# ---- mp_addsub_seq_flat ----
mp_addsub_seq_flat, logic cells by family:
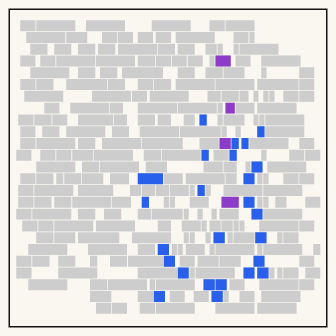

File: src/rtl/mp_addsub_pkg.sv
// Shared types and default geometry for the multi-precision add/sub sequencer.
package mp_addsub_pkg;
  localparam int W_DEF = 4;
  localparam int N_DEF = 4;

  typedef enum logic [1:0] {IDLE, RUN, DONE} state_e;
endpackage

File: src/rtl/mp_addsub_seq_if.sv
// Operand/result handshake bundle. Optional z flag when MP_ADDSUB_ZFLAG_EN is defined.
interface mp_addsub_seq_if #(parameter int W = 4, parameter int N = 4);
  logic             in_valid;
  logic             in_ready;
  logic [W*N-1:0]   a;
  logic [W*N-1:0]   b;
  logic             m;
  logic             out_valid;
  logic             out_ready;
  logic [W*N-1:0]   s;
  logic             c;
  logic             v;
  logic             busy;
`ifdef MP_ADDSUB_ZFLAG_EN
  logic             z;

  modport master (output in_valid, a, b, m, out_ready,
                  input  in_ready, out_valid, s, c, v, busy, z);
  modport slave  (input  in_valid, a, b, m, out_ready,
                  output in_ready, out_valid, s, c, v, busy, z);
`else
  modport master (output in_valid, a, b, m, out_ready,
                  input  in_ready, out_valid, s, c, v, busy);
  modport slave  (input  in_valid, a, b, m, out_ready,
                  output in_ready, out_valid, s, c, v, busy);
`endif
endinterface

File: src/rtl/mp_addsub_seq_slice.sv
// W-bit carry-lookahead add/sub slice; carry-in comes from the sequencer, not from m.
module addsub_slice #(parameter int W = 4) (
  input  logic [W-1:0] a,
  input  logic [W-1:0] b,
  input  logic         m,
  input  logic         cin,
  output logic [W-1:0] sum,
  output logic         cout,
  output logic         cmsb
);
  logic [W-1:0] bx, g, p;
  logic [W:0]   cy;
  logic         acc, pp;

  assign bx = b ^ {W{m}};
  assign g  = a & bx;
  assign p  = a ^ bx;

  // Each carry is a flat sum of generate terms masked by the propagate chain above them.
  always_comb begin
    cy    = '0;
    acc   = 1'b0;
    pp    = 1'b0;
    cy[0] = cin;
    for (int i = 0; i < W; i++) begin
      acc = g[i];
      pp  = p[i];
      for (int j = i - 1; j >= 0; j--) begin
        acc = acc | (pp & g[j]);
        pp  = pp & p[j];
      end
      cy[i+1] = acc | (pp & cin);
    end
  end

  assign sum  = p ^ cy[W-1:0];
  assign cout = cy[W];
  assign cmsb = cy[W-1];
endmodule

File: src/rtl/mp_addsub_seq.sv
// Sequencer: one W-bit slice iterated N times over W*N-bit operands.
// Optional zero flag output when MP_ADDSUB_ZFLAG_EN is defined.
module mp_addsub_seq
  import mp_addsub_pkg::*;
#(
  parameter int W = W_DEF,
  parameter int N = N_DEF
) (
  input logic              clk,
  input logic              rst_n,
  mp_addsub_seq_if.slave   bus
);
  localparam int IW = (N > 1) ? $clog2(N) : 1;

  state_e           state, state_n;
  logic [W*N-1:0]   a_q, b_q, s_q;
  logic             m_q, cr, c_q, v_q;
  logic             in_ready_q, out_valid_q, busy_q;
  logic [IW-1:0]    idx;
  logic             accept, last;
  logic [W-1:0]     sl_a, sl_b, sl_sum;
  logic             sl_cout, sl_cmsb;

  assign sl_a = a_q[int'(idx)*W +: W];
  assign sl_b = b_q[int'(idx)*W +: W];

  addsub_slice #(.W(W)) u_slice (
    .a    (sl_a),
    .b    (sl_b),
    .m    (m_q),
    .cin  (cr),
    .sum  (sl_sum),
    .cout (sl_cout),
    .cmsb (sl_cmsb)
  );

  always_comb begin
    state_n = state;
    accept  = 1'b0;
    last    = 1'b0;
    case (state)
      IDLE: if (bus.in_valid) begin
        accept  = 1'b1;
        state_n = RUN;
      end
      RUN: if (idx == IW'(N - 1)) begin
        last    = 1'b1;
        state_n = DONE;
      end
      DONE: if (bus.out_ready) state_n = IDLE;
      default: state_n = IDLE;
    endcase
  end

  always_ff @(posedge clk or negedge rst_n)
    if (!rst_n) state <= IDLE;
    else        state <= state_n;

  // Handshake outputs are flopped from the next state so every port is a register.
  always_ff @(posedge clk or negedge rst_n) begin
    if (!rst_n) begin
      in_ready_q  <= 1'b1;
      out_valid_q <= 1'b0;
      busy_q      <= 1'b0;
      a_q         <= '0;
      b_q         <= '0;
      m_q         <= 1'b0;
      s_q         <= '0;
      c_q         <= 1'b0;
      v_q         <= 1'b0;
      cr          <= 1'b0;
      idx         <= '0;
    end else begin
      in_ready_q  <= (state_n == IDLE);
      out_valid_q <= (state_n == DONE);
      busy_q      <= (state_n != IDLE);
      if (accept) begin
        a_q <= bus.a;
        b_q <= bus.b;
        m_q <= bus.m;
        cr  <= bus.m;
        idx <= '0;
      end
      if (state == RUN) begin
        s_q[int'(idx)*W +: W] <= sl_sum;
        cr                    <= sl_cout;
        idx                   <= idx + 1'b1;
        if (last) begin
          c_q <= sl_cout;
          v_q <= sl_cout ^ sl_cmsb;
        end
      end
    end
  end

  assign bus.in_ready  = in_ready_q;
  assign bus.out_valid = out_valid_q;
  assign bus.busy      = busy_q;
  assign bus.s         = s_q;
  assign bus.c         = c_q;
  assign bus.v         = v_q;

`ifdef MP_ADDSUB_ZFLAG_EN
  logic z_acc, z_q;

  always_ff @(posedge clk or negedge rst_n) begin
    if (!rst_n) begin
      z_acc <= 1'b0;
      z_q   <= 1'b0;
    end else begin
      if (accept) z_acc <= 1'b1;
      if (state == RUN) begin
        z_acc <= z_acc & ~|sl_sum;
        if (last) z_q <= z_acc & ~|sl_sum;
      end
    end
  end

  assign bus.z = z_q;
`endif
endmodule

File: src/flat_wrapper.sv
// flat-port wrapper written by rule: the top's interface ports become plain ports
module mp_addsub_seq_flat import mp_addsub_pkg::*;
#(
  parameter int W = W_DEF,
  parameter int N = N_DEF
)
  (clk, rst_n, bus_in_valid, bus_a, bus_b, bus_m, bus_out_ready, bus_in_ready, bus_out_valid, bus_s, bus_c, bus_v, bus_busy);
  mp_addsub_seq_if #(.W(W), .N(N)) bus_i ();
  input logic clk;
  input logic rst_n;
  input wire logic [$bits(bus_i.in_valid)-1:0] bus_in_valid;
  input wire logic [$bits(bus_i.a)-1:0] bus_a;
  input wire logic [$bits(bus_i.b)-1:0] bus_b;
  input wire logic [$bits(bus_i.m)-1:0] bus_m;
  input wire logic [$bits(bus_i.out_ready)-1:0] bus_out_ready;
  output wire logic [$bits(bus_i.in_ready)-1:0] bus_in_ready;
  output wire logic [$bits(bus_i.out_valid)-1:0] bus_out_valid;
  output wire logic [$bits(bus_i.s)-1:0] bus_s;
  output wire logic [$bits(bus_i.c)-1:0] bus_c;
  output wire logic [$bits(bus_i.v)-1:0] bus_v;
  output wire logic [$bits(bus_i.busy)-1:0] bus_busy;
  assign bus_i.in_valid = bus_in_valid;
  assign bus_i.a = bus_a;
  assign bus_i.b = bus_b;
  assign bus_i.m = bus_m;
  assign bus_i.out_ready = bus_out_ready;
  assign bus_in_ready = bus_i.in_ready;
  assign bus_out_valid = bus_i.out_valid;
  assign bus_s = bus_i.s;
  assign bus_c = bus_i.c;
  assign bus_v = bus_i.v;
  assign bus_busy = bus_i.busy;
  mp_addsub_seq #(.W(W), .N(N)) u_core (.clk(clk), .rst_n(rst_n), .bus(bus_i));
endmodule
File: config.mk
export PLATFORM = sky130hd
export DESIGN_NAME = mp_addsub_seq_flat
export DESIGN_NICKNAME = d
export VERILOG_FILES = /design/src/rtl/mp_addsub_pkg.sv /design/src/rtl/mp_addsub_seq_if.sv /design/src/rtl/mp_addsub_seq_slice.sv /design/src/rtl/mp_addsub_seq.sv /design/src/flat_wrapper.sv
export SDC_FILE = /design/constraint.sdc
export NUM_CORES = 1
export LEC_CHECK = 0
export CAP_MARGIN = 20
export CORE_MARGIN = 1
export CORE_UTILIZATION = 55
export CTS_CLUSTER_DIAMETER = 50
export DETAILED_ROUTE_END_ITERATION = 10
export HOLD_SLACK_MARGIN = 0.15
export PLACE_DENSITY = 0.83
export SLEW_MARGIN = 20
export SYNTH_ARGS = -nofsm -noshare
export SYNTH_HDL_FRONTEND = slang
export SYNTH_SLANG_ARGS = --single-unit
File: constraint.sdc
create_clock -name clk -period 3.97 [get_ports clk]
set_input_delay 1.191 -clock clk [delete_from_list [all_inputs] [get_ports clk]]
set_output_delay 1.191 -clock clk [all_outputs]
set_load 0.05 [all_outputs]
# ---- axis_master_fifo ----
==> config.mk <==
export PLATFORM = sky130hd
export DESIGN_NAME = axis_master_fifo
export DESIGN_NICKNAME = d
export VERILOG_FILES = /design/src/rtl/axis_pkg.sv /design/src/rtl/axis_fifo_mem.sv /design/src/rtl/axis_master_fifo.sv
export SDC_FILE = /design/constraint.sdc
export NUM_CORES = 1
export LEC_CHECK = 0
export CORE_MARGIN = 3
export CORE_UTILIZATION = 49
export DETAILED_ROUTE_END_ITERATION = 8
export GPL_ROUTABILITY_DRIVEN = 0
export PLACE_DENSITY = 0.8
export SETUP_SLACK_MARGIN = 0.5
export SYNTH_ARGS = -nofsm -noshare
export SYNTH_HDL_FRONTEND = slang
export SYNTH_SLANG_ARGS = --single-unit
==> constraint.sdc <==
create_clock -name clk -period 2.2 [get_ports clk]
set_clock_uncertainty 0.05 [all_clocks]
set_input_delay 0.55 -clock clk [delete_from_list [all_inputs] [get_ports clk]]
set_output_delay 0.55 -clock clk [all_outputs]
set_load 0.01 [all_outputs]
==> src/rtl/axis_pkg.sv <==
// Shared types and helpers for the AXI-Stream master FIFO.
// Both the FIFO top level and its storage array import this package.
package axis_pkg;

    localparam int SOF_BIT = 0;

    typedef enum logic [1:0] {
        ST_EMPTY  = 2'd0,
        ST_ACTIVE = 2'd1,
        ST_FULL   = 2'd2
    } axis_fifo_state_t;

    // The level counter needs to hold every value from 0 up to and including depth.
    function automatic int level_width(input int depth);
        return $clog2(depth + 1);
    endfunction

endpackage

==> src/rtl/axis_fifo_mem.sv <==
// Storage for the AXI-Stream master FIFO: a register array with one synchronous
// write port and one asynchronous read port. The contents are not reset.
module axis_fifo_mem #(
    parameter int DEPTH   = 4,
    parameter int WIDTH   = 34,
    parameter int PTR_W   = $clog2(DEPTH)
) (
    input  logic             clk,
    input  logic             we,
    input  logic [PTR_W-1:0] waddr,
    input  logic [WIDTH-1:0] wdata,
    input  logic [PTR_W-1:0] raddr,
    output logic [WIDTH-1:0] rdata
);

    logic [WIDTH-1:0] mem [DEPTH];

    always_ff @(posedge clk) begin
        if (we) begin
            mem[waddr] <= wdata;
        end
    end

    assign rdata = mem[raddr];

endmodule

==> src/rtl/axis_master_fifo.sv <==
// AXI-Stream master with a DEPTH-entry FIFO between the producer and m_axis,
// plus frame and line statistics counted on the beats that leave the FIFO.
module axis_master_fifo
    import axis_pkg::*;
#(
    parameter int DATA_WIDTH = 32,
    parameter int USER_WIDTH = 1,
    parameter int DEPTH      = 4,
    parameter int CNT_WIDTH  = 16
) (
    input  logic                                clk,
    input  logic                                rst_n,
    input  logic [DATA_WIDTH-1:0]               data_in,
    input  logic                                valid_in,
    input  logic                                last_in,
    input  logic [USER_WIDTH-1:0]               user_in,
    output logic                                ready_out,
    input  logic                                flush,
    output logic [DATA_WIDTH-1:0]               m_axis_tdata,
    output logic                                m_axis_tvalid,
    input  logic                                m_axis_tready,
    output logic                                m_axis_tlast,
    output logic [USER_WIDTH-1:0]               m_axis_tuser,
    output logic [level_width(DEPTH)-1:0]       level,
    output logic [CNT_WIDTH-1:0]                frame_count,
    output logic [CNT_WIDTH-1:0]                line_count
);

    localparam int PTR_W   = $clog2(DEPTH);
    localparam int LVL_W   = level_width(DEPTH);
    localparam int ENTRY_W = DATA_WIDTH + 1 + USER_WIDTH;

    // Handshakes: a beat moves on a side only in a cycle where both valid and
    // ready are high at the rising edge. ready_out and m_axis_tvalid are decoded
    // from registered state only, so neither depends on the opposite valid/ready.
    axis_fifo_state_t       state, state_nxt;
    logic [PTR_W-1:0]       wr_ptr, rd_ptr;
    logic [LVL_W-1:0]       level_nxt;
    logic                   push, pop;
    logic [ENTRY_W-1:0]     wr_entry, rd_entry;
    logic [DATA_WIDTH-1:0]  head_data;
    logic                   head_last;
    logic [USER_WIDTH-1:0]  head_user;

    assign push     = valid_in && ready_out;
    assign pop      = m_axis_tvalid && m_axis_tready;
    assign wr_entry = {user_in, last_in, data_in};
    assign {head_user, head_last, head_data} = rd_entry;

    axis_fifo_mem #(
        .DEPTH (DEPTH),
        .WIDTH (ENTRY_W),
        .PTR_W (PTR_W)
    ) u_mem (
        .clk   (clk),
        .we    (push && !flush),
        .waddr (wr_ptr),
        .wdata (wr_entry),
        .raddr (rd_ptr),
        .rdata (rd_entry)
    );

    always_comb begin
        level_nxt = level;
        if (push && !pop) begin
            level_nxt = level + LVL_W'(1);
        end else if (pop && !push) begin
            level_nxt = level - LVL_W'(1);
        end
    end

    always_ff @(posedge clk or negedge rst_n) begin
        if (!rst_n) begin
            state <= ST_EMPTY;
        end else begin
            state <= state_nxt;
        end
    end

    always_comb begin
        state_nxt     = ST_EMPTY;
        ready_out     = 1'b0;
        m_axis_tvalid = 1'b0;
        case (state)
            ST_EMPTY:  begin ready_out = 1'b1; m_axis_tvalid = 1'b0; end
            ST_ACTIVE: begin ready_out = 1'b1; m_axis_tvalid = 1'b1; end
            ST_FULL:   begin ready_out = 1'b0; m_axis_tvalid = 1'b1; end
            default:   begin ready_out = 1'b1; m_axis_tvalid = 1'b0; end
        endcase
        if (flush) begin
            state_nxt = ST_EMPTY;
        end else if (level_nxt == '0) begin
            state_nxt = ST_EMPTY;
        end else if (level_nxt == LVL_W'(DEPTH)) begin
            state_nxt = ST_FULL;
        end else begin
            state_nxt = ST_ACTIVE;
        end
    end

    // Flush wins over any same-cycle push or pop: nothing is stored and nothing is counted.
    always_ff @(posedge clk or negedge rst_n) begin
        if (!rst_n) begin
            wr_ptr      <= '0;
            rd_ptr      <= '0;
            level       <= '0;
            frame_count <= '0;
            line_count  <= '0;
        end else if (flush) begin
            wr_ptr      <= '0;
            rd_ptr      <= '0;
            level       <= '0;
            frame_count <= '0;
            line_count  <= '0;
        end else begin
            level <= level_nxt;
            if (push) begin
                wr_ptr <= wr_ptr + PTR_W'(1);
            end
            if (pop) begin
                rd_ptr <= rd_ptr + PTR_W'(1);
                if (head_user[SOF_BIT]) begin
                    frame_count <= frame_count + CNT_WIDTH'(1);
                end
                if (head_last) begin
                    line_count <= line_count + CNT_WIDTH'(1);
                end
            end
        end
    end

    assign m_axis_tdata = m_axis_tvalid ? head_data : '0;
    assign m_axis_tlast = m_axis_tvalid ? head_last : 1'b0;
    assign m_axis_tuser = m_axis_tvalid ? head_user : '0;

endmodule

# ---- uart_tx_feeder ----
**src/rtl/uart_tx_feeder.sv**
```systemverilog
// Byte FIFO feeding a UART transmitter: launches one byte per frame as a
// single-cycle Data_Valid pulse, paced by the transmitter's Busy handshake.
module uart_tx_feeder #(
    parameter int DATA_WIDTH   = 8,
    parameter int DEPTH        = 8,
    parameter int ADDR_WIDTH   = 3,
    parameter int BUSY_TIMEOUT = 4
) (
    input  logic                  CLK,
    input  logic                  RST,
    input  logic                  wr_en,
    input  logic [DATA_WIDTH-1:0] wr_data,
    output logic                  full,
    output logic                  empty,
    output logic [ADDR_WIDTH:0]   fifo_count,
    output logic                  wr_overflow,
    input  logic                  tx_busy,
    output logic                  tx_data_valid,
    output logic [DATA_WIDTH-1:0] tx_p_data,
    output logic                  launch_err
);
    localparam int TW = $clog2(BUSY_TIMEOUT + 1);
    localparam logic [ADDR_WIDTH:0] DEPTH_C   = (ADDR_WIDTH + 1)'(DEPTH);
    localparam logic [TW-1:0]       TIMEOUT_C = TW'(BUSY_TIMEOUT);

    typedef enum logic [1:0] {IDLE, WAIT_BUSY, WAIT_DONE} state_t;

    state_t                  state_q, state_d;
    logic [DATA_WIDTH-1:0]   mem_q [DEPTH];
    logic [ADDR_WIDTH-1:0]   wr_ptr_q, wr_ptr_d;
    logic [ADDR_WIDTH-1:0]   rd_ptr_q, rd_ptr_d;
    logic [ADDR_WIDTH:0]     count_q, count_d;
    logic [TW-1:0]           timer_q, timer_d;
    logic                    wr_overflow_q, wr_overflow_d;
    logic                    tx_data_valid_q, tx_data_valid_d;
    logic [DATA_WIDTH-1:0]   tx_p_data_q, tx_p_data_d;
    logic                    launch_err_q, launch_err_d;
    logic                    push, pop;

    assign full          = (count_q == DEPTH_C);
    assign empty         = (count_q == '0);
    assign fifo_count    = count_q;
    assign wr_overflow   = wr_overflow_q;
    assign tx_data_valid = tx_data_valid_q;
    assign tx_p_data     = tx_p_data_q;
    assign launch_err    = launch_err_q;

    // A write while full is dropped even if a pop happens on the same edge.
    assign push = wr_en && !full;

    always_comb begin
        state_d         = state_q;
        timer_d         = timer_q;
        tx_data_valid_d = 1'b0;
        tx_p_data_d     = tx_p_data_q;
        launch_err_d    = 1'b0;
        pop             = 1'b0;
        case (state_q)
            IDLE: begin
                if (!empty && !tx_busy) begin
                    pop             = 1'b1;
                    tx_p_data_d     = mem_q[rd_ptr_q];
                    tx_data_valid_d = 1'b1;
                    timer_d         = '0;
                    state_d         = WAIT_BUSY;
                end
            end
            WAIT_BUSY: begin
                if (tx_busy) begin
                    state_d = WAIT_DONE;
                end else begin
                    // Transmitter never acknowledged: give up, the byte is gone.
                    timer_d = timer_q + TW'(1);
                    if (timer_d == TIMEOUT_C) begin
                        state_d      = IDLE;
                        launch_err_d = 1'b1;
                    end
                end
            end
            WAIT_DONE: begin
                if (!tx_busy) begin
                    state_d = IDLE;
                end
            end
            default: state_d = IDLE;
        endcase
    end

    always_comb begin
        wr_ptr_d      = push ? wr_ptr_q + ADDR_WIDTH'(1) : wr_ptr_q;
        rd_ptr_d      = pop  ? rd_ptr_q + ADDR_WIDTH'(1) : rd_ptr_q;
        wr_overflow_d = wr_en && full;
        count_d       = count_q;
        case ({push, pop})
            2'b10:   count_d = count_q + (ADDR_WIDTH + 1)'(1);
            2'b01:   count_d = count_q - (ADDR_WIDTH + 1)'(1);
            default: count_d = count_q;
        endcase
    end

    always_ff @(posedge CLK) begin
        if (push) begin
            mem_q[wr_ptr_q] <= wr_data;
        end
    end

    always_ff @(posedge CLK or negedge RST) begin
        if (!RST) begin
            state_q         <= IDLE;
            wr_ptr_q        <= '0;
            rd_ptr_q        <= '0;
            count_q         <= '0;
            timer_q         <= '0;
            wr_overflow_q   <= 1'b0;
            tx_data_valid_q <= 1'b0;
            tx_p_data_q     <= '0;
            launch_err_q    <= 1'b0;
        end else begin
            state_q         <= state_d;
            wr_ptr_q        <= wr_ptr_d;
            rd_ptr_q        <= rd_ptr_d;
            count_q         <= count_d;
            timer_q         <= timer_d;
            wr_overflow_q   <= wr_overflow_d;
            tx_data_valid_q <= tx_data_valid_d;
            tx_p_data_q     <= tx_p_data_d;
            launch_err_q    <= launch_err_d;
        end
    end
endmodule

```
**config.mk**
```make
export PLATFORM = sky130hd
export DESIGN_NAME = uart_tx_feeder
export DESIGN_NICKNAME = d
export VERILOG_FILES = /design/src/rtl/uart_tx_feeder.sv
export SDC_FILE = /design/constraint.sdc
export NUM_CORES = 1
export LEC_CHECK = 0
export CORE_MARGIN = 2
export CORE_UTILIZATION = 43
export CTS_CLUSTER_DIAMETER = 30
export DETAILED_ROUTE_END_ITERATION = 6
export PLACE_DENSITY_LB_ADDON = 0.05
export SYNTH_ARGS = -nofsm -noshare
export SYNTH_HDL_FRONTEND = slang
export SYNTH_SLANG_ARGS = --single-unit
```
**constraint.sdc**
```tcl
create_clock -name CLK -period 3.35 [get_ports CLK]
set_clock_uncertainty 0.15 [all_clocks]
set_input_delay 0.5025 -clock CLK [delete_from_list [all_inputs] [get_ports CLK]]
set_output_delay 0.5025 -clock CLK [all_outputs]
set_load 0.01 [all_outputs]
```
# ---- seq_shift_add_multiplier ----
==> config.mk <==
export PLATFORM = sky130hd
export DESIGN_NAME = seq_shift_add_multiplier
export DESIGN_NICKNAME = d
export VERILOG_FILES = /design/src/rtl/seq_shift_add_multiplier.sv
export SDC_FILE = /design/constraint.sdc
export NUM_CORES = 1
export LEC_CHECK = 0
export CAP_MARGIN = 20
export CORE_UTILIZATION = 25
export CTS_CLUSTER_DIAMETER = 120
export DETAILED_ROUTE_END_ITERATION = 10
export GPL_ROUTABILITY_DRIVEN = 0
export PLACE_DENSITY_LB_ADDON = 0.12
export SYNTH_ARGS = -nofsm -noshare
export SYNTH_HDL_FRONTEND = slang
export SYNTH_SLANG_ARGS = --single-unit
==> constraint.sdc <==
create_clock -name clk -period 2 [get_ports clk]
set_input_delay 0.4 -clock clk [delete_from_list [all_inputs] [get_ports clk]]
set_output_delay 0.4 -clock clk [all_outputs]
set_load 0.02 [all_outputs]
==> src/rtl/seq_shift_add_multiplier.sv <==
// Sequential shift-add multiplier: WIDTH x WIDTH -> 2*WIDTH, one partial product per clock.
// Handshake: start accepted while idle, busy during the run, one-cycle done with p held after.
// Optional build macro SIGNED_MODE_EN adds the sgn port for two's-complement operands.
module seq_shift_add_multiplier #(
  parameter int unsigned WIDTH = 4
) (
  input  logic               clk,
  input  logic               rst_n,
  input  logic               start,
  input  logic [WIDTH-1:0]   a,
  input  logic [WIDTH-1:0]   b,
`ifdef SIGNED_MODE_EN
  input  logic               sgn,
`endif
  output logic               busy,
  output logic               done,
  output logic [2*WIDTH-1:0] p
);

  localparam int unsigned CntW = (WIDTH > 1) ? $clog2(WIDTH) : 1;
  localparam logic [CntW-1:0] LastCnt = CntW'(WIDTH - 1);

  typedef enum logic [0:0] {
    StIdle,
    StRun
  } state_e;

  state_e               state_q, state_d;
  logic [CntW-1:0]      cnt_q, cnt_d;
  logic [2*WIDTH-1:0]   mcand_q, mcand_d;   // multiplicand, pre-shifted by cnt
  logic [WIDTH-1:0]     mplier_q, mplier_d; // multiplier, bit 0 is the current bit
  logic [2*WIDTH-1:0]   acc_q, acc_d;
  logic [2*WIDTH-1:0]   p_q, p_d;
  logic                 done_q, done_d;

  logic [WIDTH-1:0]     mag_a, mag_b;
  logic [2*WIDTH-1:0]   sum;
  logic [2*WIDTH-1:0]   result;

`ifdef SIGNED_MODE_EN
  logic neg_q, neg_d;
  logic neg_a, neg_b;

  // Operands become magnitudes at capture; -2^(W-1) maps to 2^(W-1), which still fits unsigned.
  always_comb begin
    neg_a = sgn & a[WIDTH-1];
    neg_b = sgn & b[WIDTH-1];
    mag_a = neg_a ? (~a + 1'b1) : a;
    mag_b = neg_b ? (~b + 1'b1) : b;
  end

  // Final sum is negated only when exactly one operand was negative.
  always_comb begin
    result = neg_q ? (~sum + 1'b1) : sum;
  end
`else
  // Unsigned only: operands pass straight through.
  always_comb begin
    mag_a  = a;
    mag_b  = b;
    result = sum;
  end
`endif

  // Accumulator plus the current partial product; this is also the final sum on the last edge.
  always_comb begin
    sum = acc_q + (mplier_q[0] ? mcand_q : '0);
  end

  // Next-state and datapath control.
  always_comb begin
    state_d  = state_q;
    cnt_d    = cnt_q;
    mcand_d  = mcand_q;
    mplier_d = mplier_q;
    acc_d    = acc_q;
    p_d      = p_q;
    done_d   = 1'b0;
`ifdef SIGNED_MODE_EN
    neg_d    = neg_q;
`endif
    unique case (state_q)
      StIdle: begin
        if (start) begin
          state_d  = StRun;
          mcand_d  = {{WIDTH{1'b0}}, mag_a};
          mplier_d = mag_b;
          acc_d    = '0;
          cnt_d    = '0;
`ifdef SIGNED_MODE_EN
          neg_d    = neg_a ^ neg_b;
`endif
        end
      end
      StRun: begin
        acc_d    = sum;
        mcand_d  = mcand_q << 1;
        mplier_d = mplier_q >> 1;
        cnt_d    = cnt_q + CntW'(1);
        if (cnt_q == LastCnt) begin
          state_d = StIdle;
          p_d     = result;
          done_d  = 1'b1;
        end
      end
      default: state_d = StIdle;
    endcase
  end

  // State registers; reset abandons any run and clears the visible outputs at once.
  always_ff @(posedge clk or negedge rst_n) begin
    if (!rst_n) begin
      state_q  <= StIdle;
      cnt_q    <= '0;
      mcand_q  <= '0;
      mplier_q <= '0;
      acc_q    <= '0;
      p_q      <= '0;
      done_q   <= 1'b0;
`ifdef SIGNED_MODE_EN
      neg_q    <= 1'b0;
`endif
    end else begin
      state_q  <= state_d;
      cnt_q    <= cnt_d;
      mcand_q  <= mcand_d;
      mplier_q <= mplier_d;
      acc_q    <= acc_d;
      p_q      <= p_d;
      done_q   <= done_d;
`ifdef SIGNED_MODE_EN
      neg_q    <= neg_d;
`endif
    end
  end

  assign busy = (state_q == StRun);
  assign done = done_q;
  assign p    = p_q;

`ifndef SYNTHESIS
  // done and busy are never high together.
  a_done_not_busy: assert property (@(posedge clk) disable iff (!rst_n) done |-> !busy);
  // done lasts exactly one cycle.
  a_done_pulse: assert property (@(posedge clk) disable iff (!rst_n) done |=> !done);
  // The product is frozen while a run is in progress.
  a_p_stable: assert property (@(posedge clk) disable iff (!rst_n) busy |-> $stable(p));
`endif

endmodule

axis_master_fifo, the metal 2 layer:
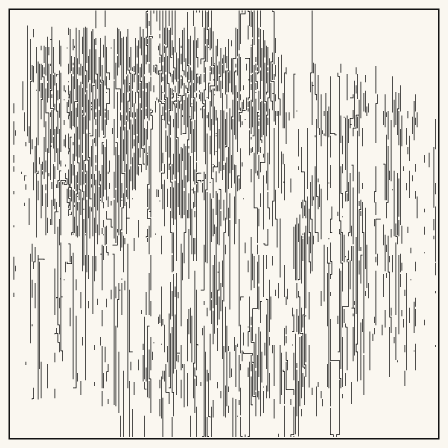
The wires run mostly vertical. 690 nets have wire on it.

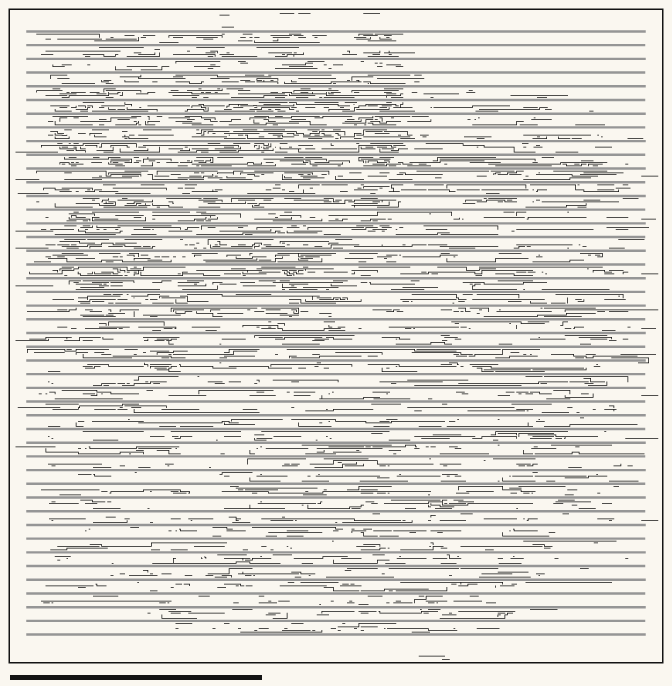
axis_master_fifo: signal wires on met1
Scale bar: 50 um. Supply wires on this layer in grey.
The wires run mostly horizontal. The layer holds 37% of the routed length. The layer carries 7610 um of wire. The longest straight run is 25.8 um.
GR Util met1: 27.99%
total number of vias: 5299
Post-Route WL: 20660 um

==> results.toml, axis_master_fifo <==
# physical design summary
[run_status]
outcome = "finished, violations left"
violations = "setup timing"

[yosys]
area_leaders = "edfxtp_1 55%, dfrtp_1 14%, mux4_2 10%"
synth_chip_area_sq_um = 7458
ys_async_sr_fraction_pct = 23.16

[floorplanning]
die_h_um = 129.4

[drt]
drc = 0
wl_met2_um = 10790
wl_met1_um = 7611

[timing]
setup_ws_ns = -0.4329
setup_violations = 66
rsz0062_at_grt = "true"

[global_route]
grt_use_met2_pct = 41.65

[setup_path]
cp_cell_sequence = "buf_4, buf_6, buf_12, mux4_2, inv_2, nor2_2, buf_2"
crit_family = "buffers and inverters"
slowest_stage = "mux4_2"

[finish]
buf_share_pct = 20.96
[axis_master_fifo: path summary, 6_finish.rpt]
path,start,to,slack [ns]
min in group clk,frame_count[3]$_DFFE_PN0P_,frame_count[3]$_DFFE_PN0P_,0.57
max reg2reg,rd_ptr[0]$_DFFE_PN0P_,line_count[15]$_DFFE_PN0P_,-0.38
min,rst_n,line_count[14]$_DFFE_PN0P_,0.006
max in group asynchronous,rst_n,frame_count[10]$_DFFE_PN0P_,1.39
max,rd_ptr[0]$_DFFE_PN0P_,m_axis_tlast,-0.43
min reg2reg,frame_count[3]$_DFFE_PN0P_,frame_count[3]$_DFFE_PN0P_,0.57
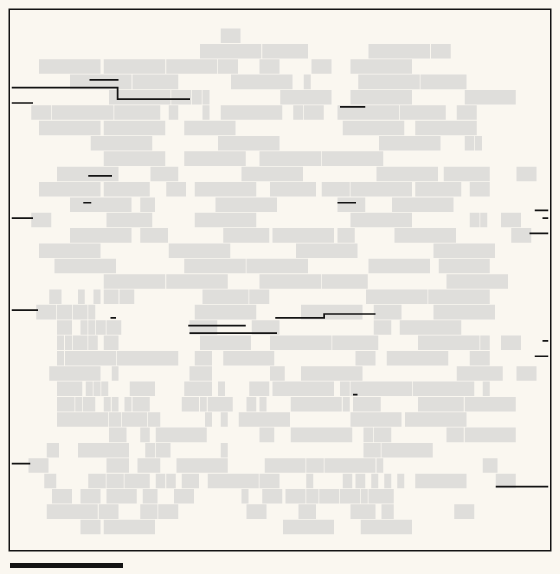
uart_tx_feeder: M3 wires
Scale bar: 20 um.
The longest straight run is 18.6 um. The layer carries 126 um of wire. 15 nets have wire on it.
Post-Route WL: 6537 um
met3 usage: 3.837%
total number of vias: 1855

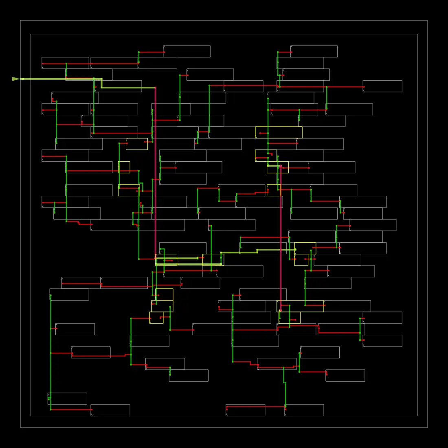
uart_tx_feeder: clock nets
flop count: 90
clock sink count: 90
clock buffer count from CTS: 9

==> results.toml, uart_tx_feeder <==
# physical design summary
[finish]
sh_comb_area_pct = 22.83
lay_top_count = "edfxtp_1"
drive_gt1_share_pct = 19.07
logic_area_sq_um = 979.7

[yosys]
synth_chip_area_sq_um = 3616
edf_count = 64
synth.distinct_cells = 35
synth-seq-cells = 90
top_cells_by_count = "64 x edfxtp_1, 26 x dfrtp_1, 23 x nand2_1, 16 x mux4_2, 10 x o21ai_0"

[setup_path]
r2r_cells = 10
slowest_delay_ns = 0.59
critPathArrivalTime_ns = 2.00

[run_status]
outcome = "complete, no violations"

[place]
placed_cells = 346

[cts]
cts_resized = 0
cts-root-buf = "clkbuf_8"

[drt]
first_pass_iters = 4
wl_met3_um = 126
ant_nets = 0

[global_route]
antenna_found_initial = 0
grt_pass1_vias = 1998

[flow_run]
drv_cap = 0
uart_tx_feeder: cells by family after synthesis:
| logic type | Yosys count | share of synthesized area (%) |
|---|---|---|
| AND-OR/OR-AND | 18 | 2.872 |
| flip-flops | 90 | 71.14 |
| AND/OR/NAND/NOR | 48 | 6.886 |
| buffers and inverters | 11 | 1.764 |
| XOR/XNOR | 10 | 2.422 |
| adder cells (fa/ha/maj) | 7 | 2.422 |
| multiplexers | 25 | 12.49 |
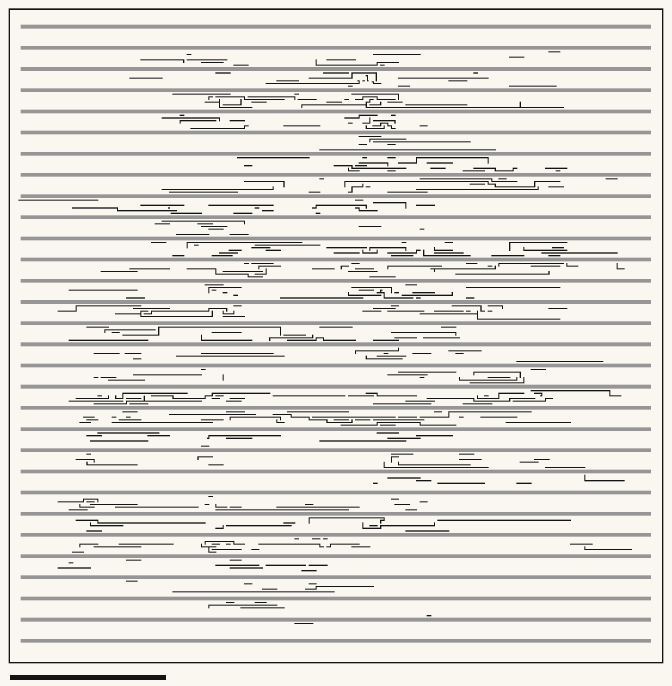
seq_shift_add_multiplier: signal wires on met1
Scale bar: 20 um. Supply wires on this layer in grey.
The layer carries 1820 um of wire. The longest straight run is 25.3 um. 195 nets have wire on it. The wires run mostly horizontal.
total number of vias: 1280
Post-Route WL: 3793 um
GR Util met1: 14.60%

==> results.toml, seq_shift_add_multiplier <==
# physical design summary
[finish]
lay_top_cells = "31 x dfrtp_1, 24 x buf_4, 20 x clkdlybuf4s50_1, 15 x nand2_1, 12 x o21ai_0"
n_all_inverters = 3
buf_share_pct = 16.47
clock_area_share_pct = 3.900
seq_cells = 32
n_antenna_cell = 0

[place]
portBuffers = 20

[setup_path]
reg2reg_slack_ns = 0.01

[global_route]
grt_use_met2_pct = 19.81
overflow = 0
grt_pass1_wl_um = 6603

[floorplanning]
die_area_sq_um = 7012
core_sq_um = 6386

[drt]
drt-vias-per-instance = 4.655
wl_met1_um = 1818

[flow_run]
drv_cap = 0

[run_status]
outcome = "complete, no violations"

[cts]
clk_pin_slew_ns = 0.07

[yosys]
aoi_share_pct = 13.78
synth.distinct_cells = 34
synth_area_sq_um = 1670
[seq_shift_add_multiplier: through the flow]
step           std cells  instance area [sq um]  hold WS, ns  worst slack [ns]
2_1_floorplan        152                   1675       0.1044           0.01205
3_3_place_gp         262                   2091       0.4702          -0.03297
3_5_place_dp         262                   2091       0.4786          -0.08514
4_1_cts              272                   2230       0.5019          0.002015
5_1_grt              275                   2310       0.5345          -0.05084
6_report             275                   2310       0.4948           0.01472
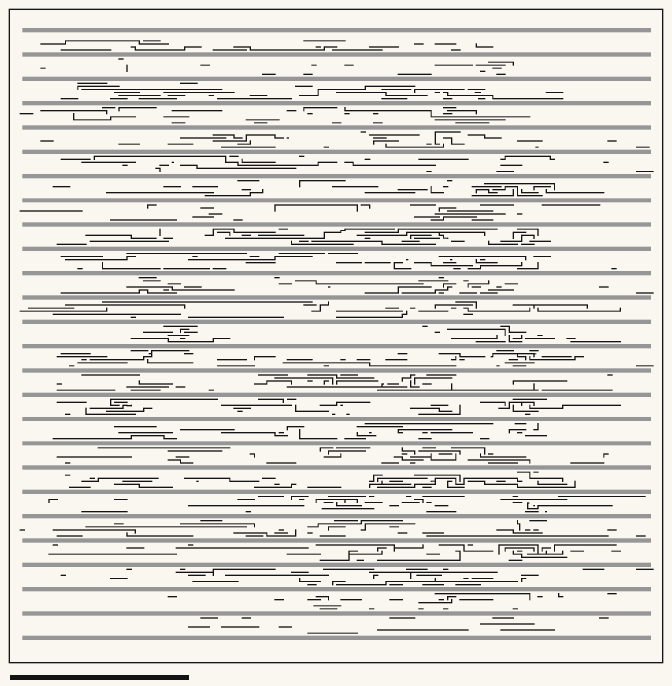
mp_addsub_seq_flat: signal wires on met1
Scale bar: 20 um. Supply wires on this layer in grey.
The wires run mostly horizontal. 272 nets have wire on it.

## Picture notes: 'logic cells by family' of mp_addsub_seq_flat
inverting AOI/OAI gates: shown in blue, cells 25. AND and OR gates: shown in purple, cells 4.

==> results.toml, mp_addsub_seq_flat <==
# physical design summary
[drt]
drt-vias-per-instance = 5.277
drc = 0

[place]
placed_area_sq_um = 3408
place.gp.congestion = 0.8475
placed_cells = 327

[finish]
nFillCells = 321
n_all_buffers = 61
sh_comb_area_pct = 34.10
drive_gt1_share_pct = 23.55
finalCoreUtilization_pct = 74.82
fin_nets = 320

[timing]
setup_violations = 0
period_minus_slack_ns = 2.825
worst-slew-pin-transition_ns = 0.6150

[setup_path]
reg2reg_slack_ns = 1.20
setup.worst_path.end = "bus_in_ready"

[floorplanning]
die_w_um = 72.99
core_sq_um = 4786
die_h_um = 72.99

[global_route]
grt_pass1_wl_um = 8562

[cts]
postCtsSetupRepairBufs = 0
cts_resized = 0

[yosys]
xor_share_pct = 2.212
top_cells_by_count = "58 x dfrtp_1, 34 x mux2_2, 28 x nand2_1, 16 x o31ai_1, 11 x ha_1"
ys_cells = 206

[hold_path]
min_path_cells = 2

[run_status]
outcome = "complete, no violations"

[flow_run]
warnings = 32
==> mp_addsub_seq_flat: layout by cell type, fill, tap and decap left out, drive strengths merged, types with 3 or more instances in the layout <==
master,n
a21oi,6
buf,5
clkbuf,14
clkdlybuf4s50,56
dfrtp,58
ha,11
inv,8
mux2,34
mux4,8
nand2,28
nor2,5
o21ai,3
o31ai,16
xor2,6

# ---- processor_gen2_flat ----
processor_gen2_flat, M3 wires:
Scale bar: 100 um.
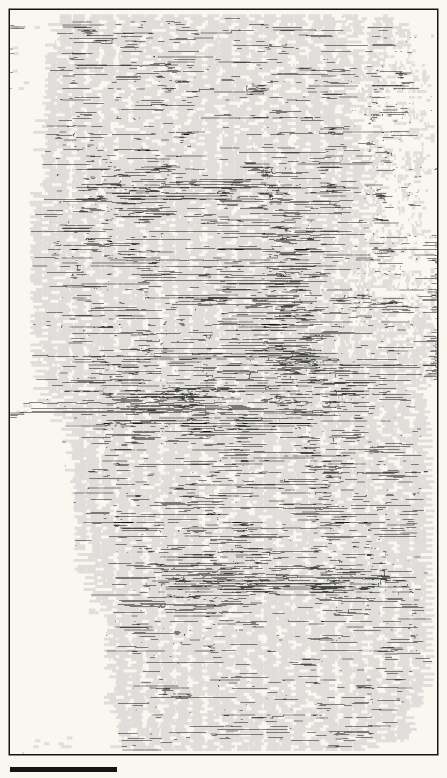

===== src/rtl/processor_gen2_if.sv =====
// processor_gen2_if: request/response bus between the processor core and its APB master.
// The core drives the read/write requests and the APB master answers with done strobes.
interface processor_gen2_if #(
  parameter int DATA_W     = 16,
  parameter int APB_ADDR_W = 9
);
  logic                  wr_en;
  logic [APB_ADDR_W-1:0] wr_addr;
  logic [DATA_W-1:0]     wr_data;
  logic                  wr_done;
  logic                  rd_en;
  logic [APB_ADDR_W-1:0] rd_addr;
  logic [DATA_W-1:0]     rd_data;
  logic                  rd_done;

  modport master (
    output wr_en, wr_addr, wr_data, rd_en, rd_addr,
    input  wr_done, rd_data, rd_done
  );

  modport slave (
    input  wr_en, wr_addr, wr_data, rd_en, rd_addr,
    output wr_done, rd_data, rd_done
  );
endinterface


===== src/rtl/processor_gen2.sv =====
// processor_gen2: small multi-cycle processor with a loadable program memory,
// a register file, APB load/store through an external master, a single-level
// interrupt and a halt state. Instruction word is the low 16 bits of a memory word:
// op=[15:12], rd=[11:8], rs=[7:4], target=[11:0]; two-word ops carry imm/APB address next.
module processor_gen2 #(
  parameter int DATA_W     = 16,
  parameter int NUM_REGS   = 4,
  parameter int MEM_DEPTH  = 256,
  parameter int APB_ADDR_W = 9,
  parameter int PROG_START = 'h020,
  parameter int INT_VEC    = 'h010,
  localparam int ADDR_W    = $clog2(MEM_DEPTH)
) (
  input  logic              clk,
  input  logic              reset,
  input  logic              init_done,
  input  logic              init_we,
  input  logic [ADDR_W-1:0] init_addr,
  input  logic [DATA_W-1:0] init_data,
  input  logic              irq,
  output logic              irq_ack,
  output logic              halted,
  output logic              illegal,
  processor_gen2_if.master  bus
);

  // Controller states
  localparam logic [3:0] S_INIT    = 4'd0;
  localparam logic [3:0] S_FETCH   = 4'd1;
  localparam logic [3:0] S_DECODE  = 4'd2;
  localparam logic [3:0] S_OPERAND = 4'd3;
  localparam logic [3:0] S_EXEC    = 4'd4;
  localparam logic [3:0] S_RD_WAIT = 4'd5;
  localparam logic [3:0] S_WR_WAIT = 4'd6;
  localparam logic [3:0] S_IRQ     = 4'd7;
  localparam logic [3:0] S_HALTED  = 4'd8;

  // Opcodes; 0xA..0xF are undefined
  localparam logic [3:0] OP_ADD   = 4'h0;
  localparam logic [3:0] OP_SUB   = 4'h1;
  localparam logic [3:0] OP_MOV   = 4'h2;
  localparam logic [3:0] OP_MVI   = 4'h3;
  localparam logic [3:0] OP_LOAD  = 4'h4;
  localparam logic [3:0] OP_STORE = 4'h5;
  localparam logic [3:0] OP_JMP   = 4'h6;
  localparam logic [3:0] OP_JEZ   = 4'h7;
  localparam logic [3:0] OP_HALT  = 4'h8;
  localparam logic [3:0] OP_RETI  = 4'h9;

  logic [3:0]        state;
  logic [ADDR_W-1:0] pc;
  logic [ADDR_W-1:0] instr_pc;
  logic [ADDR_W-1:0] saved_pc;
  logic [15:0]       instr;
  logic [DATA_W-1:0] mem_q;
  logic              z;
  logic              in_isr;
  logic              illegal_q;

  // The register file always has 16 entries so any 4-bit field indexes it
  // directly; entries at or above NUM_REGS are never written and stay zero.
  logic [DATA_W-1:0] regs [16];
  logic [DATA_W-1:0] mem  [MEM_DEPTH];

  logic                  wr_en;
  logic [APB_ADDR_W-1:0] wr_addr;
  logic [DATA_W-1:0]     wr_data;
  logic                  rd_en;
  logic [APB_ADDR_W-1:0] rd_addr;

  logic [3:0]        op;
  logic [3:0]        rd_idx;
  logic [3:0]        rs_idx;
  logic              rd_ok;
  logic              rs_ok;
  logic [DATA_W-1:0] rd_val;
  logic [DATA_W-1:0] rs_val;
  logic [DATA_W-1:0] sum;
  logic [DATA_W-1:0] diff;
  logic              two_word;
  logic              take_irq;

  assign op     = instr[15:12];
  assign rd_idx = instr[11:8];
  assign rs_idx = instr[7:4];
  assign rd_ok  = (int'(rd_idx) < NUM_REGS);
  assign rs_ok  = (int'(rs_idx) < NUM_REGS);
  assign rd_val = rd_ok ? regs[rd_idx] : '0;
  assign rs_val = rs_ok ? regs[rs_idx] : '0;
  assign sum    = rd_val + rs_val;
  assign diff   = rd_val - rs_val;

  // In DECODE the fetched word is still on mem_q, so classify from there
  assign two_word = (mem_q[15:12] == OP_MVI) || (mem_q[15:12] == OP_LOAD) ||
                    (mem_q[15:12] == OP_STORE);

  // Interrupts are only taken between instructions or while halted, never nested
  assign take_irq = irq && !in_isr;

  assign bus.wr_en   = wr_en;
  assign bus.wr_addr = wr_addr;
  assign bus.wr_data = wr_data;
  assign bus.rd_en   = rd_en;
  assign bus.rd_addr = rd_addr;

  assign halted  = (state == S_HALTED);
  assign irq_ack = (state == S_IRQ);
  assign illegal = illegal_q;

  // PC advance with wrap at the end of program memory
  function automatic logic [ADDR_W-1:0] pc_inc(input logic [ADDR_W-1:0] p);
    if (p == ADDR_W'(MEM_DEPTH - 1)) return '0;
    else return p + 1'b1;
  endfunction

  // Program memory: loader writes during INIT, registered read of the word at PC every cycle
  always_ff @(posedge clk) begin
    if (state == S_INIT && init_we) mem[init_addr] <= init_data;
    mem_q <= mem[pc];
  end

  // Controller, datapath registers and APB request registers
  always_ff @(posedge clk or posedge reset) begin
    if (reset) begin
      state     <= S_INIT;
      pc        <= ADDR_W'(PROG_START);
      instr_pc  <= '0;
      saved_pc  <= '0;
      instr     <= '0;
      z         <= 1'b0;
      in_isr    <= 1'b0;
      illegal_q <= 1'b0;
      wr_en     <= 1'b0;
      wr_addr   <= '0;
      wr_data   <= '0;
      rd_en     <= 1'b0;
      rd_addr   <= '0;
      for (int i = 0; i < 16; i++) regs[i] <= '0;
    end else if (!init_done && state != S_INIT) begin
      // Loader took the memory back: abandon whatever was running, keep registers
      state     <= S_INIT;
      wr_en     <= 1'b0;
      rd_en     <= 1'b0;
      illegal_q <= 1'b0;
    end else begin
      case (state)
        S_INIT: begin
          if (init_done) begin
            pc     <= ADDR_W'(PROG_START);
            in_isr <= 1'b0;
            state  <= S_FETCH;
          end
        end

        S_FETCH: begin
          if (take_irq) begin
            saved_pc <= pc;
            state    <= S_IRQ;
          end else begin
            instr_pc <= pc;
            pc       <= pc_inc(pc);
            state    <= S_DECODE;
          end
        end

        S_DECODE: begin
          instr <= mem_q[15:0];
          state <= two_word ? S_OPERAND : S_EXEC;
        end

        S_OPERAND: begin
          pc    <= pc_inc(pc);
          state <= S_EXEC;
        end

        S_EXEC: begin
          state <= S_FETCH;
          case (op)
            OP_ADD: begin
              if (rd_ok) regs[rd_idx] <= sum;
              z <= (sum == '0);
            end
            OP_SUB: begin
              if (rd_ok) regs[rd_idx] <= diff;
              z <= (diff == '0);
            end
            OP_MOV: begin
              if (rd_ok) regs[rd_idx] <= rs_val;
            end
            OP_MVI: begin
              if (rd_ok) regs[rd_idx] <= mem_q;
            end
            OP_LOAD: begin
              rd_addr <= mem_q[APB_ADDR_W-1:0];
              rd_en   <= 1'b1;
              state   <= S_RD_WAIT;
            end
            OP_STORE: begin
              wr_addr <= mem_q[APB_ADDR_W-1:0];
              wr_data <= rs_val;
              wr_en   <= 1'b1;
              state   <= S_WR_WAIT;
            end
            OP_JMP: begin
              pc <= instr[ADDR_W-1:0];
            end
            OP_JEZ: begin
              if (z) pc <= instr[ADDR_W-1:0];
            end
            OP_HALT: begin
              illegal_q <= 1'b0;
              state     <= S_HALTED;
            end
            OP_RETI: begin
              if (in_isr) begin
                pc     <= saved_pc;
                in_isr <= 1'b0;
              end else begin
                illegal_q <= 1'b1;
                state     <= S_HALTED;
              end
            end
            default: begin
              illegal_q <= 1'b1;
              state     <= S_HALTED;
            end
          endcase
        end

        S_RD_WAIT: begin
          if (bus.rd_done) begin
            if (rd_ok) regs[rd_idx] <= bus.rd_data;
            rd_en <= 1'b0;
            state <= S_FETCH;
          end
        end

        S_WR_WAIT: begin
          if (bus.wr_done) begin
            wr_en <= 1'b0;
            state <= S_FETCH;
          end
        end

        S_IRQ: begin
          pc     <= ADDR_W'(INT_VEC);
          in_isr <= 1'b1;
          state  <= S_FETCH;
        end

        S_HALTED: begin
          // Return address is the HALT itself so RETI lands back in HALTED
          if (take_irq) begin
            saved_pc  <= instr_pc;
            illegal_q <= 1'b0;
            state     <= S_IRQ;
          end
        end

        default: state <= S_INIT;
      endcase
    end
  end

endmodule


===== src/flat_wrapper.sv =====
// flat-port wrapper written by rule: the top's interface ports become plain ports
module processor_gen2_flat 
#(
  parameter int DATA_W     = 16,
  parameter int NUM_REGS   = 4,
  parameter int MEM_DEPTH  = 256,
  parameter int APB_ADDR_W = 9,
  parameter int PROG_START = 'h020,
  parameter int INT_VEC    = 'h010,
  localparam int ADDR_W    = $clog2(MEM_DEPTH)
)
  (clk, reset, init_done, init_we, init_addr, init_data, irq, irq_ack, halted, illegal, bus_wr_en, bus_wr_addr, bus_wr_data, bus_rd_en, bus_rd_addr, bus_wr_done, bus_rd_data, bus_rd_done);
  processor_gen2_if #(.DATA_W(DATA_W), .APB_ADDR_W(APB_ADDR_W)) bus_i ();
  input  logic clk;
  input  logic reset;
  input  logic init_done;
  input  logic init_we;
  input  logic [ADDR_W-1:0] init_addr;
  input  logic [DATA_W-1:0] init_data;
  input  logic irq;
  output logic irq_ack;
  output logic halted;
  output logic illegal;
  output wire logic [$bits(bus_i.wr_en)-1:0] bus_wr_en;
  output wire logic [$bits(bus_i.wr_addr)-1:0] bus_wr_addr;
  output wire logic [$bits(bus_i.wr_data)-1:0] bus_wr_data;
  output wire logic [$bits(bus_i.rd_en)-1:0] bus_rd_en;
  output wire logic [$bits(bus_i.rd_addr)-1:0] bus_rd_addr;
  input wire logic [$bits(bus_i.wr_done)-1:0] bus_wr_done;
  input wire logic [$bits(bus_i.rd_data)-1:0] bus_rd_data;
  input wire logic [$bits(bus_i.rd_done)-1:0] bus_rd_done;
  assign bus_wr_en = bus_i.wr_en;
  assign bus_wr_addr = bus_i.wr_addr;
  assign bus_wr_data = bus_i.wr_data;
  assign bus_rd_en = bus_i.rd_en;
  assign bus_rd_addr = bus_i.rd_addr;
  assign bus_i.wr_done = bus_wr_done;
  assign bus_i.rd_data = bus_rd_data;
  assign bus_i.rd_done = bus_rd_done;
  processor_gen2 #(.DATA_W(DATA_W), .NUM_REGS(NUM_REGS), .MEM_DEPTH(MEM_DEPTH), .APB_ADDR_W(APB_ADDR_W), .PROG_START(PROG_START), .INT_VEC(INT_VEC)) u_core (.clk(clk), .reset(reset), .init_done(init_done), .init_we(init_we), .init_addr(init_addr), .init_data(init_data), .irq(irq), .irq_ack(irq_ack), .halted(halted), .illegal(illegal), .bus(bus_i));
endmodule

===== config.mk =====
export PLATFORM = sky130hd
export DESIGN_NAME = processor_gen2_flat
export DESIGN_NICKNAME = d
export VERILOG_FILES = /design/src/rtl/processor_gen2_if.sv /design/src/rtl/processor_gen2.sv /design/src/flat_wrapper.sv
export SDC_FILE = /design/constraint.sdc
export NUM_CORES = 2
export LEC_CHECK = 0
export CORE_ASPECT_RATIO = 1.75
export CORE_MARGIN = 2
export CORE_UTILIZATION = 61
export CTS_CLUSTER_DIAMETER = 150
export DETAILED_ROUTE_END_ITERATION = 10
export PLACE_DENSITY = 0.77
export SYNTH_ARGS = -nofsm -noshare
export SYNTH_HDL_FRONTEND = slang
export SYNTH_SLANG_ARGS = --single-unit

===== constraint.sdc =====
create_clock -name clk -period 5.54 [get_ports clk]
set_clock_uncertainty 0.2 [all_clocks]
set_input_delay 0.831 -clock clk [delete_from_list [all_inputs] [get_ports clk]]
set_output_delay 0.831 -clock clk [all_outputs]
set_load 0.1 [all_outputs]

# ---- io_port_bank ----
File: config.mk
export PLATFORM = sky130hd
export DESIGN_NAME = io_port_bank
export DESIGN_NICKNAME = d
export VERILOG_FILES = /design/src/rtl/io_bank_pkg.sv /design/src/rtl/io_sync_edge.sv /design/src/rtl/io_port_bank.sv
export SDC_FILE = /design/constraint.sdc
export NUM_CORES = 1
export LEC_CHECK = 0
export ABC_CLOCK_PERIOD_IN_PS = 4500
export CAP_MARGIN = 10
export CORE_ASPECT_RATIO = 0.75
export CORE_MARGIN = 2
export CORE_UTILIZATION = 56
export CTS_CLUSTER_DIAMETER = 30
export DETAILED_ROUTE_END_ITERATION = 8
export MAX_ROUTING_LAYER = met4
export PLACE_DENSITY = 0.95
export SLEW_MARGIN = 15
export SYNTH_ARGS = -nofsm -noshare
export SYNTH_HDL_FRONTEND = slang
export SYNTH_HIERARCHICAL = 1
export SYNTH_SLANG_ARGS = --single-unit
File: constraint.sdc
create_clock -name CLK -period 4.5 [get_ports CLK]
set_input_delay 0.9 -clock CLK [delete_from_list [all_inputs] [get_ports CLK]]
set_output_delay 0.9 -clock CLK [all_outputs]
set_load 0.005 [all_outputs]
File: src/rtl/io_bank_pkg.sv
// Shared constants for the memory-mapped I/O bank: window size, offset map
// and the decode regions selected by the top two offset bits.
package io_bank_pkg;

  localparam int WINDOW_BYTES = 128;
  localparam int OFS_W        = $clog2(WINDOW_BYTES);
  localparam int IDX_W        = 3;

  localparam logic [OFS_W-1:0] OFS_OUT    = 7'h00;
  localparam logic [OFS_W-1:0] OFS_SET    = 7'h20;
  localparam logic [OFS_W-1:0] OFS_IN     = 7'h40;
  localparam logic [OFS_W-1:0] OFS_STATUS = 7'h60;
  localparam logic [OFS_W-1:0] OFS_MASK   = 7'h64;

  typedef enum logic [1:0] {
    RGN_OUT = 2'd0,
    RGN_SET = 2'd1,
    RGN_IN  = 2'd2,
    RGN_CTL = 2'd3
  } region_e;

endpackage

File: src/rtl/io_sync_edge.sv
// Multi-flop synchroniser for one input word, plus a history register so a
// change of the synchronised value can be flagged for one cycle.
module io_sync_edge #(
  parameter int W      = 32,
  parameter int STAGES = 2
) (
  input  logic         clk,
  input  logic         rst_n,
  input  logic [W-1:0] din,
  output logic [W-1:0] sync,
  output logic         chg
);

  logic [W-1:0] stage_q [STAGES];
  logic [W-1:0] prev_q;

  // NOTE: non-blocking assignments let the chain shift one stage per edge
  // regardless of statement order; blocking would collapse it to one flop.
  always_ff @(posedge clk or negedge rst_n) begin
    if (!rst_n) begin
      for (int i = 0; i < STAGES; i++) stage_q[i] <= '0;
      prev_q <= '0;
    end else begin
      stage_q[0] <= din;
      for (int i = 1; i < STAGES; i++) stage_q[i] <= stage_q[i-1];
      prev_q <= stage_q[STAGES-1];
    end
  end

  assign sync = stage_q[STAGES-1];
  assign chg  = (stage_q[STAGES-1] != prev_q);

endmodule

File: src/rtl/io_port_bank.sv
// Memory-mapped I/O bank: output registers with OR-set aliases, synchronised
// inputs with sticky W1C change flags, an interrupt mask and a registered IRQ.
module io_port_bank
  import io_bank_pkg::*;
#(
  parameter int          DATA_WIDTH  = 32,
  parameter int          N_OUT       = 4,
  parameter int          N_IN        = 4,
  parameter logic [31:0] BASE_ADDR   = 32'h003F_FF80,
  parameter int          SYNC_STAGES = 2
) (
  input  logic                        CLK,
  input  logic                        RST,
  input  logic                        Write_Enable_i,
  input  logic [31:0]                 Address_i,
  input  logic [DATA_WIDTH-1:0]       Write_Data,
  output logic [DATA_WIDTH-1:0]       Read_Data,
  output logic                        Hit_o,
  output logic [N_OUT*DATA_WIDTH-1:0] OutPorts,
  input  logic [N_IN*DATA_WIDTH-1:0]  InPorts,
  output logic                        Irq_o
);

  logic [OFS_W-1:0]      ofs;
  logic [IDX_W-1:0]      idx;
  region_e               rgn;
  logic                  we;
  logic                  unused_addr;

  logic [DATA_WIDTH-1:0] out_q   [N_OUT];
  logic [DATA_WIDTH-1:0] in_sync [N_IN];
  logic [N_IN-1:0]       chg;
  logic [N_IN-1:0]       status_q, status_next, clr;
  logic [N_IN-1:0]       mask_q, mask_next;
  logic                  irq_q;

  // Byte lanes are ignored: every register is a full word.
  assign ofs         = {Address_i[OFS_W-1:2], 2'b00};
  assign idx         = ofs[2 +: IDX_W];
  assign rgn         = region_e'(ofs[OFS_W-1 -: 2]);
  assign unused_addr = ^Address_i[1:0];
  assign Hit_o       = (Address_i[31:OFS_W] == BASE_ADDR[31:OFS_W]);
  assign we          = Write_Enable_i & Hit_o;

  for (genvar j = 0; j < N_IN; j++) begin : g_in
    io_sync_edge #(
      .W      (DATA_WIDTH),
      .STAGES (SYNC_STAGES)
    ) u_sync (
      .clk   (CLK),
      .rst_n (RST),
      .din   (InPorts[j*DATA_WIDTH +: DATA_WIDTH]),
      .sync  (in_sync[j]),
      .chg   (chg[j])
    );
  end

  // A fresh change event wins over a same-edge clear, so no event is lost.
  // NOTE: every always_comb output gets a default first so no latch is inferred.
  always_comb begin
    clr       = '0;
    mask_next = mask_q;
    if (we && ofs == OFS_STATUS) clr = Write_Data[N_IN-1:0];
    if (we && ofs == OFS_MASK)   mask_next = Write_Data[N_IN-1:0];
    status_next = chg | (status_q & ~clr);
  end

  // NOTE: the register file is small and drives pins, so it is reset with
  // the rest of the state rather than left to power-up values.
  always_ff @(posedge CLK or negedge RST) begin
    if (!RST) begin
      for (int i = 0; i < N_OUT; i++) out_q[i] <= '0;
      status_q <= '0;
      mask_q   <= '0;
      irq_q    <= 1'b0;
    end else begin
      for (int i = 0; i < N_OUT; i++) begin
        if (we && idx == IDX_W'(i)) begin
          if (rgn == RGN_OUT)      out_q[i] <= Write_Data;
          else if (rgn == RGN_SET) out_q[i] <= out_q[i] | Write_Data;
        end
      end
      status_q <= status_next;
      mask_q   <= mask_next;
      irq_q    <= |(status_next & mask_next);
    end
  end

  // Combinational read mux; a same-cycle write is not forwarded.
  always_comb begin
    Read_Data = '0;
    if (Hit_o) begin
      case (rgn)
        RGN_OUT: begin
          for (int i = 0; i < N_OUT; i++)
            if (idx == IDX_W'(i)) Read_Data = out_q[i];
        end
        RGN_SET: Read_Data = '0;
        RGN_IN: begin
          for (int j = 0; j < N_IN; j++)
            if (idx == IDX_W'(j)) Read_Data = in_sync[j];
        end
        RGN_CTL: begin
          if (ofs == OFS_STATUS)    Read_Data = DATA_WIDTH'(status_q);
          else if (ofs == OFS_MASK) Read_Data = DATA_WIDTH'(mask_q);
        end
        default: Read_Data = '0;
      endcase
    end
  end

  for (genvar i = 0; i < N_OUT; i++) begin : g_out
    assign OutPorts[i*DATA_WIDTH +: DATA_WIDTH] = out_q[i];
  end

  assign Irq_o = irq_q;

endmodule


==> layout pictures side by side <==
Signal wires on met1.
shot_01.png
Scale bar: 100 um. Supply wires on this layer in grey.
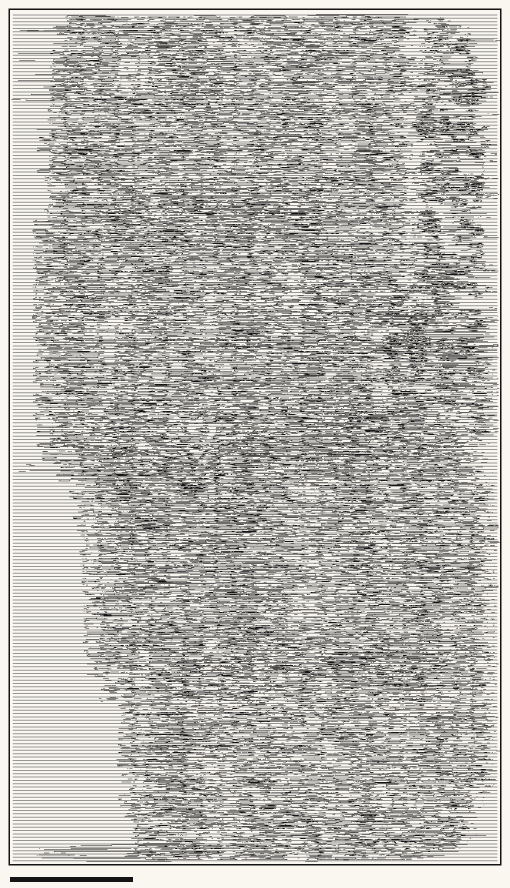
shot_02.png
Scale bar: 50 um. Supply wires on this layer in grey.
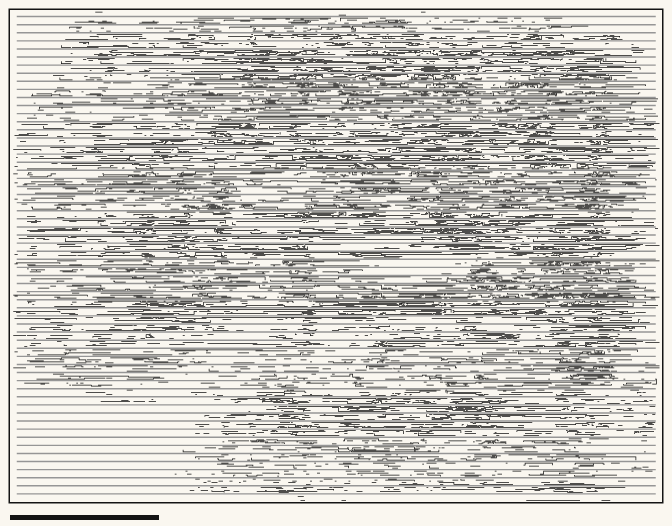
processor_gen2_flat: shot_01.png
io_port_bank: shot_02.png
- largest die: shot_01.png

Key to shot_01.png:
The layer holds 31% of the routed length. The longest straight run is 134 um. The wires run mostly horizontal. 7505 nets have wire on it.

io_port_bank, clock nets:
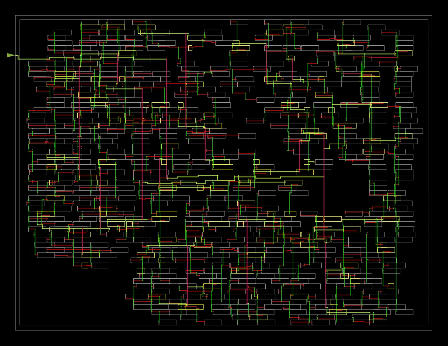
Post-Route Skew: 0.02856 ns
clock buffer count from CTS: 78
Latency at later pin: 0.58 ns
flop count: 521

==> results.toml, io_port_bank <==
# physical design summary
[cts]
postCtsSetupRepairBufs = 0
cts-htree-levels = 3
cts_hold_buf = 0

[setup_path]
r2r-start = "g_in[2].u_sync/sync[7]$_DFF_PN0_"
slowest_stage = "clkdlybuf4s50_1"
startpoint = "Address_i[4]"
cp_num_cells = 9
slowest_delay_ns = 0.54
r2r_cells = 8

[global_route]
track_usage_pct = 33.23

[run_status]
outcome = "complete, no violations"

[drt]
routedWlPerCell_um = 26.65
ant_nets = 0
first_pass_iters = 7
wl_met3_um = 5923

[finish]
sh_comb_area_pct = 20.09
finalCoreUtilization_pct = 73.97
lay_top_count = "dfrtp_1"
clock_area_share_pct = 10.75

[timing]
slew_headroom_pct = 31.86

[yosys]
simple_gate_share_pct = 4.103

[flow_run]
warnings = 37
drv_cap = 0
## io_port_bank: state kept, by name (all words and copies together), names as in the netlist
name,flops
OutPorts,128
g_in.u_sync/prev_q,128
g_in.u_sync/stage_q,128
g_in.u_sync/sync,128
mask_q,4
status_q,4
Irq_o,1
## io_port_bank: power by group
part | switching [W] | total (W) | internal [W]
clock | 0.00234 | 0.00624 | 0.00390
combinational | 0.000321 | 0.000641 | 0.000320
sequential | 0.000126 | 0.00499 | 0.00486
total | 0.00279 | 0.0119 | 0.00908
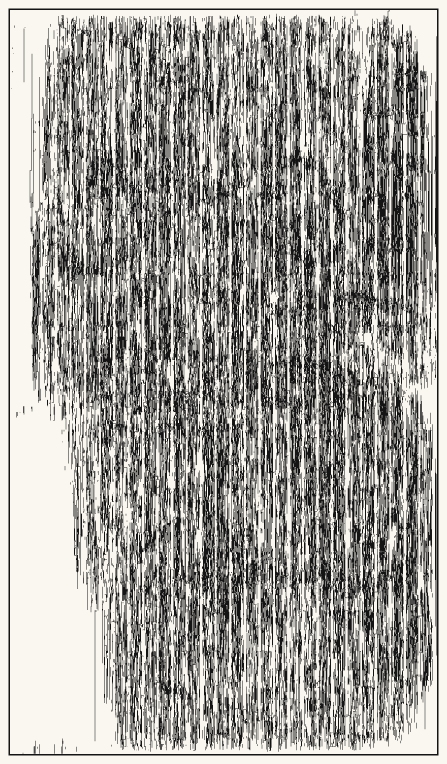
processor_gen2_flat: the metal 2 layer
The longest straight run is 211 um. The layer holds 52% of the routed length.
Post-Route WL: 457000 um
total number of vias: 82540
M2 GR Usage: 56.85%

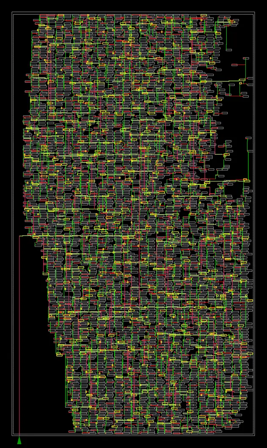
processor_gen2_flat: clock nets
clock-net power: 0.0254 W
clock sink count: 4259
clock buffers: 431
flop count: 4259
Latency at later pin: 0.91 ns

About 'M3 wires' of processor_gen2_flat:
The layer carries 40.9 mm of wire. The layer holds 8.9% of the routed length. The longest straight run is 160 um. 1727 nets have wire on it. The wires run mostly horizontal.

==> results.toml, processor_gen2_flat <==
# physical design summary
[timing]
holdWs_ns = 0.1822
worst-slew-pin-transition_ns = 1.371

[flow_run]
drv_cap = 0

[run_status]
outcome = "complete, no violations"

[finish]
n_antenna_cell = 29
fin_nets = 7728
seq_share_pct = 68.46
biggestCellCategory = "flip-flops and latches"

[yosys]
synth_area_sq_um = 166400
adder_share_pct = 0.2466
synth-seq-cells = 4259

[pwr]
ir_drop_uv = 276.3

[setup_path]
reg2reg_to = "u_core.regs[252]$_DFFE_PP0P_"
r2r-start = "u_core.instr[8]$_DFFE_PP0P_"

[cts]
clk_pin_slew_ns = 0.07

[drt]
wl_met1_um = 142400
routed.top_layer = "met5"

[floorplanning]
die_h_um = 695.0
## processor_gen2_flat: how the worst max path moves through the flow
stage / end / slack, ns / cells past startpoint
floorplan: u_core.bus.rd_addr[0]$_DFFE_PP0P_ / 0.56 / 1
finish: u_core.regs[252]$_DFFE_PP0P_ / 0.67 / 13
global route: u_core.regs[252]$_DFFE_PP0P_ / 0.48 / 12
global placement: u_core.z$_DFFE_PP0P_ / 0.70 / 13
detailed placement: u_core.z$_DFFE_PP0P_ / 0.72 / 12
CTS: u_core.z$_DFFE_PP0P_ / 0.72 / 12

# ---- imem_loader ----
imem_loader, M4 wires:
Supply wires on this layer in grey.
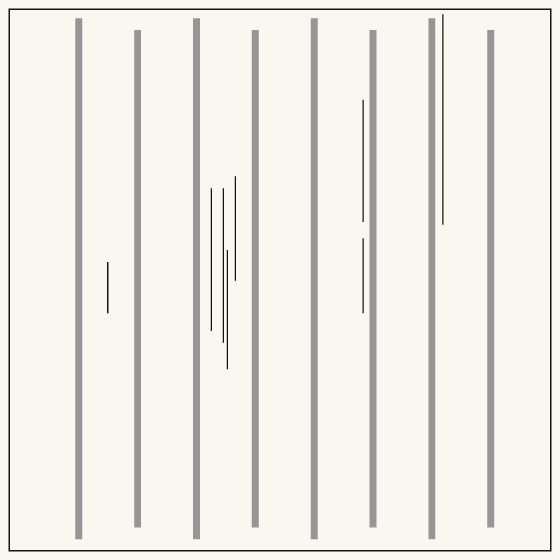

--- src/rtl/imem_loader.sv ---
// imem_loader: loads a length-prefixed, XOR-checksummed byte stream into instruction memory.
module imem_loader #(
    parameter int          DEPTH = 16,
    parameter logic [31:0] BASE  = 32'h0000_0000
) (
    input  logic        clk,
    input  logic        reset,
    input  logic        start,
    input  logic [7:0]  rx_data,
    input  logic        rx_valid,
    output logic        rx_ready,
    output logic        WE,
    output logic [31:0] WA,
    output logic [31:0] WD,
    output logic        cpu_reset,
    output logic        done,
    output logic        err
);
    typedef enum logic [2:0] {IDLE, COUNT, DATA, CHECK, DONE} state_t;
    localparam logic [7:0] DEPTH8 = 8'(DEPTH);
    state_t      state, state_n;
    logic [4:0]  idx, idx_n, n, n_n;
    logic [1:0]  bidx, bidx_n;
    logic [7:0]  csum, csum_n;
    logic [31:0] word, word_n, word_nx, wa_n, wd_n;
    logic        acc, rdy_n, we_n, cpu_reset_n, done_n, err_n;
    always_ff @(posedge clk or posedge reset) begin
        if (reset) begin
            state     <= IDLE;
            idx       <= '0;
            n         <= '0;
            bidx      <= '0;
            csum      <= '0;
            word      <= '0;
            rx_ready  <= 1'b0;
            WE        <= 1'b0;
            WA        <= '0;
            WD        <= '0;
            cpu_reset <= 1'b1;
            done      <= 1'b0;
            err       <= 1'b0;
        end else begin
            state     <= state_n;
            idx       <= idx_n;
            n         <= n_n;
            bidx      <= bidx_n;
            csum      <= csum_n;
            word      <= word_n;
            rx_ready  <= rdy_n;
            WE        <= we_n;
            WA        <= wa_n;
            WD        <= wd_n;
            cpu_reset <= cpu_reset_n;
            done      <= done_n;
            err       <= err_n;
        end
    end
    // rx_ready is registered, so it already reflects the current state
    assign acc     = rx_valid && rx_ready;
    assign word_nx = {rx_data, word[31:8]};
    always_comb begin
        state_n     = state;
        idx_n       = idx;
        n_n         = n;
        bidx_n      = bidx;
        csum_n      = csum;
        word_n      = word;
        we_n        = 1'b0;
        wa_n        = WA;
        wd_n        = WD;
        cpu_reset_n = cpu_reset;
        done_n      = done;
        err_n       = err;
        if (start) begin
            state_n     = COUNT;
            idx_n       = '0;
            bidx_n      = '0;
            csum_n      = '0;
            cpu_reset_n = 1'b1;
            done_n      = 1'b0;
            err_n       = 1'b0;
        end else begin
            case (state)
                IDLE: cpu_reset_n = 1'b1;
                COUNT: if (acc) begin
                    if (rx_data != 8'd0 && rx_data <= DEPTH8) begin
                        state_n = DATA;
                        n_n     = rx_data[4:0];
                        csum_n  = rx_data;
                    end else begin
                        state_n = IDLE;
                        err_n   = 1'b1;
                    end
                end
                DATA: if (acc) begin
                    csum_n = csum ^ rx_data;
                    word_n = word_nx;
                    bidx_n = bidx + 2'd1;
                    if (bidx == 2'd3) begin
                        we_n  = 1'b1;
                        wa_n  = BASE + {25'd0, idx, 2'b00};
                        wd_n  = word_nx;
                        idx_n = idx + 5'd1;
                        if (idx + 5'd1 == n) state_n = CHECK;
                    end
                end
                CHECK: if (acc) begin
                    if (rx_data == csum) begin
                        state_n     = DONE;
                        done_n      = 1'b1;
                        cpu_reset_n = 1'b0;
                    end else begin
                        state_n = IDLE;
                        err_n   = 1'b1;
                    end
                end
                default: ;
            endcase
        end
        rdy_n = state_n == COUNT || state_n == DATA || state_n == CHECK;
    end
endmodule

--- config.mk ---
export PLATFORM = sky130hd
export DESIGN_NAME = imem_loader
export DESIGN_NICKNAME = d
export VERILOG_FILES = /design/src/rtl/imem_loader.sv
export SDC_FILE = /design/constraint.sdc
export NUM_CORES = 1
export LEC_CHECK = 0
export CORE_MARGIN = 2
export CORE_UTILIZATION = 30
export CTS_CLUSTER_SIZE = 16
export DETAILED_ROUTE_END_ITERATION = 10
export HOLD_SLACK_MARGIN = 0.1
export PLACE_DENSITY = 0.54
export SLEW_MARGIN = 30
export SYNTH_ARGS = -nofsm -noshare
export SYNTH_HDL_FRONTEND = slang
export SYNTH_SLANG_ARGS = --single-unit
export TNS_END_PERCENT = 30
--- constraint.sdc ---
create_clock -name clk -period 2.8 [get_ports clk]
set_input_delay 0.56 -clock clk [delete_from_list [all_inputs] [get_ports clk]]
set_output_delay 0.56 -clock clk [all_outputs]
set_load 0.01 [all_outputs]
# ---- btn_event_sched_flat ----
===== src/rtl/btn_event_sched_if.sv =====
// Event stream between the button scheduler and its consumer.
// Handshake: an event transfers on a rising clock edge where valid && ready; while valid is high and ready is low, id and code stay unchanged.
interface btn_event_sched_if #(
   parameter int ID_WIDTH = 2
);
   logic                valid;
   logic                ready;
   logic [ID_WIDTH-1:0] id;
   logic [1:0]          code;

   modport master (output valid, output id, output code, input ready);
   modport slave  (input valid, input id, input code, output ready);
endinterface


===== src/rtl/btn_event_sched.sv =====
// Button bank scheduler: debounce CE prescaler, per-button press/release/long/repeat
// classification, one pending slot per button, round-robin arbitration onto one event stream.
module btn_event_sched #(
   parameter int N_BTN        = 4,
   parameter int ID_WIDTH     = 2,
   parameter int PRESC_DIV    = 50000,
   parameter int PRESC_WIDTH  = 16,
   parameter int TCNT_WIDTH   = 8,
   parameter int LONG_TICKS   = 100,
   parameter int REPEAT_TICKS = 20
) (
   input  logic                 clk_i,
   input  logic                 rst_n_i,
   input  logic                 en_i,
   input  logic [N_BTN-1:0]     btn_state_i,
   output logic                 tick_o,
   output logic [N_BTN-1:0]     ovf_o,
   input  logic                 ovf_clr_i,
   output logic [2*N_BTN-1:0]   dbg_state_o,
   btn_event_sched_if.master    ev
);

   typedef enum logic [1:0] {
      ST_IDLE    = 2'd0,
      ST_PRESSED = 2'd1,
      ST_HELD    = 2'd2
   } btn_st_e;

   localparam logic [1:0] EV_PRESS   = 2'b00;
   localparam logic [1:0] EV_RELEASE = 2'b01;
   localparam logic [1:0] EV_LONG    = 2'b10;
   localparam logic [1:0] EV_REPEAT  = 2'b11;

   localparam logic [PRESC_WIDTH-1:0] PRESC_LAST = PRESC_WIDTH'(PRESC_DIV - 1);
   localparam logic [TCNT_WIDTH-1:0]  LONG_LAST  = TCNT_WIDTH'(LONG_TICKS - 1);
   localparam logic [TCNT_WIDTH-1:0]  REP_LAST   = TCNT_WIDTH'(REPEAT_TICKS - 1);
   localparam logic [ID_WIDTH:0]      N_EXT      = (ID_WIDTH + 1)'(N_BTN);

   // Prescaler
   logic [PRESC_WIDTH-1:0] presc_q, presc_d;
   logic                   tick_q, tick_d;
   logic                   timer_ce;

   // Edge detect
   logic [N_BTN-1:0] prev_q;
   logic [N_BTN-1:0] rise, fall;

   // Per-button classifier
   btn_st_e               st_q  [N_BTN];
   btn_st_e               st_d  [N_BTN];
   logic [TCNT_WIDTH-1:0] tmr_q [N_BTN];
   logic [TCNT_WIDTH-1:0] tmr_d [N_BTN];
   logic [N_BTN-1:0]      post;
   logic [1:0]            post_code [N_BTN];

   // Pending slots and overflow
   logic [N_BTN-1:0] slot_v_q, slot_v_d;
   logic [1:0]       slot_code_q [N_BTN];
   logic [1:0]       slot_code_d [N_BTN];
   logic [N_BTN-1:0] ovf_q, ovf_d, ovf_set;

   // Arbiter and output register
   logic [ID_WIDTH-1:0] ptr_q, ptr_d;
   logic                ev_valid_q, ev_valid_d;
   logic [ID_WIDTH-1:0] ev_id_q, ev_id_d;
   logic [1:0]          ev_code_q, ev_code_d;
   logic                load;
   logic                found;
   logic [ID_WIDTH-1:0] gnt_idx;
   logic [ID_WIDTH:0]   scan_sum;
   logic [ID_WIDTH-1:0] scan_idx;
   logic [ID_WIDTH:0]   nxt_sum;
   logic [N_BTN-1:0]    grant;

   always_comb begin
      presc_d = presc_q;
      tick_d  = 1'b0;
      if (en_i) begin
         if (presc_q == PRESC_LAST) begin
            presc_d = '0;
            tick_d  = 1'b1;
         end else begin
            presc_d = presc_q + PRESC_WIDTH'(1);
         end
      end
   end

   // Gate with en_i too, so a tick already in flight when EN drops does not advance timers.
   assign timer_ce = tick_q & en_i;

   assign rise = btn_state_i & ~prev_q;
   assign fall = ~btn_state_i & prev_q;

   always_comb begin
      for (int i = 0; i < N_BTN; i++) begin
         st_d[i]      = st_q[i];
         tmr_d[i]     = tmr_q[i];
         post[i]      = 1'b0;
         post_code[i] = EV_PRESS;
         case (st_q[i])
            ST_IDLE: begin
               if (rise[i]) begin
                  st_d[i]      = ST_PRESSED;
                  tmr_d[i]     = '0;
                  post[i]      = 1'b1;
                  post_code[i] = EV_PRESS;
               end
            end
            ST_PRESSED: begin
               if (fall[i]) begin
                  st_d[i]      = ST_IDLE;
                  post[i]      = 1'b1;
                  post_code[i] = EV_RELEASE;
               end else if (timer_ce) begin
                  if (tmr_q[i] == LONG_LAST) begin
                     st_d[i]      = ST_HELD;
                     tmr_d[i]     = '0;
                     post[i]      = 1'b1;
                     post_code[i] = EV_LONG;
                  end else begin
                     tmr_d[i] = tmr_q[i] + TCNT_WIDTH'(1);
                  end
               end
            end
            ST_HELD: begin
               if (fall[i]) begin
                  st_d[i]      = ST_IDLE;
                  post[i]      = 1'b1;
                  post_code[i] = EV_RELEASE;
               end else if (timer_ce) begin
                  if (tmr_q[i] == REP_LAST) begin
                     tmr_d[i]     = '0;
                     post[i]      = 1'b1;
                     post_code[i] = EV_REPEAT;
                  end else begin
                     tmr_d[i] = tmr_q[i] + TCNT_WIDTH'(1);
                  end
               end
            end
            default: begin
               st_d[i]  = ST_IDLE;
               tmr_d[i] = '0;
            end
         endcase
      end
   end

   // A slot granted this cycle is free to take a new post without flagging overflow.
   always_comb begin
      slot_v_d = slot_v_q;
      ovf_set  = '0;
      for (int i = 0; i < N_BTN; i++) begin
         slot_code_d[i] = slot_code_q[i];
         if (post[i]) begin
            slot_v_d[i]    = 1'b1;
            slot_code_d[i] = post_code[i];
            ovf_set[i]     = slot_v_q[i] & ~grant[i];
         end else if (grant[i]) begin
            slot_v_d[i] = 1'b0;
         end
      end
      ovf_d = (ovf_q & ~{N_BTN{ovf_clr_i}}) | ovf_set;
   end

   always_comb begin
      load       = ~ev_valid_q | ev.ready;
      ev_valid_d = ev_valid_q;
      ev_id_d    = ev_id_q;
      ev_code_d  = ev_code_q;
      ptr_d      = ptr_q;
      grant      = '0;
      found      = 1'b0;
      gnt_idx    = ptr_q;
      scan_sum   = '0;
      scan_idx   = '0;
      for (int k = 0; k < N_BTN; k++) begin
         scan_sum = {1'b0, ptr_q} + (ID_WIDTH + 1)'(k);
         if (scan_sum >= N_EXT) scan_sum = scan_sum - N_EXT;
         scan_idx = scan_sum[ID_WIDTH-1:0];
         if (!found && slot_v_q[scan_idx]) begin
            found   = 1'b1;
            gnt_idx = scan_idx;
         end
      end
      nxt_sum = {1'b0, gnt_idx} + (ID_WIDTH + 1)'(1);
      if (nxt_sum >= N_EXT) nxt_sum = '0;
      if (load) begin
         if (found) begin
            ev_valid_d       = 1'b1;
            ev_id_d          = gnt_idx;
            ev_code_d        = slot_code_q[gnt_idx];
            grant[gnt_idx]   = 1'b1;
            ptr_d            = nxt_sum[ID_WIDTH-1:0];
         end else begin
            ev_valid_d = 1'b0;
         end
      end
   end

   always_ff @(posedge clk_i or negedge rst_n_i) begin
      if (!rst_n_i) begin
         presc_q    <= '0;
         tick_q     <= 1'b0;
         prev_q     <= '0;
         slot_v_q   <= '0;
         ovf_q      <= '0;
         ptr_q      <= '0;
         ev_valid_q <= 1'b0;
         ev_id_q    <= '0;
         ev_code_q  <= '0;
         for (int i = 0; i < N_BTN; i++) begin
            st_q[i]        <= ST_IDLE;
            tmr_q[i]       <= '0;
            slot_code_q[i] <= '0;
         end
      end else begin
         presc_q    <= presc_d;
         tick_q     <= tick_d;
         prev_q     <= btn_state_i;
         slot_v_q   <= slot_v_d;
         ovf_q      <= ovf_d;
         ptr_q      <= ptr_d;
         ev_valid_q <= ev_valid_d;
         ev_id_q    <= ev_id_d;
         ev_code_q  <= ev_code_d;
         for (int i = 0; i < N_BTN; i++) begin
            st_q[i]        <= st_d[i];
            tmr_q[i]       <= tmr_d[i];
            slot_code_q[i] <= slot_code_d[i];
         end
      end
   end

   for (genvar g = 0; g < N_BTN; g++) begin : g_dbg
      assign dbg_state_o[2*g +: 2] = st_q[g];
   end

   assign tick_o   = tick_q;
   assign ovf_o    = ovf_q;
   assign ev.valid = ev_valid_q;
   assign ev.id    = ev_id_q;
   assign ev.code  = ev_code_q;

endmodule


===== src/flat_wrapper.sv =====
// flat-port wrapper written by rule: the top's interface ports become plain ports
module btn_event_sched_flat 
#(
   parameter int N_BTN        = 4,
   parameter int ID_WIDTH     = 2,
   parameter int PRESC_DIV    = 50000,
   parameter int PRESC_WIDTH  = 16,
   parameter int TCNT_WIDTH   = 8,
   parameter int LONG_TICKS   = 100,
   parameter int REPEAT_TICKS = 20
)
  (clk_i, rst_n_i, en_i, btn_state_i, tick_o, ovf_o, ovf_clr_i, dbg_state_o, ev_valid, ev_id, ev_code, ev_ready);
  btn_event_sched_if #(.ID_WIDTH(ID_WIDTH)) ev_i ();
  input  logic clk_i;
  input  logic rst_n_i;
  input  logic en_i;
  input  logic [N_BTN-1:0] btn_state_i;
  output logic tick_o;
  output logic [N_BTN-1:0] ovf_o;
  input  logic ovf_clr_i;
  output logic [2*N_BTN-1:0] dbg_state_o;
  output wire logic [$bits(ev_i.valid)-1:0] ev_valid;
  output wire logic [$bits(ev_i.id)-1:0] ev_id;
  output wire logic [$bits(ev_i.code)-1:0] ev_code;
  input wire logic [$bits(ev_i.ready)-1:0] ev_ready;
  assign ev_valid = ev_i.valid;
  assign ev_id = ev_i.id;
  assign ev_code = ev_i.code;
  assign ev_i.ready = ev_ready;
  btn_event_sched #(.N_BTN(N_BTN), .ID_WIDTH(ID_WIDTH), .PRESC_DIV(PRESC_DIV), .PRESC_WIDTH(PRESC_WIDTH), .TCNT_WIDTH(TCNT_WIDTH), .LONG_TICKS(LONG_TICKS), .REPEAT_TICKS(REPEAT_TICKS)) u_core (.clk_i(clk_i), .rst_n_i(rst_n_i), .en_i(en_i), .btn_state_i(btn_state_i), .tick_o(tick_o), .ovf_o(ovf_o), .ovf_clr_i(ovf_clr_i), .dbg_state_o(dbg_state_o), .ev(ev_i));
endmodule

===== config.mk =====
export PLATFORM = sky130hd
export DESIGN_NAME = btn_event_sched_flat
export DESIGN_NICKNAME = d
export VERILOG_FILES = /design/src/rtl/btn_event_sched_if.sv /design/src/rtl/btn_event_sched.sv /design/src/flat_wrapper.sv
export SDC_FILE = /design/constraint.sdc
export NUM_CORES = 1
export LEC_CHECK = 0
export ABC_CLOCK_PERIOD_IN_PS = 5600
export CORE_MARGIN = 2
export CORE_UTILIZATION = 55
export CTS_CLUSTER_SIZE = 8
export DETAILED_ROUTE_END_ITERATION = 10
export HOLD_SLACK_MARGIN = 0.08
export PLACE_DENSITY = 0.74
export SYNTH_ARGS = -nofsm -noshare
export SYNTH_HDL_FRONTEND = slang
export SYNTH_SLANG_ARGS = --single-unit
export TNS_END_PERCENT = 1

===== constraint.sdc =====
create_clock -name clk_i -period 5.6 [get_ports clk_i]
set_clock_uncertainty 0.05 [all_clocks]
set_input_delay 0.56 -clock clk_i [delete_from_list [all_inputs] [get_ports clk_i]]
set_output_delay 0.56 -clock clk_i [all_outputs]
set_load 0.01 [all_outputs]

imem_loader, signal wires on met1:
Scale bar: 20 um. Supply wires on this layer in grey.
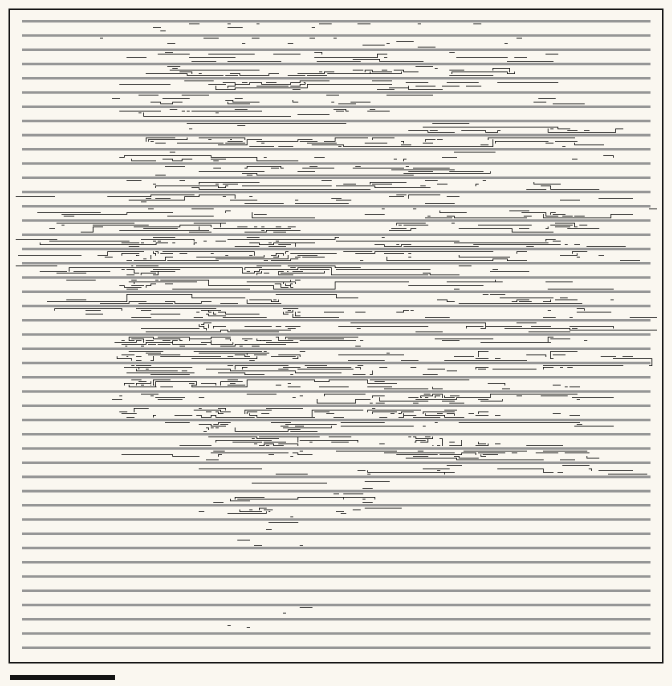
The layer holds 48% of the routed length. The longest straight run is 33.1 um. The wires run mostly horizontal. The layer carries 4360 um of wire.

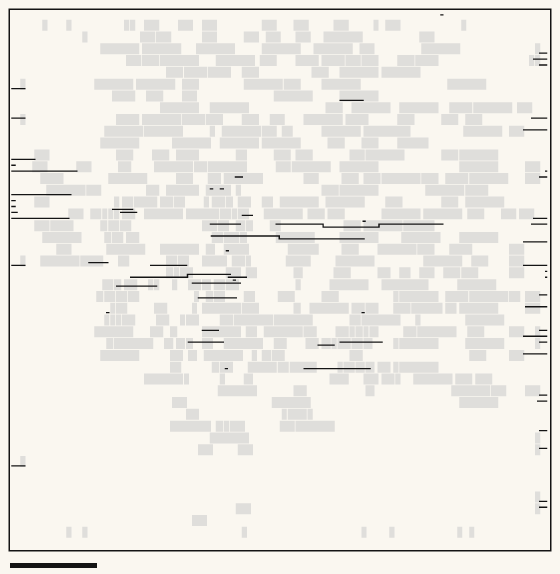
imem_loader: M3 wires
Scale bar: 20 um.
The wires run mostly horizontal. The longest straight run is 19.6 um. The layer carries 339 um of wire. The layer holds 3.7% of the routed length. 55 nets have wire on it.

Notes on 'M4 wires' of imem_loader above:
The longest straight run is 48.3 um. 6 nets have wire on it.
total number of vias: 2772
Post-Route WL: 9176 um

==> results.toml, imem_loader <==
# physical design summary
[floorplanning]
rows = 44
core_sq_um = 14370
die_w_um = 124.5
die_h_um = 124.5

[timing]
fin_setup_tns_ns = 0
setup_ws_ns = 0.6170

[setup_path]
crit_family = "simple AND/OR/NAND/NOR gates"
r2r-start = "rx_ready$_DFF_PP0_"
critPathLaunchType = "primary input"

[pwr]
power-top-group = "sequential cells"
powerClk_w = 0.00132
comb_cell_power_w = 0.000218
p_comb_share_pct = 7.6

[global_route]
top_usage_layer = "met2"
met3_usage_pct = 2.019

[finish]
finalCoreUtilization_pct = 37.61
biggestCellCategory = "flip-flops and latches"

[cts]
clk_pin_slew_ns = 0.07
postCtsSetupRepairBufs = 0
clock_latency_ns = 0.33
cts-htree-levels = 3

[run_status]
outcome = "complete, no violations"

[place]
placed_cells = 574
placed_area_sq_um = 5072

[hold_path]
min_to = "WD[7]$_DFFE_PP0P_"
imem_loader: flip-flops by register name, summed over array words and instances (netlist names), 2 cells and up:
name	cells
bidx	2
WA	5
idx	5
state	3
WD	32
word	24
csum	8
n	5
imem_loader: cells by family after synthesis:
logic type	Yosys count	share of synthesized area (%)
buffers and inverters	51	8.094
other	1	0.08603
muxes	68	19.14
AOI/OAI and AO/OA	48	8.180
xor gates and xnor gates	19	3.817
DFF	89	51.12
and+or+nand+nor	62	8.984
adders and majority gates	2	0.5740
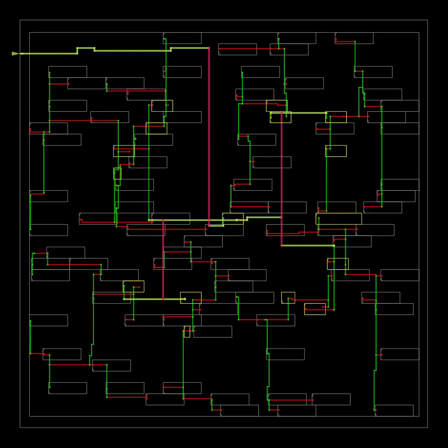
btn_event_sched_flat: clock nets
clock-net power: 0.000455 W
clock buffers: 13
flop count: 84
clock buffer count from CTS: 9

==> results.toml, btn_event_sched_flat <==
# physical design summary
[run_status]
outcome = "complete, no violations"

[finish]
logic_area_sq_um = 2569
n_antenna_cell = 0

[cts]
cts_hold_buf = 0
cts_tree = "done"

[place]
dp_hpwl_um = 7061
place.gp.congestion = 0.8826

[setup_path]
reg2reg_to = "u_core.tmr_q[14]$_DFFE_PN0P_"
critPathLaunchType = "primary input"
r2r_cells = 6

[drt]
drt-initial-drc-count = 201
ant_nets = 0

[yosys]
synth-seq-cells = 84
top_cells_by_count = "84 x dfrtp_1, 60 x nand2_1, 46 x inv_1, 37 x a21oi_1, 29 x nor2_1"
synthCells = 540
logic_family = "simple AND/OR/NAND/NOR gates"
mux_share_pct = 3.230
fp_nets = 571

[timing]
setup_ws_ns = 3.178
finalCritPeriodShare_pct = 43.25

[global_route]
top_usage_layer = "met2"

[floorplanning]
fp_util_pct = 56.24
-- btn_event_sched_flat: stage by stage --
step	instances	total power (W)	instance area [sq um]	utilization, %	hold slack, ns
6_report	681	0.002289	5449	62.79	0.3501
5_1_grt	681	0.002477	5449	62.79	0.4440
4_1_cts	681	0.002308	5449	62.79	0.3865
3_5_place_dp	665	0.001839	5236	60.34	0.4197
3_3_place_gp	665	0.001809	5236	60.34	0.4155
2_1_floorplan	540	0.001555	4881	-	0.2144

# ---- ps2_scan_receiver ----
ps2_scan_receiver, logic cells by family:
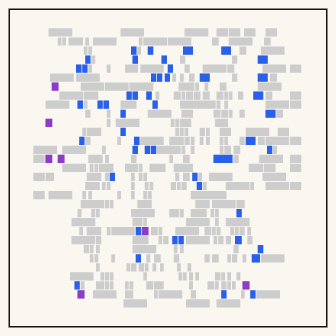

File: config.mk
export PLATFORM = sky130hd
export DESIGN_NAME = ps2_scan_receiver
export DESIGN_NICKNAME = d
export VERILOG_FILES = /design/src/rtl/ps2_scan_receiver.sv
export SDC_FILE = /design/constraint.sdc
export NUM_CORES = 1
export LEC_CHECK = 0
export ABC_AREA = 1
export CORE_MARGIN = 5
export CORE_UTILIZATION = 35
export CTS_CLUSTER_SIZE = 8
export DETAILED_ROUTE_END_ITERATION = 12
export PLACE_DENSITY_LB_ADDON = 0.1
export SLEW_MARGIN = 20
export SYNTH_ARGS = -nofsm -noshare
export SYNTH_HDL_FRONTEND = slang
export SYNTH_SLANG_ARGS = --single-unit
File: constraint.sdc
create_clock -name clk -period 4.6 [get_ports clk]
set_input_delay 1.38 -clock clk [delete_from_list [all_inputs] [get_ports clk]]
set_output_delay 1.38 -clock clk [all_outputs]
set_load 0.02 [all_outputs]
File: src/rtl/ps2_scan_receiver.sv
// PS/2 device-to-host receiver: synchronises and de-glitches the PS/2 pins,
// deframes 11-bit frames and decodes make/break/extended scan-code events.
module ps2_scan_receiver #(
  parameter int unsigned FILTER_LEN     = 4,
  parameter int unsigned TIMEOUT_CYCLES = 200000
) (
  input  logic       clk,
  input  logic       rst,
  input  logic       ps2_clk,
  input  logic       ps2_data,
  output logic [7:0] key_code,
  output logic       key_valid,
  output logic       key_break,
  output logic       key_ext,
  output logic       frame_err
);

  localparam int unsigned FILT_W = (FILTER_LEN > 1) ? $clog2(FILTER_LEN) : 1;
  localparam int unsigned TO_W   = (TIMEOUT_CYCLES > 1) ? $clog2(TIMEOUT_CYCLES) : 1;
  localparam int unsigned BIT_W  = 3;

  localparam logic [7:0] CODE_EXT = 8'hE0;
  localparam logic [7:0] CODE_BRK = 8'hF0;

  typedef enum logic [1:0] {
    ST_IDLE,
    ST_DATA,
    ST_PARITY,
    ST_STOP
  } state_t;

  logic              clk_meta, clk_sync;
  logic              data_meta, data_sync;
  logic              filt_clk, filt_clk_prev;
  logic [FILT_W-1:0] filt_cnt;
  logic              fall;

  state_t            state;
  logic [7:0]        shift;
  logic [BIT_W-1:0]  bit_cnt;
  logic              parity;
  logic [TO_W-1:0]   to_cnt;
  logic              ext_flag;
  logic              brk_flag;

  // Two-flop synchronisers for both asynchronous pins (idle-high reset value)
  always_ff @(posedge clk) begin
    if (rst) begin
      clk_meta  <= 1'b1;
      clk_sync  <= 1'b1;
      data_meta <= 1'b1;
      data_sync <= 1'b1;
    end else begin
      clk_meta  <= ps2_clk;
      clk_sync  <= clk_meta;
      data_meta <= ps2_data;
      data_sync <= data_meta;
    end
  end

  // Glitch filter: accept a new clock level only after FILTER_LEN consecutive samples of it
  always_ff @(posedge clk) begin
    if (rst) begin
      filt_clk      <= 1'b1;
      filt_clk_prev <= 1'b1;
      filt_cnt      <= '0;
    end else begin
      filt_clk_prev <= filt_clk;
      if (clk_sync == filt_clk) begin
        filt_cnt <= '0;
      end else if (filt_cnt == FILT_W'(FILTER_LEN - 1)) begin
        filt_clk <= clk_sync;
        filt_cnt <= '0;
      end else begin
        filt_cnt <= filt_cnt + FILT_W'(1);
      end
    end
  end

  assign fall = filt_clk_prev & ~filt_clk;

  // Frame FSM with timeout, byte decode and registered event pulses
  always_ff @(posedge clk) begin
    if (rst) begin
      state     <= ST_IDLE;
      shift     <= '0;
      bit_cnt   <= '0;
      parity    <= 1'b0;
      to_cnt    <= '0;
      ext_flag  <= 1'b0;
      brk_flag  <= 1'b0;
      key_code  <= 8'h00;
      key_ext   <= 1'b0;
      key_valid <= 1'b0;
      key_break <= 1'b0;
      frame_err <= 1'b0;
    end else begin
      key_valid <= 1'b0;
      key_break <= 1'b0;
      frame_err <= 1'b0;

      if (state == ST_IDLE) begin
        to_cnt <= '0;
        if (fall && !data_sync) begin
          state   <= ST_DATA;
          bit_cnt <= '0;
        end
      end else if (fall) begin
        to_cnt <= '0;
        case (state)
          ST_DATA: begin
            shift   <= {data_sync, shift[7:1]};
            bit_cnt <= bit_cnt + BIT_W'(1);
            if (bit_cnt == BIT_W'(7)) begin
              state <= ST_PARITY;
            end
          end
          ST_PARITY: begin
            parity <= data_sync;
            state  <= ST_STOP;
          end
          ST_STOP: begin
            state <= ST_IDLE;
            if (data_sync && (^{shift, parity})) begin
              if (shift == CODE_EXT) begin
                ext_flag <= 1'b1;
              end else if (shift == CODE_BRK) begin
                brk_flag <= 1'b1;
              end else begin
                key_code  <= shift;
                key_ext   <= ext_flag;
                key_valid <= ~brk_flag;
                key_break <= brk_flag;
                ext_flag  <= 1'b0;
                brk_flag  <= 1'b0;
              end
            end else begin
              frame_err <= 1'b1;
              ext_flag  <= 1'b0;
              brk_flag  <= 1'b0;
            end
          end
          default: state <= ST_IDLE;
        endcase
      end else if (to_cnt == TO_W'(TIMEOUT_CYCLES - 1)) begin
        // Line went quiet mid-frame: drop the partial byte
        frame_err <= 1'b1;
        ext_flag  <= 1'b0;
        brk_flag  <= 1'b0;
        to_cnt    <= '0;
        state     <= ST_IDLE;
      end else begin
        to_cnt <= to_cnt + TO_W'(1);
      end
    end
  end

endmodule
# ---- alu_issue_ctrl ----
## config.mk

```make
export PLATFORM = sky130hd
export DESIGN_NAME = alu_issue_ctrl
export DESIGN_NICKNAME = d
export VERILOG_FILES = /design/src/rtl/alu_pkg.sv /design/src/rtl/alu_cmd_fifo.sv /design/src/rtl/alu_issue_ctrl.sv
export SDC_FILE = /design/constraint.sdc
export NUM_CORES = 1
export LEC_CHECK = 0
export CORE_ASPECT_RATIO = 1.75
export CORE_MARGIN = 1
export CORE_UTILIZATION = 30
export DETAILED_ROUTE_END_ITERATION = 10
export PLACE_DENSITY = 0.46
export REMOVE_ABC_BUFFERS = 1
export SETUP_SLACK_MARGIN = 0.3
export SYNTH_ARGS = -nofsm -noshare
export SYNTH_HDL_FRONTEND = slang
export SYNTH_SLANG_ARGS = --single-unit
export TNS_END_PERCENT = 100
```

## constraint.sdc

```tcl
create_clock -name clk -period 4.3 [get_ports clk]
set_input_delay 0.645 -clock clk [delete_from_list [all_inputs] [get_ports clk]]
set_output_delay 0.645 -clock clk [all_outputs]
set_load 0.05 [all_outputs]
```

## src/rtl/alu_pkg.sv

```systemverilog
// Shared definitions for the 4-bit ALU issue controller: opcodes, command word layout,
// register-file geometry and small opcode-decode helpers.
package alu_pkg;

  localparam int DATA_W    = 4;
  localparam int OP_W      = 3;
  localparam int REG_IDX_W = 2;
  localparam int NUM_REGS  = 4;

  // Command word layout, LSB first: imm, src_b, src_a, dst, op
  localparam int IMM_LSB   = 0;
  localparam int SRC_B_LSB = IMM_LSB + DATA_W;
  localparam int SRC_A_LSB = SRC_B_LSB + REG_IDX_W;
  localparam int DST_LSB   = SRC_A_LSB + REG_IDX_W;
  localparam int OP_LSB    = DST_LSB + REG_IDX_W;
  localparam int CMD_W     = OP_LSB + OP_W;

  localparam logic [OP_W-1:0] OP_ADD   = 3'b000;
  localparam logic [OP_W-1:0] OP_SUB   = 3'b001;
  localparam logic [OP_W-1:0] OP_AND   = 3'b010;
  localparam logic [OP_W-1:0] OP_OR    = 3'b011;
  localparam logic [OP_W-1:0] OP_XOR   = 3'b100;
  localparam logic [OP_W-1:0] OP_LOADI = 3'b101;

  typedef struct packed {
    logic [OP_W-1:0]      op;
    logic [REG_IDX_W-1:0] dst;
    logic [REG_IDX_W-1:0] src_a;
    logic [REG_IDX_W-1:0] src_b;
    logic [DATA_W-1:0]    imm;
  } cmd_t;

  typedef enum logic [0:0] {
    ST_IDLE = 1'b0,
    ST_EXEC = 1'b1
  } state_t;

  function automatic logic op_writes_reg(input logic [OP_W-1:0] op);
    logic res;
    case (op)
      OP_ADD, OP_SUB, OP_AND, OP_OR, OP_XOR, OP_LOADI: res = 1'b1;
      default:                                         res = 1'b0;
    endcase
    return res;
  endfunction

  // LOADI and illegal commands do not use the ALU; park it on ADD.
  function automatic logic [OP_W-1:0] alu_op_of(input logic [OP_W-1:0] op);
    logic [OP_W-1:0] res;
    case (op)
      OP_ADD, OP_SUB, OP_AND, OP_OR, OP_XOR: res = op;
      default:                               res = OP_ADD;
    endcase
    return res;
  endfunction

endpackage

```

## src/rtl/alu_cmd_fifo.sv

```systemverilog
// Command FIFO for the ALU issue controller: first-word-fall-through read, extra
// pointer bit distinguishes full from empty, no pass-through when full.
module alu_cmd_fifo #(
  parameter int WIDTH = 13,
  parameter int DEPTH = 4
) (
  input  logic             clk,
  input  logic             rst_n,
  input  logic             push,
  input  logic             pop,
  input  logic [WIDTH-1:0] wdata,
  output logic [WIDTH-1:0] rdata,
  output logic             full,
  output logic             empty
);

  localparam int AW = $clog2(DEPTH);
  localparam logic [AW:0] PTR_ONE = {{AW{1'b0}}, 1'b1};

  logic [WIDTH-1:0] mem_r [DEPTH];
  logic [AW:0]      wptr_r;
  logic [AW:0]      rptr_r;
  logic             push_ok_s;
  logic             pop_ok_s;

  assign full      = (wptr_r[AW] != rptr_r[AW]) && (wptr_r[AW-1:0] == rptr_r[AW-1:0]);
  assign empty     = (wptr_r == rptr_r);
  assign push_ok_s = push && !full;
  assign pop_ok_s  = pop && !empty;
  assign rdata     = mem_r[rptr_r[AW-1:0]];

  // Pointer update and storage write
  always_ff @(posedge clk or negedge rst_n) begin
    if (!rst_n) begin
      wptr_r <= '0;
      rptr_r <= '0;
      for (int i = 0; i < DEPTH; i++) begin
        mem_r[i] <= '0;
      end
    end else begin
      if (push_ok_s) begin
        mem_r[wptr_r[AW-1:0]] <= wdata;
        wptr_r                <= wptr_r + PTR_ONE;
      end
      if (pop_ok_s) begin
        rptr_r <= rptr_r + PTR_ONE;
      end
    end
  end

endmodule

```

## src/rtl/alu_issue_ctrl.sv

```systemverilog
// Issue controller upstream of the combinational 4-bit ALU: buffers commands, reads a
// 4x4 register file, drives registered ALU operands and writes results back next cycle.
module alu_issue_ctrl #(
  parameter int DEPTH = 4
) (
  input  logic       clk,
  input  logic       rst_n,
  input  logic       cmd_valid,
  output logic       cmd_ready,
  input  logic [2:0] cmd_op,
  input  logic [1:0] cmd_dst,
  input  logic [1:0] cmd_src_a,
  input  logic [1:0] cmd_src_b,
  input  logic [3:0] cmd_imm,
  input  logic       hold,
  output logic [2:0] alu_opcode,
  output logic [3:0] alu_a,
  output logic [3:0] alu_b,
  input  logic [3:0] alu_result,
  input  logic       alu_cout,
  input  logic       alu_zero,
  input  logic       alu_overflow,
  output logic       flag_c,
  output logic       flag_z,
  output logic       flag_v,
  output logic       busy,
  output logic       err_illegal,
  input  logic [1:0] rd_sel,
  output logic [3:0] rd_data
);

  import alu_pkg::*;

  cmd_t                 cmd_in_s;
  cmd_t                 head_s;
  logic [CMD_W-1:0]     head_bits_s;
  logic                 fifo_full_s;
  logic                 fifo_empty_s;
  logic                 push_s;
  logic                 pop_s;

  state_t               state_r;
  state_t               state_nxt_s;
  logic                 wb_en_s;
  logic                 wb_write_s;
  logic [DATA_W-1:0]    wb_data_s;
  logic [DATA_W-1:0]    opnd_a_s;
  logic [DATA_W-1:0]    opnd_b_s;

  logic [OP_W-1:0]      exec_op_r;
  logic [REG_IDX_W-1:0] exec_dst_r;
  logic [DATA_W-1:0]    exec_imm_r;
  logic [DATA_W-1:0]    regs_r [NUM_REGS];
  logic [OP_W-1:0]      alu_opcode_r;
  logic [DATA_W-1:0]    alu_a_r;
  logic [DATA_W-1:0]    alu_b_r;
  logic                 flag_c_r;
  logic                 flag_z_r;
  logic                 flag_v_r;
  logic                 err_r;

  assign cmd_in_s    = {cmd_op, cmd_dst, cmd_src_a, cmd_src_b, cmd_imm};
  assign head_s      = head_bits_s;
  assign cmd_ready   = !fifo_full_s;
  assign push_s      = cmd_valid && !fifo_full_s;

  alu_cmd_fifo #(
    .WIDTH (CMD_W),
    .DEPTH (DEPTH)
  ) u_fifo (
    .clk   (clk),
    .rst_n (rst_n),
    .push  (push_s),
    .pop   (pop_s),
    .wdata (cmd_in_s),
    .rdata (head_bits_s),
    .full  (fifo_full_s),
    .empty (fifo_empty_s)
  );

  // Next-state, pop and writeback-enable decode
  always_comb begin
    state_nxt_s = state_r;
    pop_s       = 1'b0;
    wb_en_s     = 1'b0;
    case (state_r)
      ST_IDLE: begin
        if (!fifo_empty_s && !hold) begin
          pop_s       = 1'b1;
          state_nxt_s = ST_EXEC;
        end else begin
          state_nxt_s = ST_IDLE;
        end
      end
      ST_EXEC: begin
        wb_en_s = 1'b1;
        if (!fifo_empty_s && !hold) begin
          pop_s       = 1'b1;
          state_nxt_s = ST_EXEC;
        end else begin
          state_nxt_s = ST_IDLE;
        end
      end
      default: begin
        state_nxt_s = ST_IDLE;
      end
    endcase
  end

  // Writeback value and operand selection with forwarding from the in-flight command
  always_comb begin
    wb_write_s = wb_en_s && op_writes_reg(exec_op_r);
    wb_data_s  = (exec_op_r == OP_LOADI) ? exec_imm_r : alu_result;
    opnd_a_s   = (wb_write_s && (exec_dst_r == head_s.src_a)) ? wb_data_s : regs_r[head_s.src_a];
    opnd_b_s   = (wb_write_s && (exec_dst_r == head_s.src_b)) ? wb_data_s : regs_r[head_s.src_b];
  end

  // FSM state register
  always_ff @(posedge clk or negedge rst_n) begin
    if (!rst_n) begin
      state_r <= ST_IDLE;
    end else begin
      state_r <= state_nxt_s;
    end
  end

  // Execute register and ALU operand registers, loaded on every pop
  always_ff @(posedge clk or negedge rst_n) begin
    if (!rst_n) begin
      exec_op_r    <= 3'b000;
      exec_dst_r   <= 2'b00;
      exec_imm_r   <= 4'b0000;
      alu_opcode_r <= 3'b000;
      alu_a_r      <= 4'b0000;
      alu_b_r      <= 4'b0000;
    end else if (pop_s) begin
      exec_op_r    <= head_s.op;
      exec_dst_r   <= head_s.dst;
      exec_imm_r   <= head_s.imm;
      alu_opcode_r <= alu_op_of(head_s.op);
      alu_a_r      <= opnd_a_s;
      alu_b_r      <= opnd_b_s;
    end
  end

  // Register file writeback
  always_ff @(posedge clk or negedge rst_n) begin
    if (!rst_n) begin
      for (int i = 0; i < NUM_REGS; i++) begin
        regs_r[i] <= 4'b0000;
      end
    end else if (wb_write_s) begin
      regs_r[exec_dst_r] <= wb_data_s;
    end
  end

  // Flag and sticky illegal-opcode update
  always_ff @(posedge clk or negedge rst_n) begin
    if (!rst_n) begin
      flag_c_r <= 1'b0;
      flag_z_r <= 1'b0;
      flag_v_r <= 1'b0;
      err_r    <= 1'b0;
    end else if (wb_en_s) begin
      case (exec_op_r)
        OP_ADD, OP_SUB: begin
          flag_c_r <= alu_cout;
          flag_z_r <= alu_zero;
          flag_v_r <= alu_overflow;
        end
        OP_AND, OP_OR, OP_XOR: begin
          flag_c_r <= 1'b0;
          flag_z_r <= alu_zero;
          flag_v_r <= 1'b0;
        end
        OP_LOADI: begin
          flag_c_r <= flag_c_r;
        end
        default: begin
          err_r <= 1'b1;
        end
      endcase
    end
  end

  assign alu_opcode  = alu_opcode_r;
  assign alu_a       = alu_a_r;
  assign alu_b       = alu_b_r;
  assign flag_c      = flag_c_r;
  assign flag_z      = flag_z_r;
  assign flag_v      = flag_v_r;
  assign err_illegal = err_r;
  assign busy        = (state_r == ST_EXEC) || !fifo_empty_s;
  assign rd_data     = regs_r[rd_sel];

endmodule

```

# ---- serial_word_receiver ----
==> src/rtl/serial_word_receiver.sv <==
`default_nettype none
//------------------------------------------------------------------------------
// Module   : serial_word_receiver
// Brief    : Oversampled start/data/parity/stop receiver producing parallel
//            words with valid, framing-error and parity-error strobes.
// Revision : 1.0 - initial release
//------------------------------------------------------------------------------
module serial_word_receiver #(
    parameter int DATA_WIDTH = 8,
    parameter int OVERSAMPLE = 16,
    parameter int PARITY_EN  = 0,
    parameter int PARITY_ODD = 0
) (
    input  logic                  clk,
    input  logic                  reset,
    input  logic                  sample_tick,
    input  logic                  rx_in,
    output logic [DATA_WIDTH-1:0] word_out,
    output logic                  word_valid,
    output logic                  frame_err,
    output logic                  parity_err,
    output logic                  busy
);

    localparam int c_TICK_W = $clog2(OVERSAMPLE);
    localparam int c_BIT_W  = $clog2(DATA_WIDTH + 1);

    localparam logic [c_TICK_W-1:0] c_TICK_HALF = c_TICK_W'(OVERSAMPLE / 2 - 1);
    localparam logic [c_TICK_W-1:0] c_TICK_FULL = c_TICK_W'(OVERSAMPLE - 1);
    localparam logic [c_TICK_W-1:0] c_TICK_ONE  = c_TICK_W'(1);
    localparam logic [c_BIT_W-1:0]  c_BIT_LAST  = c_BIT_W'(DATA_WIDTH - 1);
    localparam logic [c_BIT_W-1:0]  c_BIT_ONE   = c_BIT_W'(1);
    localparam logic                c_PAR_ODD   = (PARITY_ODD != 0);

    typedef enum logic [2:0] {
        S_IDLE      = 3'd0,
        S_START     = 3'd1,
        S_DATA      = 3'd2,
        S_PARITY    = 3'd3,
        S_STOP      = 3'd4,
        S_WAIT_IDLE = 3'd5
    } state_t;

    state_t                r_state;
    logic [1:0]            r_sync;
    logic [c_TICK_W-1:0]   r_tick;
    logic [c_BIT_W-1:0]    r_bit;
    logic [DATA_WIDTH-1:0] r_shift;
    logic                  r_par_bad;

    state_t                w_state_nxt;
    logic [c_TICK_W-1:0]   w_tick_nxt;
    logic [c_BIT_W-1:0]    w_bit_nxt;
    logic [DATA_WIDTH-1:0] w_shift_nxt;
    logic                  w_par_bad_nxt;
    logic [DATA_WIDTH-1:0] w_word_nxt;
    logic                  w_valid_nxt;
    logic                  w_ferr_nxt;
    logic                  w_perr_nxt;
    logic                  w_rx_s;

    assign w_rx_s = r_sync[1];
    assign busy   = (r_state != S_IDLE);

    // Synchroniser resets to the idle line level so reset cannot fake a start bit
    always_ff @(posedge clk or posedge reset) begin
        if (reset) begin
            r_sync <= 2'b11;
        end else begin
            r_sync <= {r_sync[0], rx_in};
        end
    end

    always_ff @(posedge clk or posedge reset) begin
        if (reset) begin
            r_state    <= S_IDLE;
            r_tick     <= '0;
            r_bit      <= '0;
            r_shift    <= '0;
            r_par_bad  <= 1'b0;
            word_out   <= '0;
            word_valid <= 1'b0;
            frame_err  <= 1'b0;
            parity_err <= 1'b0;
        end else begin
            r_state    <= w_state_nxt;
            r_tick     <= w_tick_nxt;
            r_bit      <= w_bit_nxt;
            r_shift    <= w_shift_nxt;
            r_par_bad  <= w_par_bad_nxt;
            word_out   <= w_word_nxt;
            word_valid <= w_valid_nxt;
            frame_err  <= w_ferr_nxt;
            parity_err <= w_perr_nxt;
        end
    end

    always_comb begin
        w_state_nxt   = r_state;
        w_tick_nxt    = r_tick;
        w_bit_nxt     = r_bit;
        w_shift_nxt   = r_shift;
        w_par_bad_nxt = r_par_bad;
        w_word_nxt    = word_out;
        w_valid_nxt   = 1'b0;
        w_ferr_nxt    = 1'b0;
        w_perr_nxt    = 1'b0;

        if (sample_tick) begin
            case (r_state)
                S_IDLE: begin
                    if (!w_rx_s) begin
                        w_state_nxt   = S_START;
                        w_tick_nxt    = '0;
                        w_bit_nxt     = '0;
                        w_par_bad_nxt = 1'b0;
                    end
                end
                S_START: begin
                    if (r_tick == c_TICK_HALF) begin
                        w_tick_nxt  = '0;
                        w_state_nxt = w_rx_s ? S_IDLE : S_DATA;
                    end else begin
                        w_tick_nxt = r_tick + c_TICK_ONE;
                    end
                end
                S_DATA: begin
                    if (r_tick == c_TICK_FULL) begin
                        w_tick_nxt  = '0;
                        // LSB-first line: shifting in at the top leaves bit 0 first-received
                        w_shift_nxt = {w_rx_s, r_shift[DATA_WIDTH-1:1]};
                        if (r_bit == c_BIT_LAST) begin
                            w_bit_nxt   = '0;
                            w_state_nxt = (PARITY_EN != 0) ? S_PARITY : S_STOP;
                        end else begin
                            w_bit_nxt = r_bit + c_BIT_ONE;
                        end
                    end else begin
                        w_tick_nxt = r_tick + c_TICK_ONE;
                    end
                end
                S_PARITY: begin
                    if (r_tick == c_TICK_FULL) begin
                        w_tick_nxt    = '0;
                        w_par_bad_nxt = (w_rx_s != ((^r_shift) ^ c_PAR_ODD));
                        w_state_nxt   = S_STOP;
                    end else begin
                        w_tick_nxt = r_tick + c_TICK_ONE;
                    end
                end
                S_STOP: begin
                    if (r_tick == c_TICK_FULL) begin
                        w_tick_nxt = '0;
                        if (!w_rx_s) begin
                            w_ferr_nxt  = 1'b1;
                            w_state_nxt = S_WAIT_IDLE;
                        end else if (r_par_bad) begin
                            w_perr_nxt  = 1'b1;
                            w_state_nxt = S_IDLE;
                        end else begin
                            w_word_nxt  = r_shift;
                            w_valid_nxt = 1'b1;
                            w_state_nxt = S_IDLE;
                        end
                    end else begin
                        w_tick_nxt = r_tick + c_TICK_ONE;
                    end
                end
                S_WAIT_IDLE: begin
                    if (w_rx_s) begin
                        w_state_nxt = S_IDLE;
                    end
                end
                default: begin
                    w_state_nxt = S_IDLE;
                end
            endcase
        end
    end

endmodule
`default_nettype wire

==> config.mk <==
export PLATFORM = sky130hd
export DESIGN_NAME = serial_word_receiver
export DESIGN_NICKNAME = d
export VERILOG_FILES = /design/src/rtl/serial_word_receiver.sv
export SDC_FILE = /design/constraint.sdc
export NUM_CORES = 1
export LEC_CHECK = 0
export CAP_MARGIN = 5
export CORE_MARGIN = 1
export CORE_UTILIZATION = 49
export CTS_CLUSTER_SIZE = 10
export DETAILED_ROUTE_END_ITERATION = 8
export GPL_TIMING_DRIVEN = 0
export PLACE_DENSITY_LB_ADDON = 0.12
export SLEW_MARGIN = 5
export SYNTH_ARGS = -nofsm -noshare
export SYNTH_HDL_FRONTEND = slang
export SYNTH_SLANG_ARGS = --single-unit
export TNS_END_PERCENT = 30
==> constraint.sdc <==
create_clock -name clk -period 1.8 [get_ports clk]
set_input_delay 0.36 -clock clk [delete_from_list [all_inputs] [get_ports clk]]
set_output_delay 0.36 -clock clk [all_outputs]
set_load 0.01 [all_outputs]
alu_issue_ctrl, M3 wires:
Scale bar: 20 um.
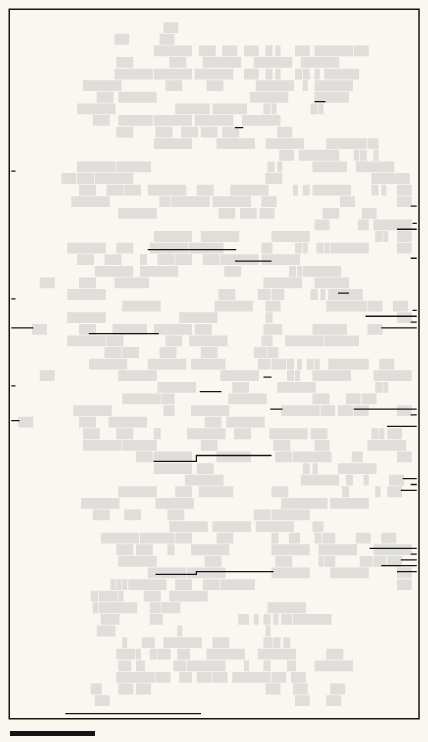
The wires run mostly horizontal. The layer holds 2.5% of the routed length.
met3 usage: 2.656%
total number of vias: 2702

==> results.toml, alu_issue_ctrl <==
# physical design summary
[yosys]
ys_seq_share_pct = 53.75
synth_chip_area_sq_um = 4609
postSynthAreaPerCell_sq_um = 14.36
ys_async_sr_fraction_pct = 100.0

[pwr]
power_leakage_nw = 2.340
power_switching_w = 0.001866
p_total_w = 0.004951
power-top-group = "combinational cells"
swShare_pct = 37.69

[global_route]
overflow = 0
antenna_found_initial = 0
grt_max_degree = 71
grt_pass1_vias = 2863
top_usage_layer = "met2"

[drt]
drt-initial-drc-count = 71
drc = 0

[setup_path]
cp_num_cells = 3
cp_cell_sequence = "clkdlybuf4s50_1, mux4_2, clkdlybuf4s50_1"
critPathLaunchType = "primary input"

[finish]
largest_reg_flops = 52
reg_top3 = "u_fifo.mem_r: 52 flops, regs_r: 16 flops"
n_antenna_cell = 0

[floorplanning]
rows = 59

[run_status]
outcome = "complete, no violations"

[cts]
cts_buffer_depth = 2
clk_pin_slew_ns = 0.06

[timing]
slew_violations = 0

[place]
dp_hpwl_um = 7046
==> alu_issue_ctrl: final cells by class <==
type                    count  area, sq um  share of cell area [%]
flip-flops and latches     99         2477                   44.76
multi-input cells         205         2043                   36.91
repair buffers             51        495.5                   8.951
well taps                 183        229.0                   4.137
clock buffers               9        225.2                   4.069
clock inverters             6        57.56                   1.040
inverters                   2        7.507                  0.1356
==> alu_issue_ctrl: cells by family after synthesis <==
group,synth area share (%)
AND-OR/OR-AND,3.936
XOR/XNOR,2.090
adder cells (fa/ha/maj),1.357
buffers and inverters,1.981
flip-flops,53.75
multiplexers,31.49
AND/OR/NAND/NOR,5.402
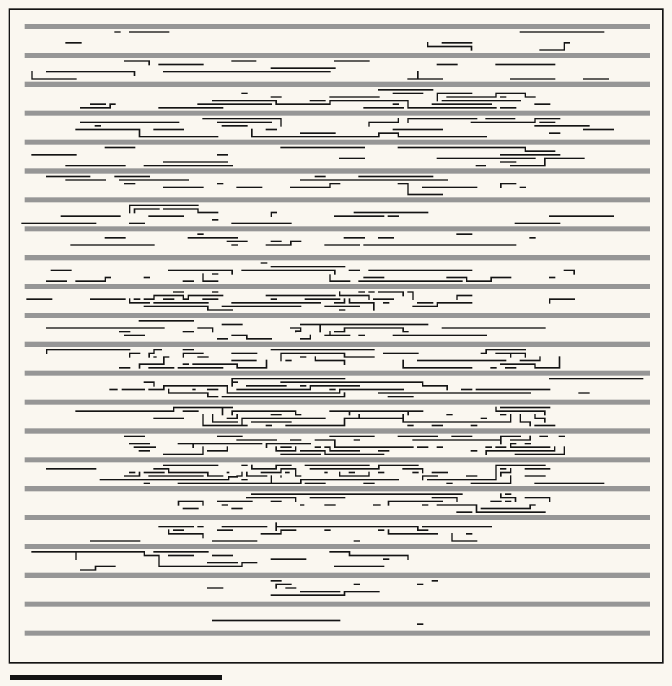
serial_word_receiver: signal wires on met1
Scale bar: 20 um. Supply wires on this layer in grey.
The longest straight run is 19.8 um. The layer carries 1550 um of wire. 171 nets have wire on it. The layer holds 46% of the routed length. The wires run mostly horizontal.

==> results.toml, serial_word_receiver <==
# physical design summary
[yosys]
mux_share_pct = 12.81
ys_cells = 155
synth-seq-cells = 33
yosys.area.top_type = "dfrtp_1"
synth.distinct_cells = 49

[timing]
setup_ws_ns = -0.02816
worst-slew-pin-transition_ns = 0.6694
setup_violations = 1
finalClockSkew_ns = 0.006616
fin_setup_tns_ns = -0.02816

[setup_path]
reg2reg_slack_ns = 0.03
slowest_delay_ns = 0.47

[pwr]
ir_drop_uv = 738.1
p_comb_share_pct = 41.7
p_total_w = 0.002740

[cts]
cts_tree = "done"
cts_hold_buf = 0

[finish]
flop_area_sq_um = 830.8
logic_area_sq_um = 888.4
drive_gt1_share_pct = 34.41
final_cell_area_sq_um = 2228

[global_route]
overflow = 0
use_met1_pct = 26.85

[run_status]
violations = "setup timing"
outcome = "finished, violations left"

[flow_run]
drv_cap = 0

[drt]
routedWlPerCell_um = 14.59
## serial_word_receiver: final cells by class
cell class                      instances  share of cell area, %
Timing Repair Buffer                   25                  11.29
Clock buffer                            5                  1.684
Inverter                                5                 0.8422
Sequential cell                        33                  37.28
Multi-Input combinational cell        108                  39.87
Buffer                                  7                  3.537
Clock inverter                          3                  2.920
Tap cell                               46                  2.583
## serial_word_receiver: worst register-to-register path, cell delays in order (launching register included)
cell	delay [ns]
dfrtp_1	0.40
ha_2	0.22
and3_4	0.22
o21a_4	0.21
o31ai_4	0.25
mux2_2	0.37
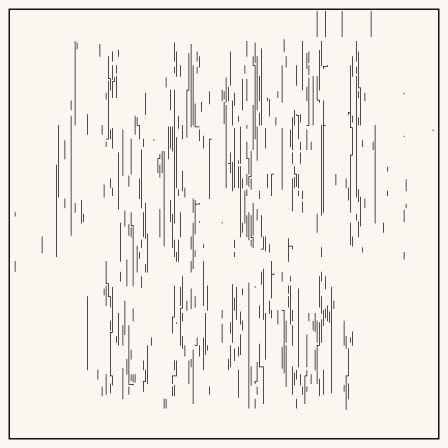
ps2_scan_receiver: the metal 2 layer
The wires run mostly vertical. 271 nets have wire on it. The longest straight run is 29.6 um. The layer carries 1940 um of wire.
Post-Route WL: 4725 um
total number of vias: 1998
M2 GR Usage: 17.67%

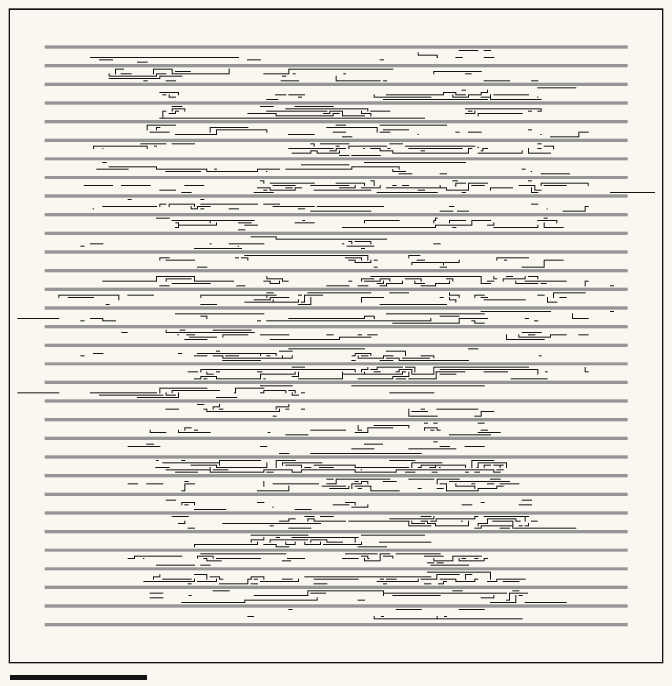
ps2_scan_receiver: signal wires on met1
Scale bar: 20 um. Supply wires on this layer in grey.
The longest straight run is 38.6 um. The layer holds 54% of the routed length.

Notes on 'logic cells by family' of ps2_scan_receiver above:
inverting AOI/OAI gates: shown in blue, cells 49. AND and OR gates: shown in purple, cells 7.

==> results.toml, ps2_scan_receiver <==
# physical design summary
[run_status]
outcome = "complete, no violations"

[global_route]
overflow = 0
grt_pass1_vias = 1894

[timing]
finalClockSkew_ns = 0.009186
fin_setup_tns_ns = 0

[setup_path]
crit_family = "buffers and inverters"
slowest_delay_ns = 0.51
cp_num_buf_inv = 3
setup.worst_path.end = "to_cnt[12]$_SDFF_PP0_"
crit_required_ns = 4.85
r2r-start = "state[0]$_SDFFE_PP0P_"

[yosys]
postSynthAreaPerCell_sq_um = 7.764
ys_seq_share_pct = 42.58
yosys.area.top_type = "dfxtp_1"
ys_warn_count = 0

[finish]
n_antenna_cell = 0

[cts]
cts-root-buf = "clkbuf_8"
cts-htree-levels = 2
clock_latency_ns = 0.31

[drt]
first_pass_iters = 4
drt-initial-drc-count = 58

[hold_path]
min_path_cells = 1
min_path_type = "reg -> reg"

[place]
pre_cts_slack_ns = 1.171
[ps2_scan_receiver: through the flow]
stage,hold WS (ns),util [%]
after global placement,0.3928,38.64
after CTS,0.4247,40.56
after floorplan,0.3895,-
final,0.4194,40.56
after global routing,0.4416,40.56
after detailed placement,0.3990,38.64
[ps2_scan_receiver: registers in the layout (all words and copies together) (netlist names)]
name	count
data_meta	1
filt_clk_prev	1
brk_flag	1
state	2
clk_sync	1
filt_cnt	2
key_code	8
clk_meta	1
frame_err	1
data_sync	1
filt_clk	1
key_valid	1
to_cnt	18
bit_cnt	3
shift	8
ext_flag	1
key_break	1
key_ext	1
parity	1


==> notes/layouts.md <==
Pictures saved along the way, in no particular order.

Clock nets.
panel A
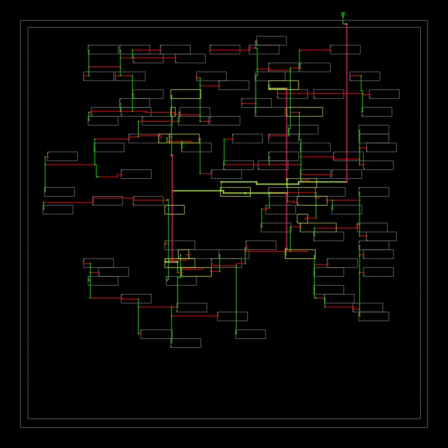
panel B
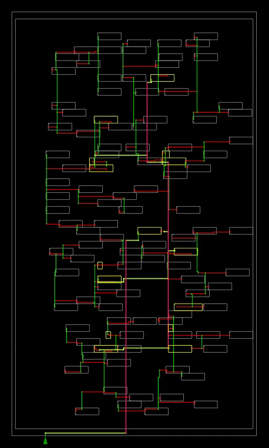
panel C
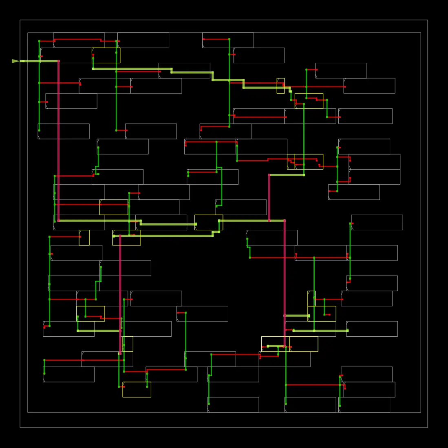
panel D
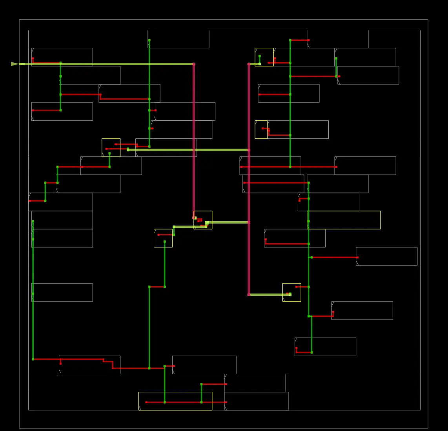
panel E
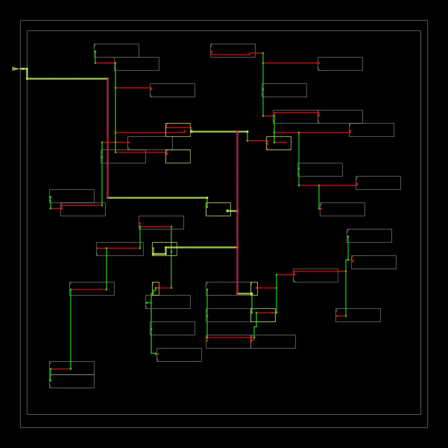
panel F
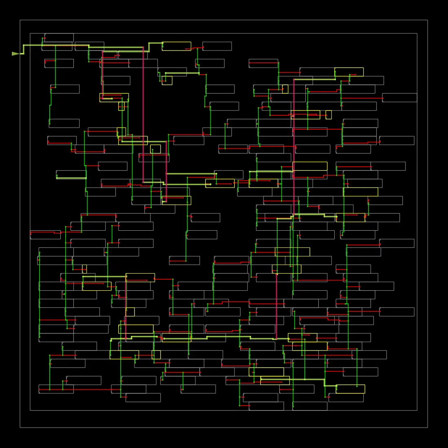
- fewest clock buffers: panel D
- most sequential cells: panel F
| from | picture |
|---|---|
| alu_issue_ctrl | panel B |
| seq_shift_add_multiplier | panel E |
| serial_word_receiver | panel D |
| mp_addsub_seq_flat | panel C |
| axis_master_fifo | panel F |
| imem_loader | panel A |


==> gallery <==
M3 wires.
image #1
Scale bar: 20 um.
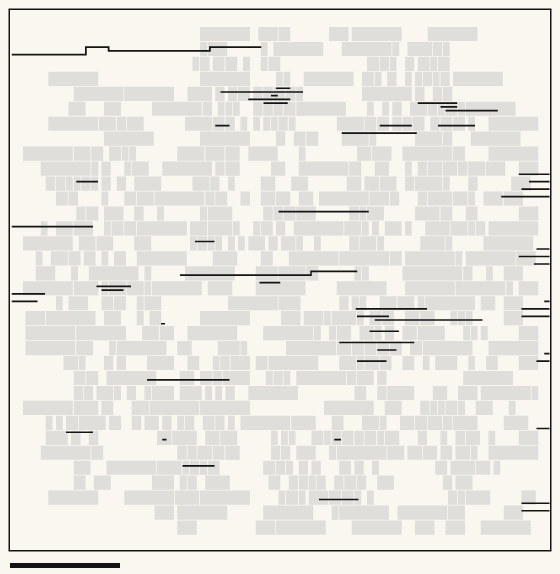
image #2
Scale bar: 20 um.
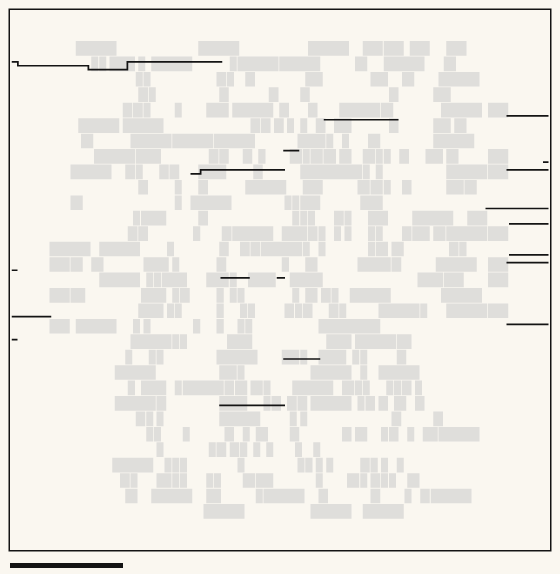
image #3
Scale bar: 50 um.
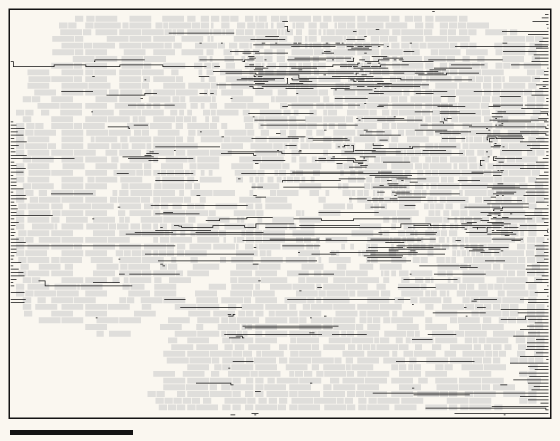
image #4
Scale bar: 20 um.
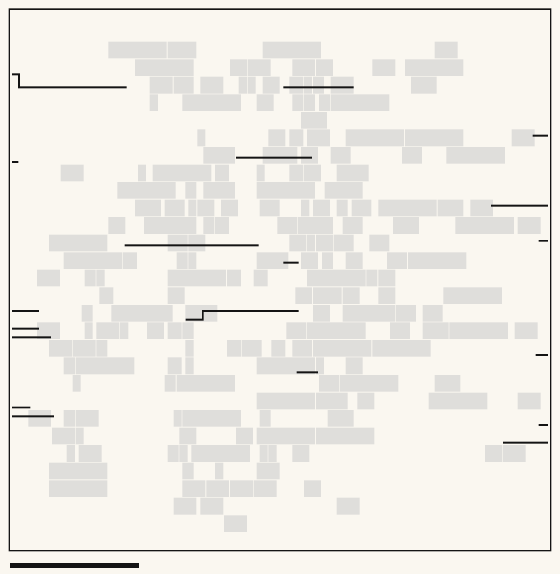
image #5
Scale bar: 20 um.
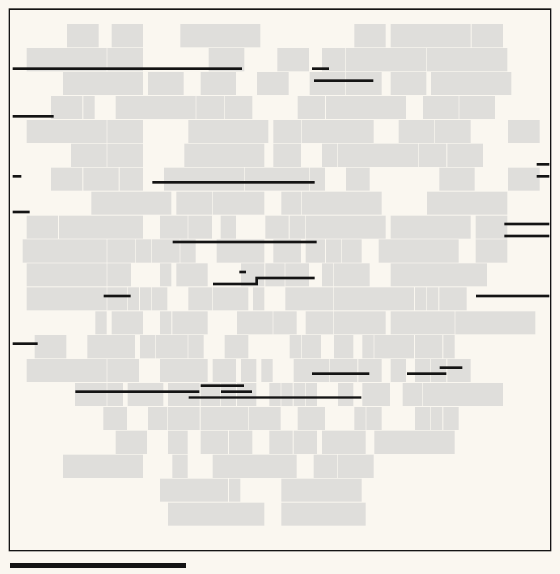
image #6
Scale bar: 20 um.
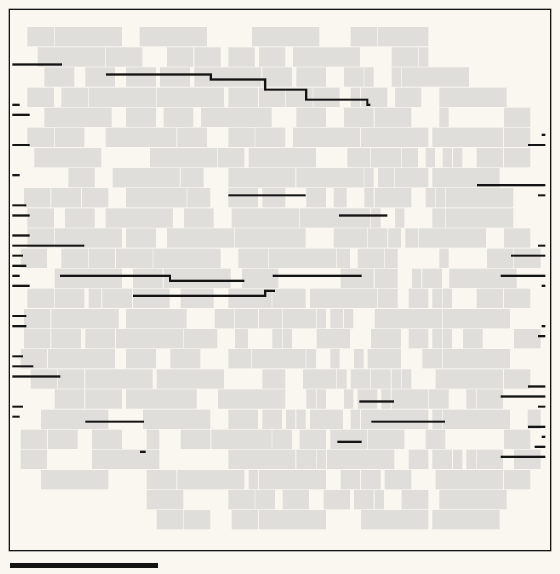
Image #3 is io_port_bank.
Image #1 is btn_event_sched_flat.
Image #4 is seq_shift_add_multiplier.
Image #5 is serial_word_receiver.
Image #2 is ps2_scan_receiver.
Image #6 is mp_addsub_seq_flat.

Key to image #1:
45 nets have wire on it. The wires run mostly horizontal.

Power figures rest on the tool's default switching activity, not on a simulated workload.
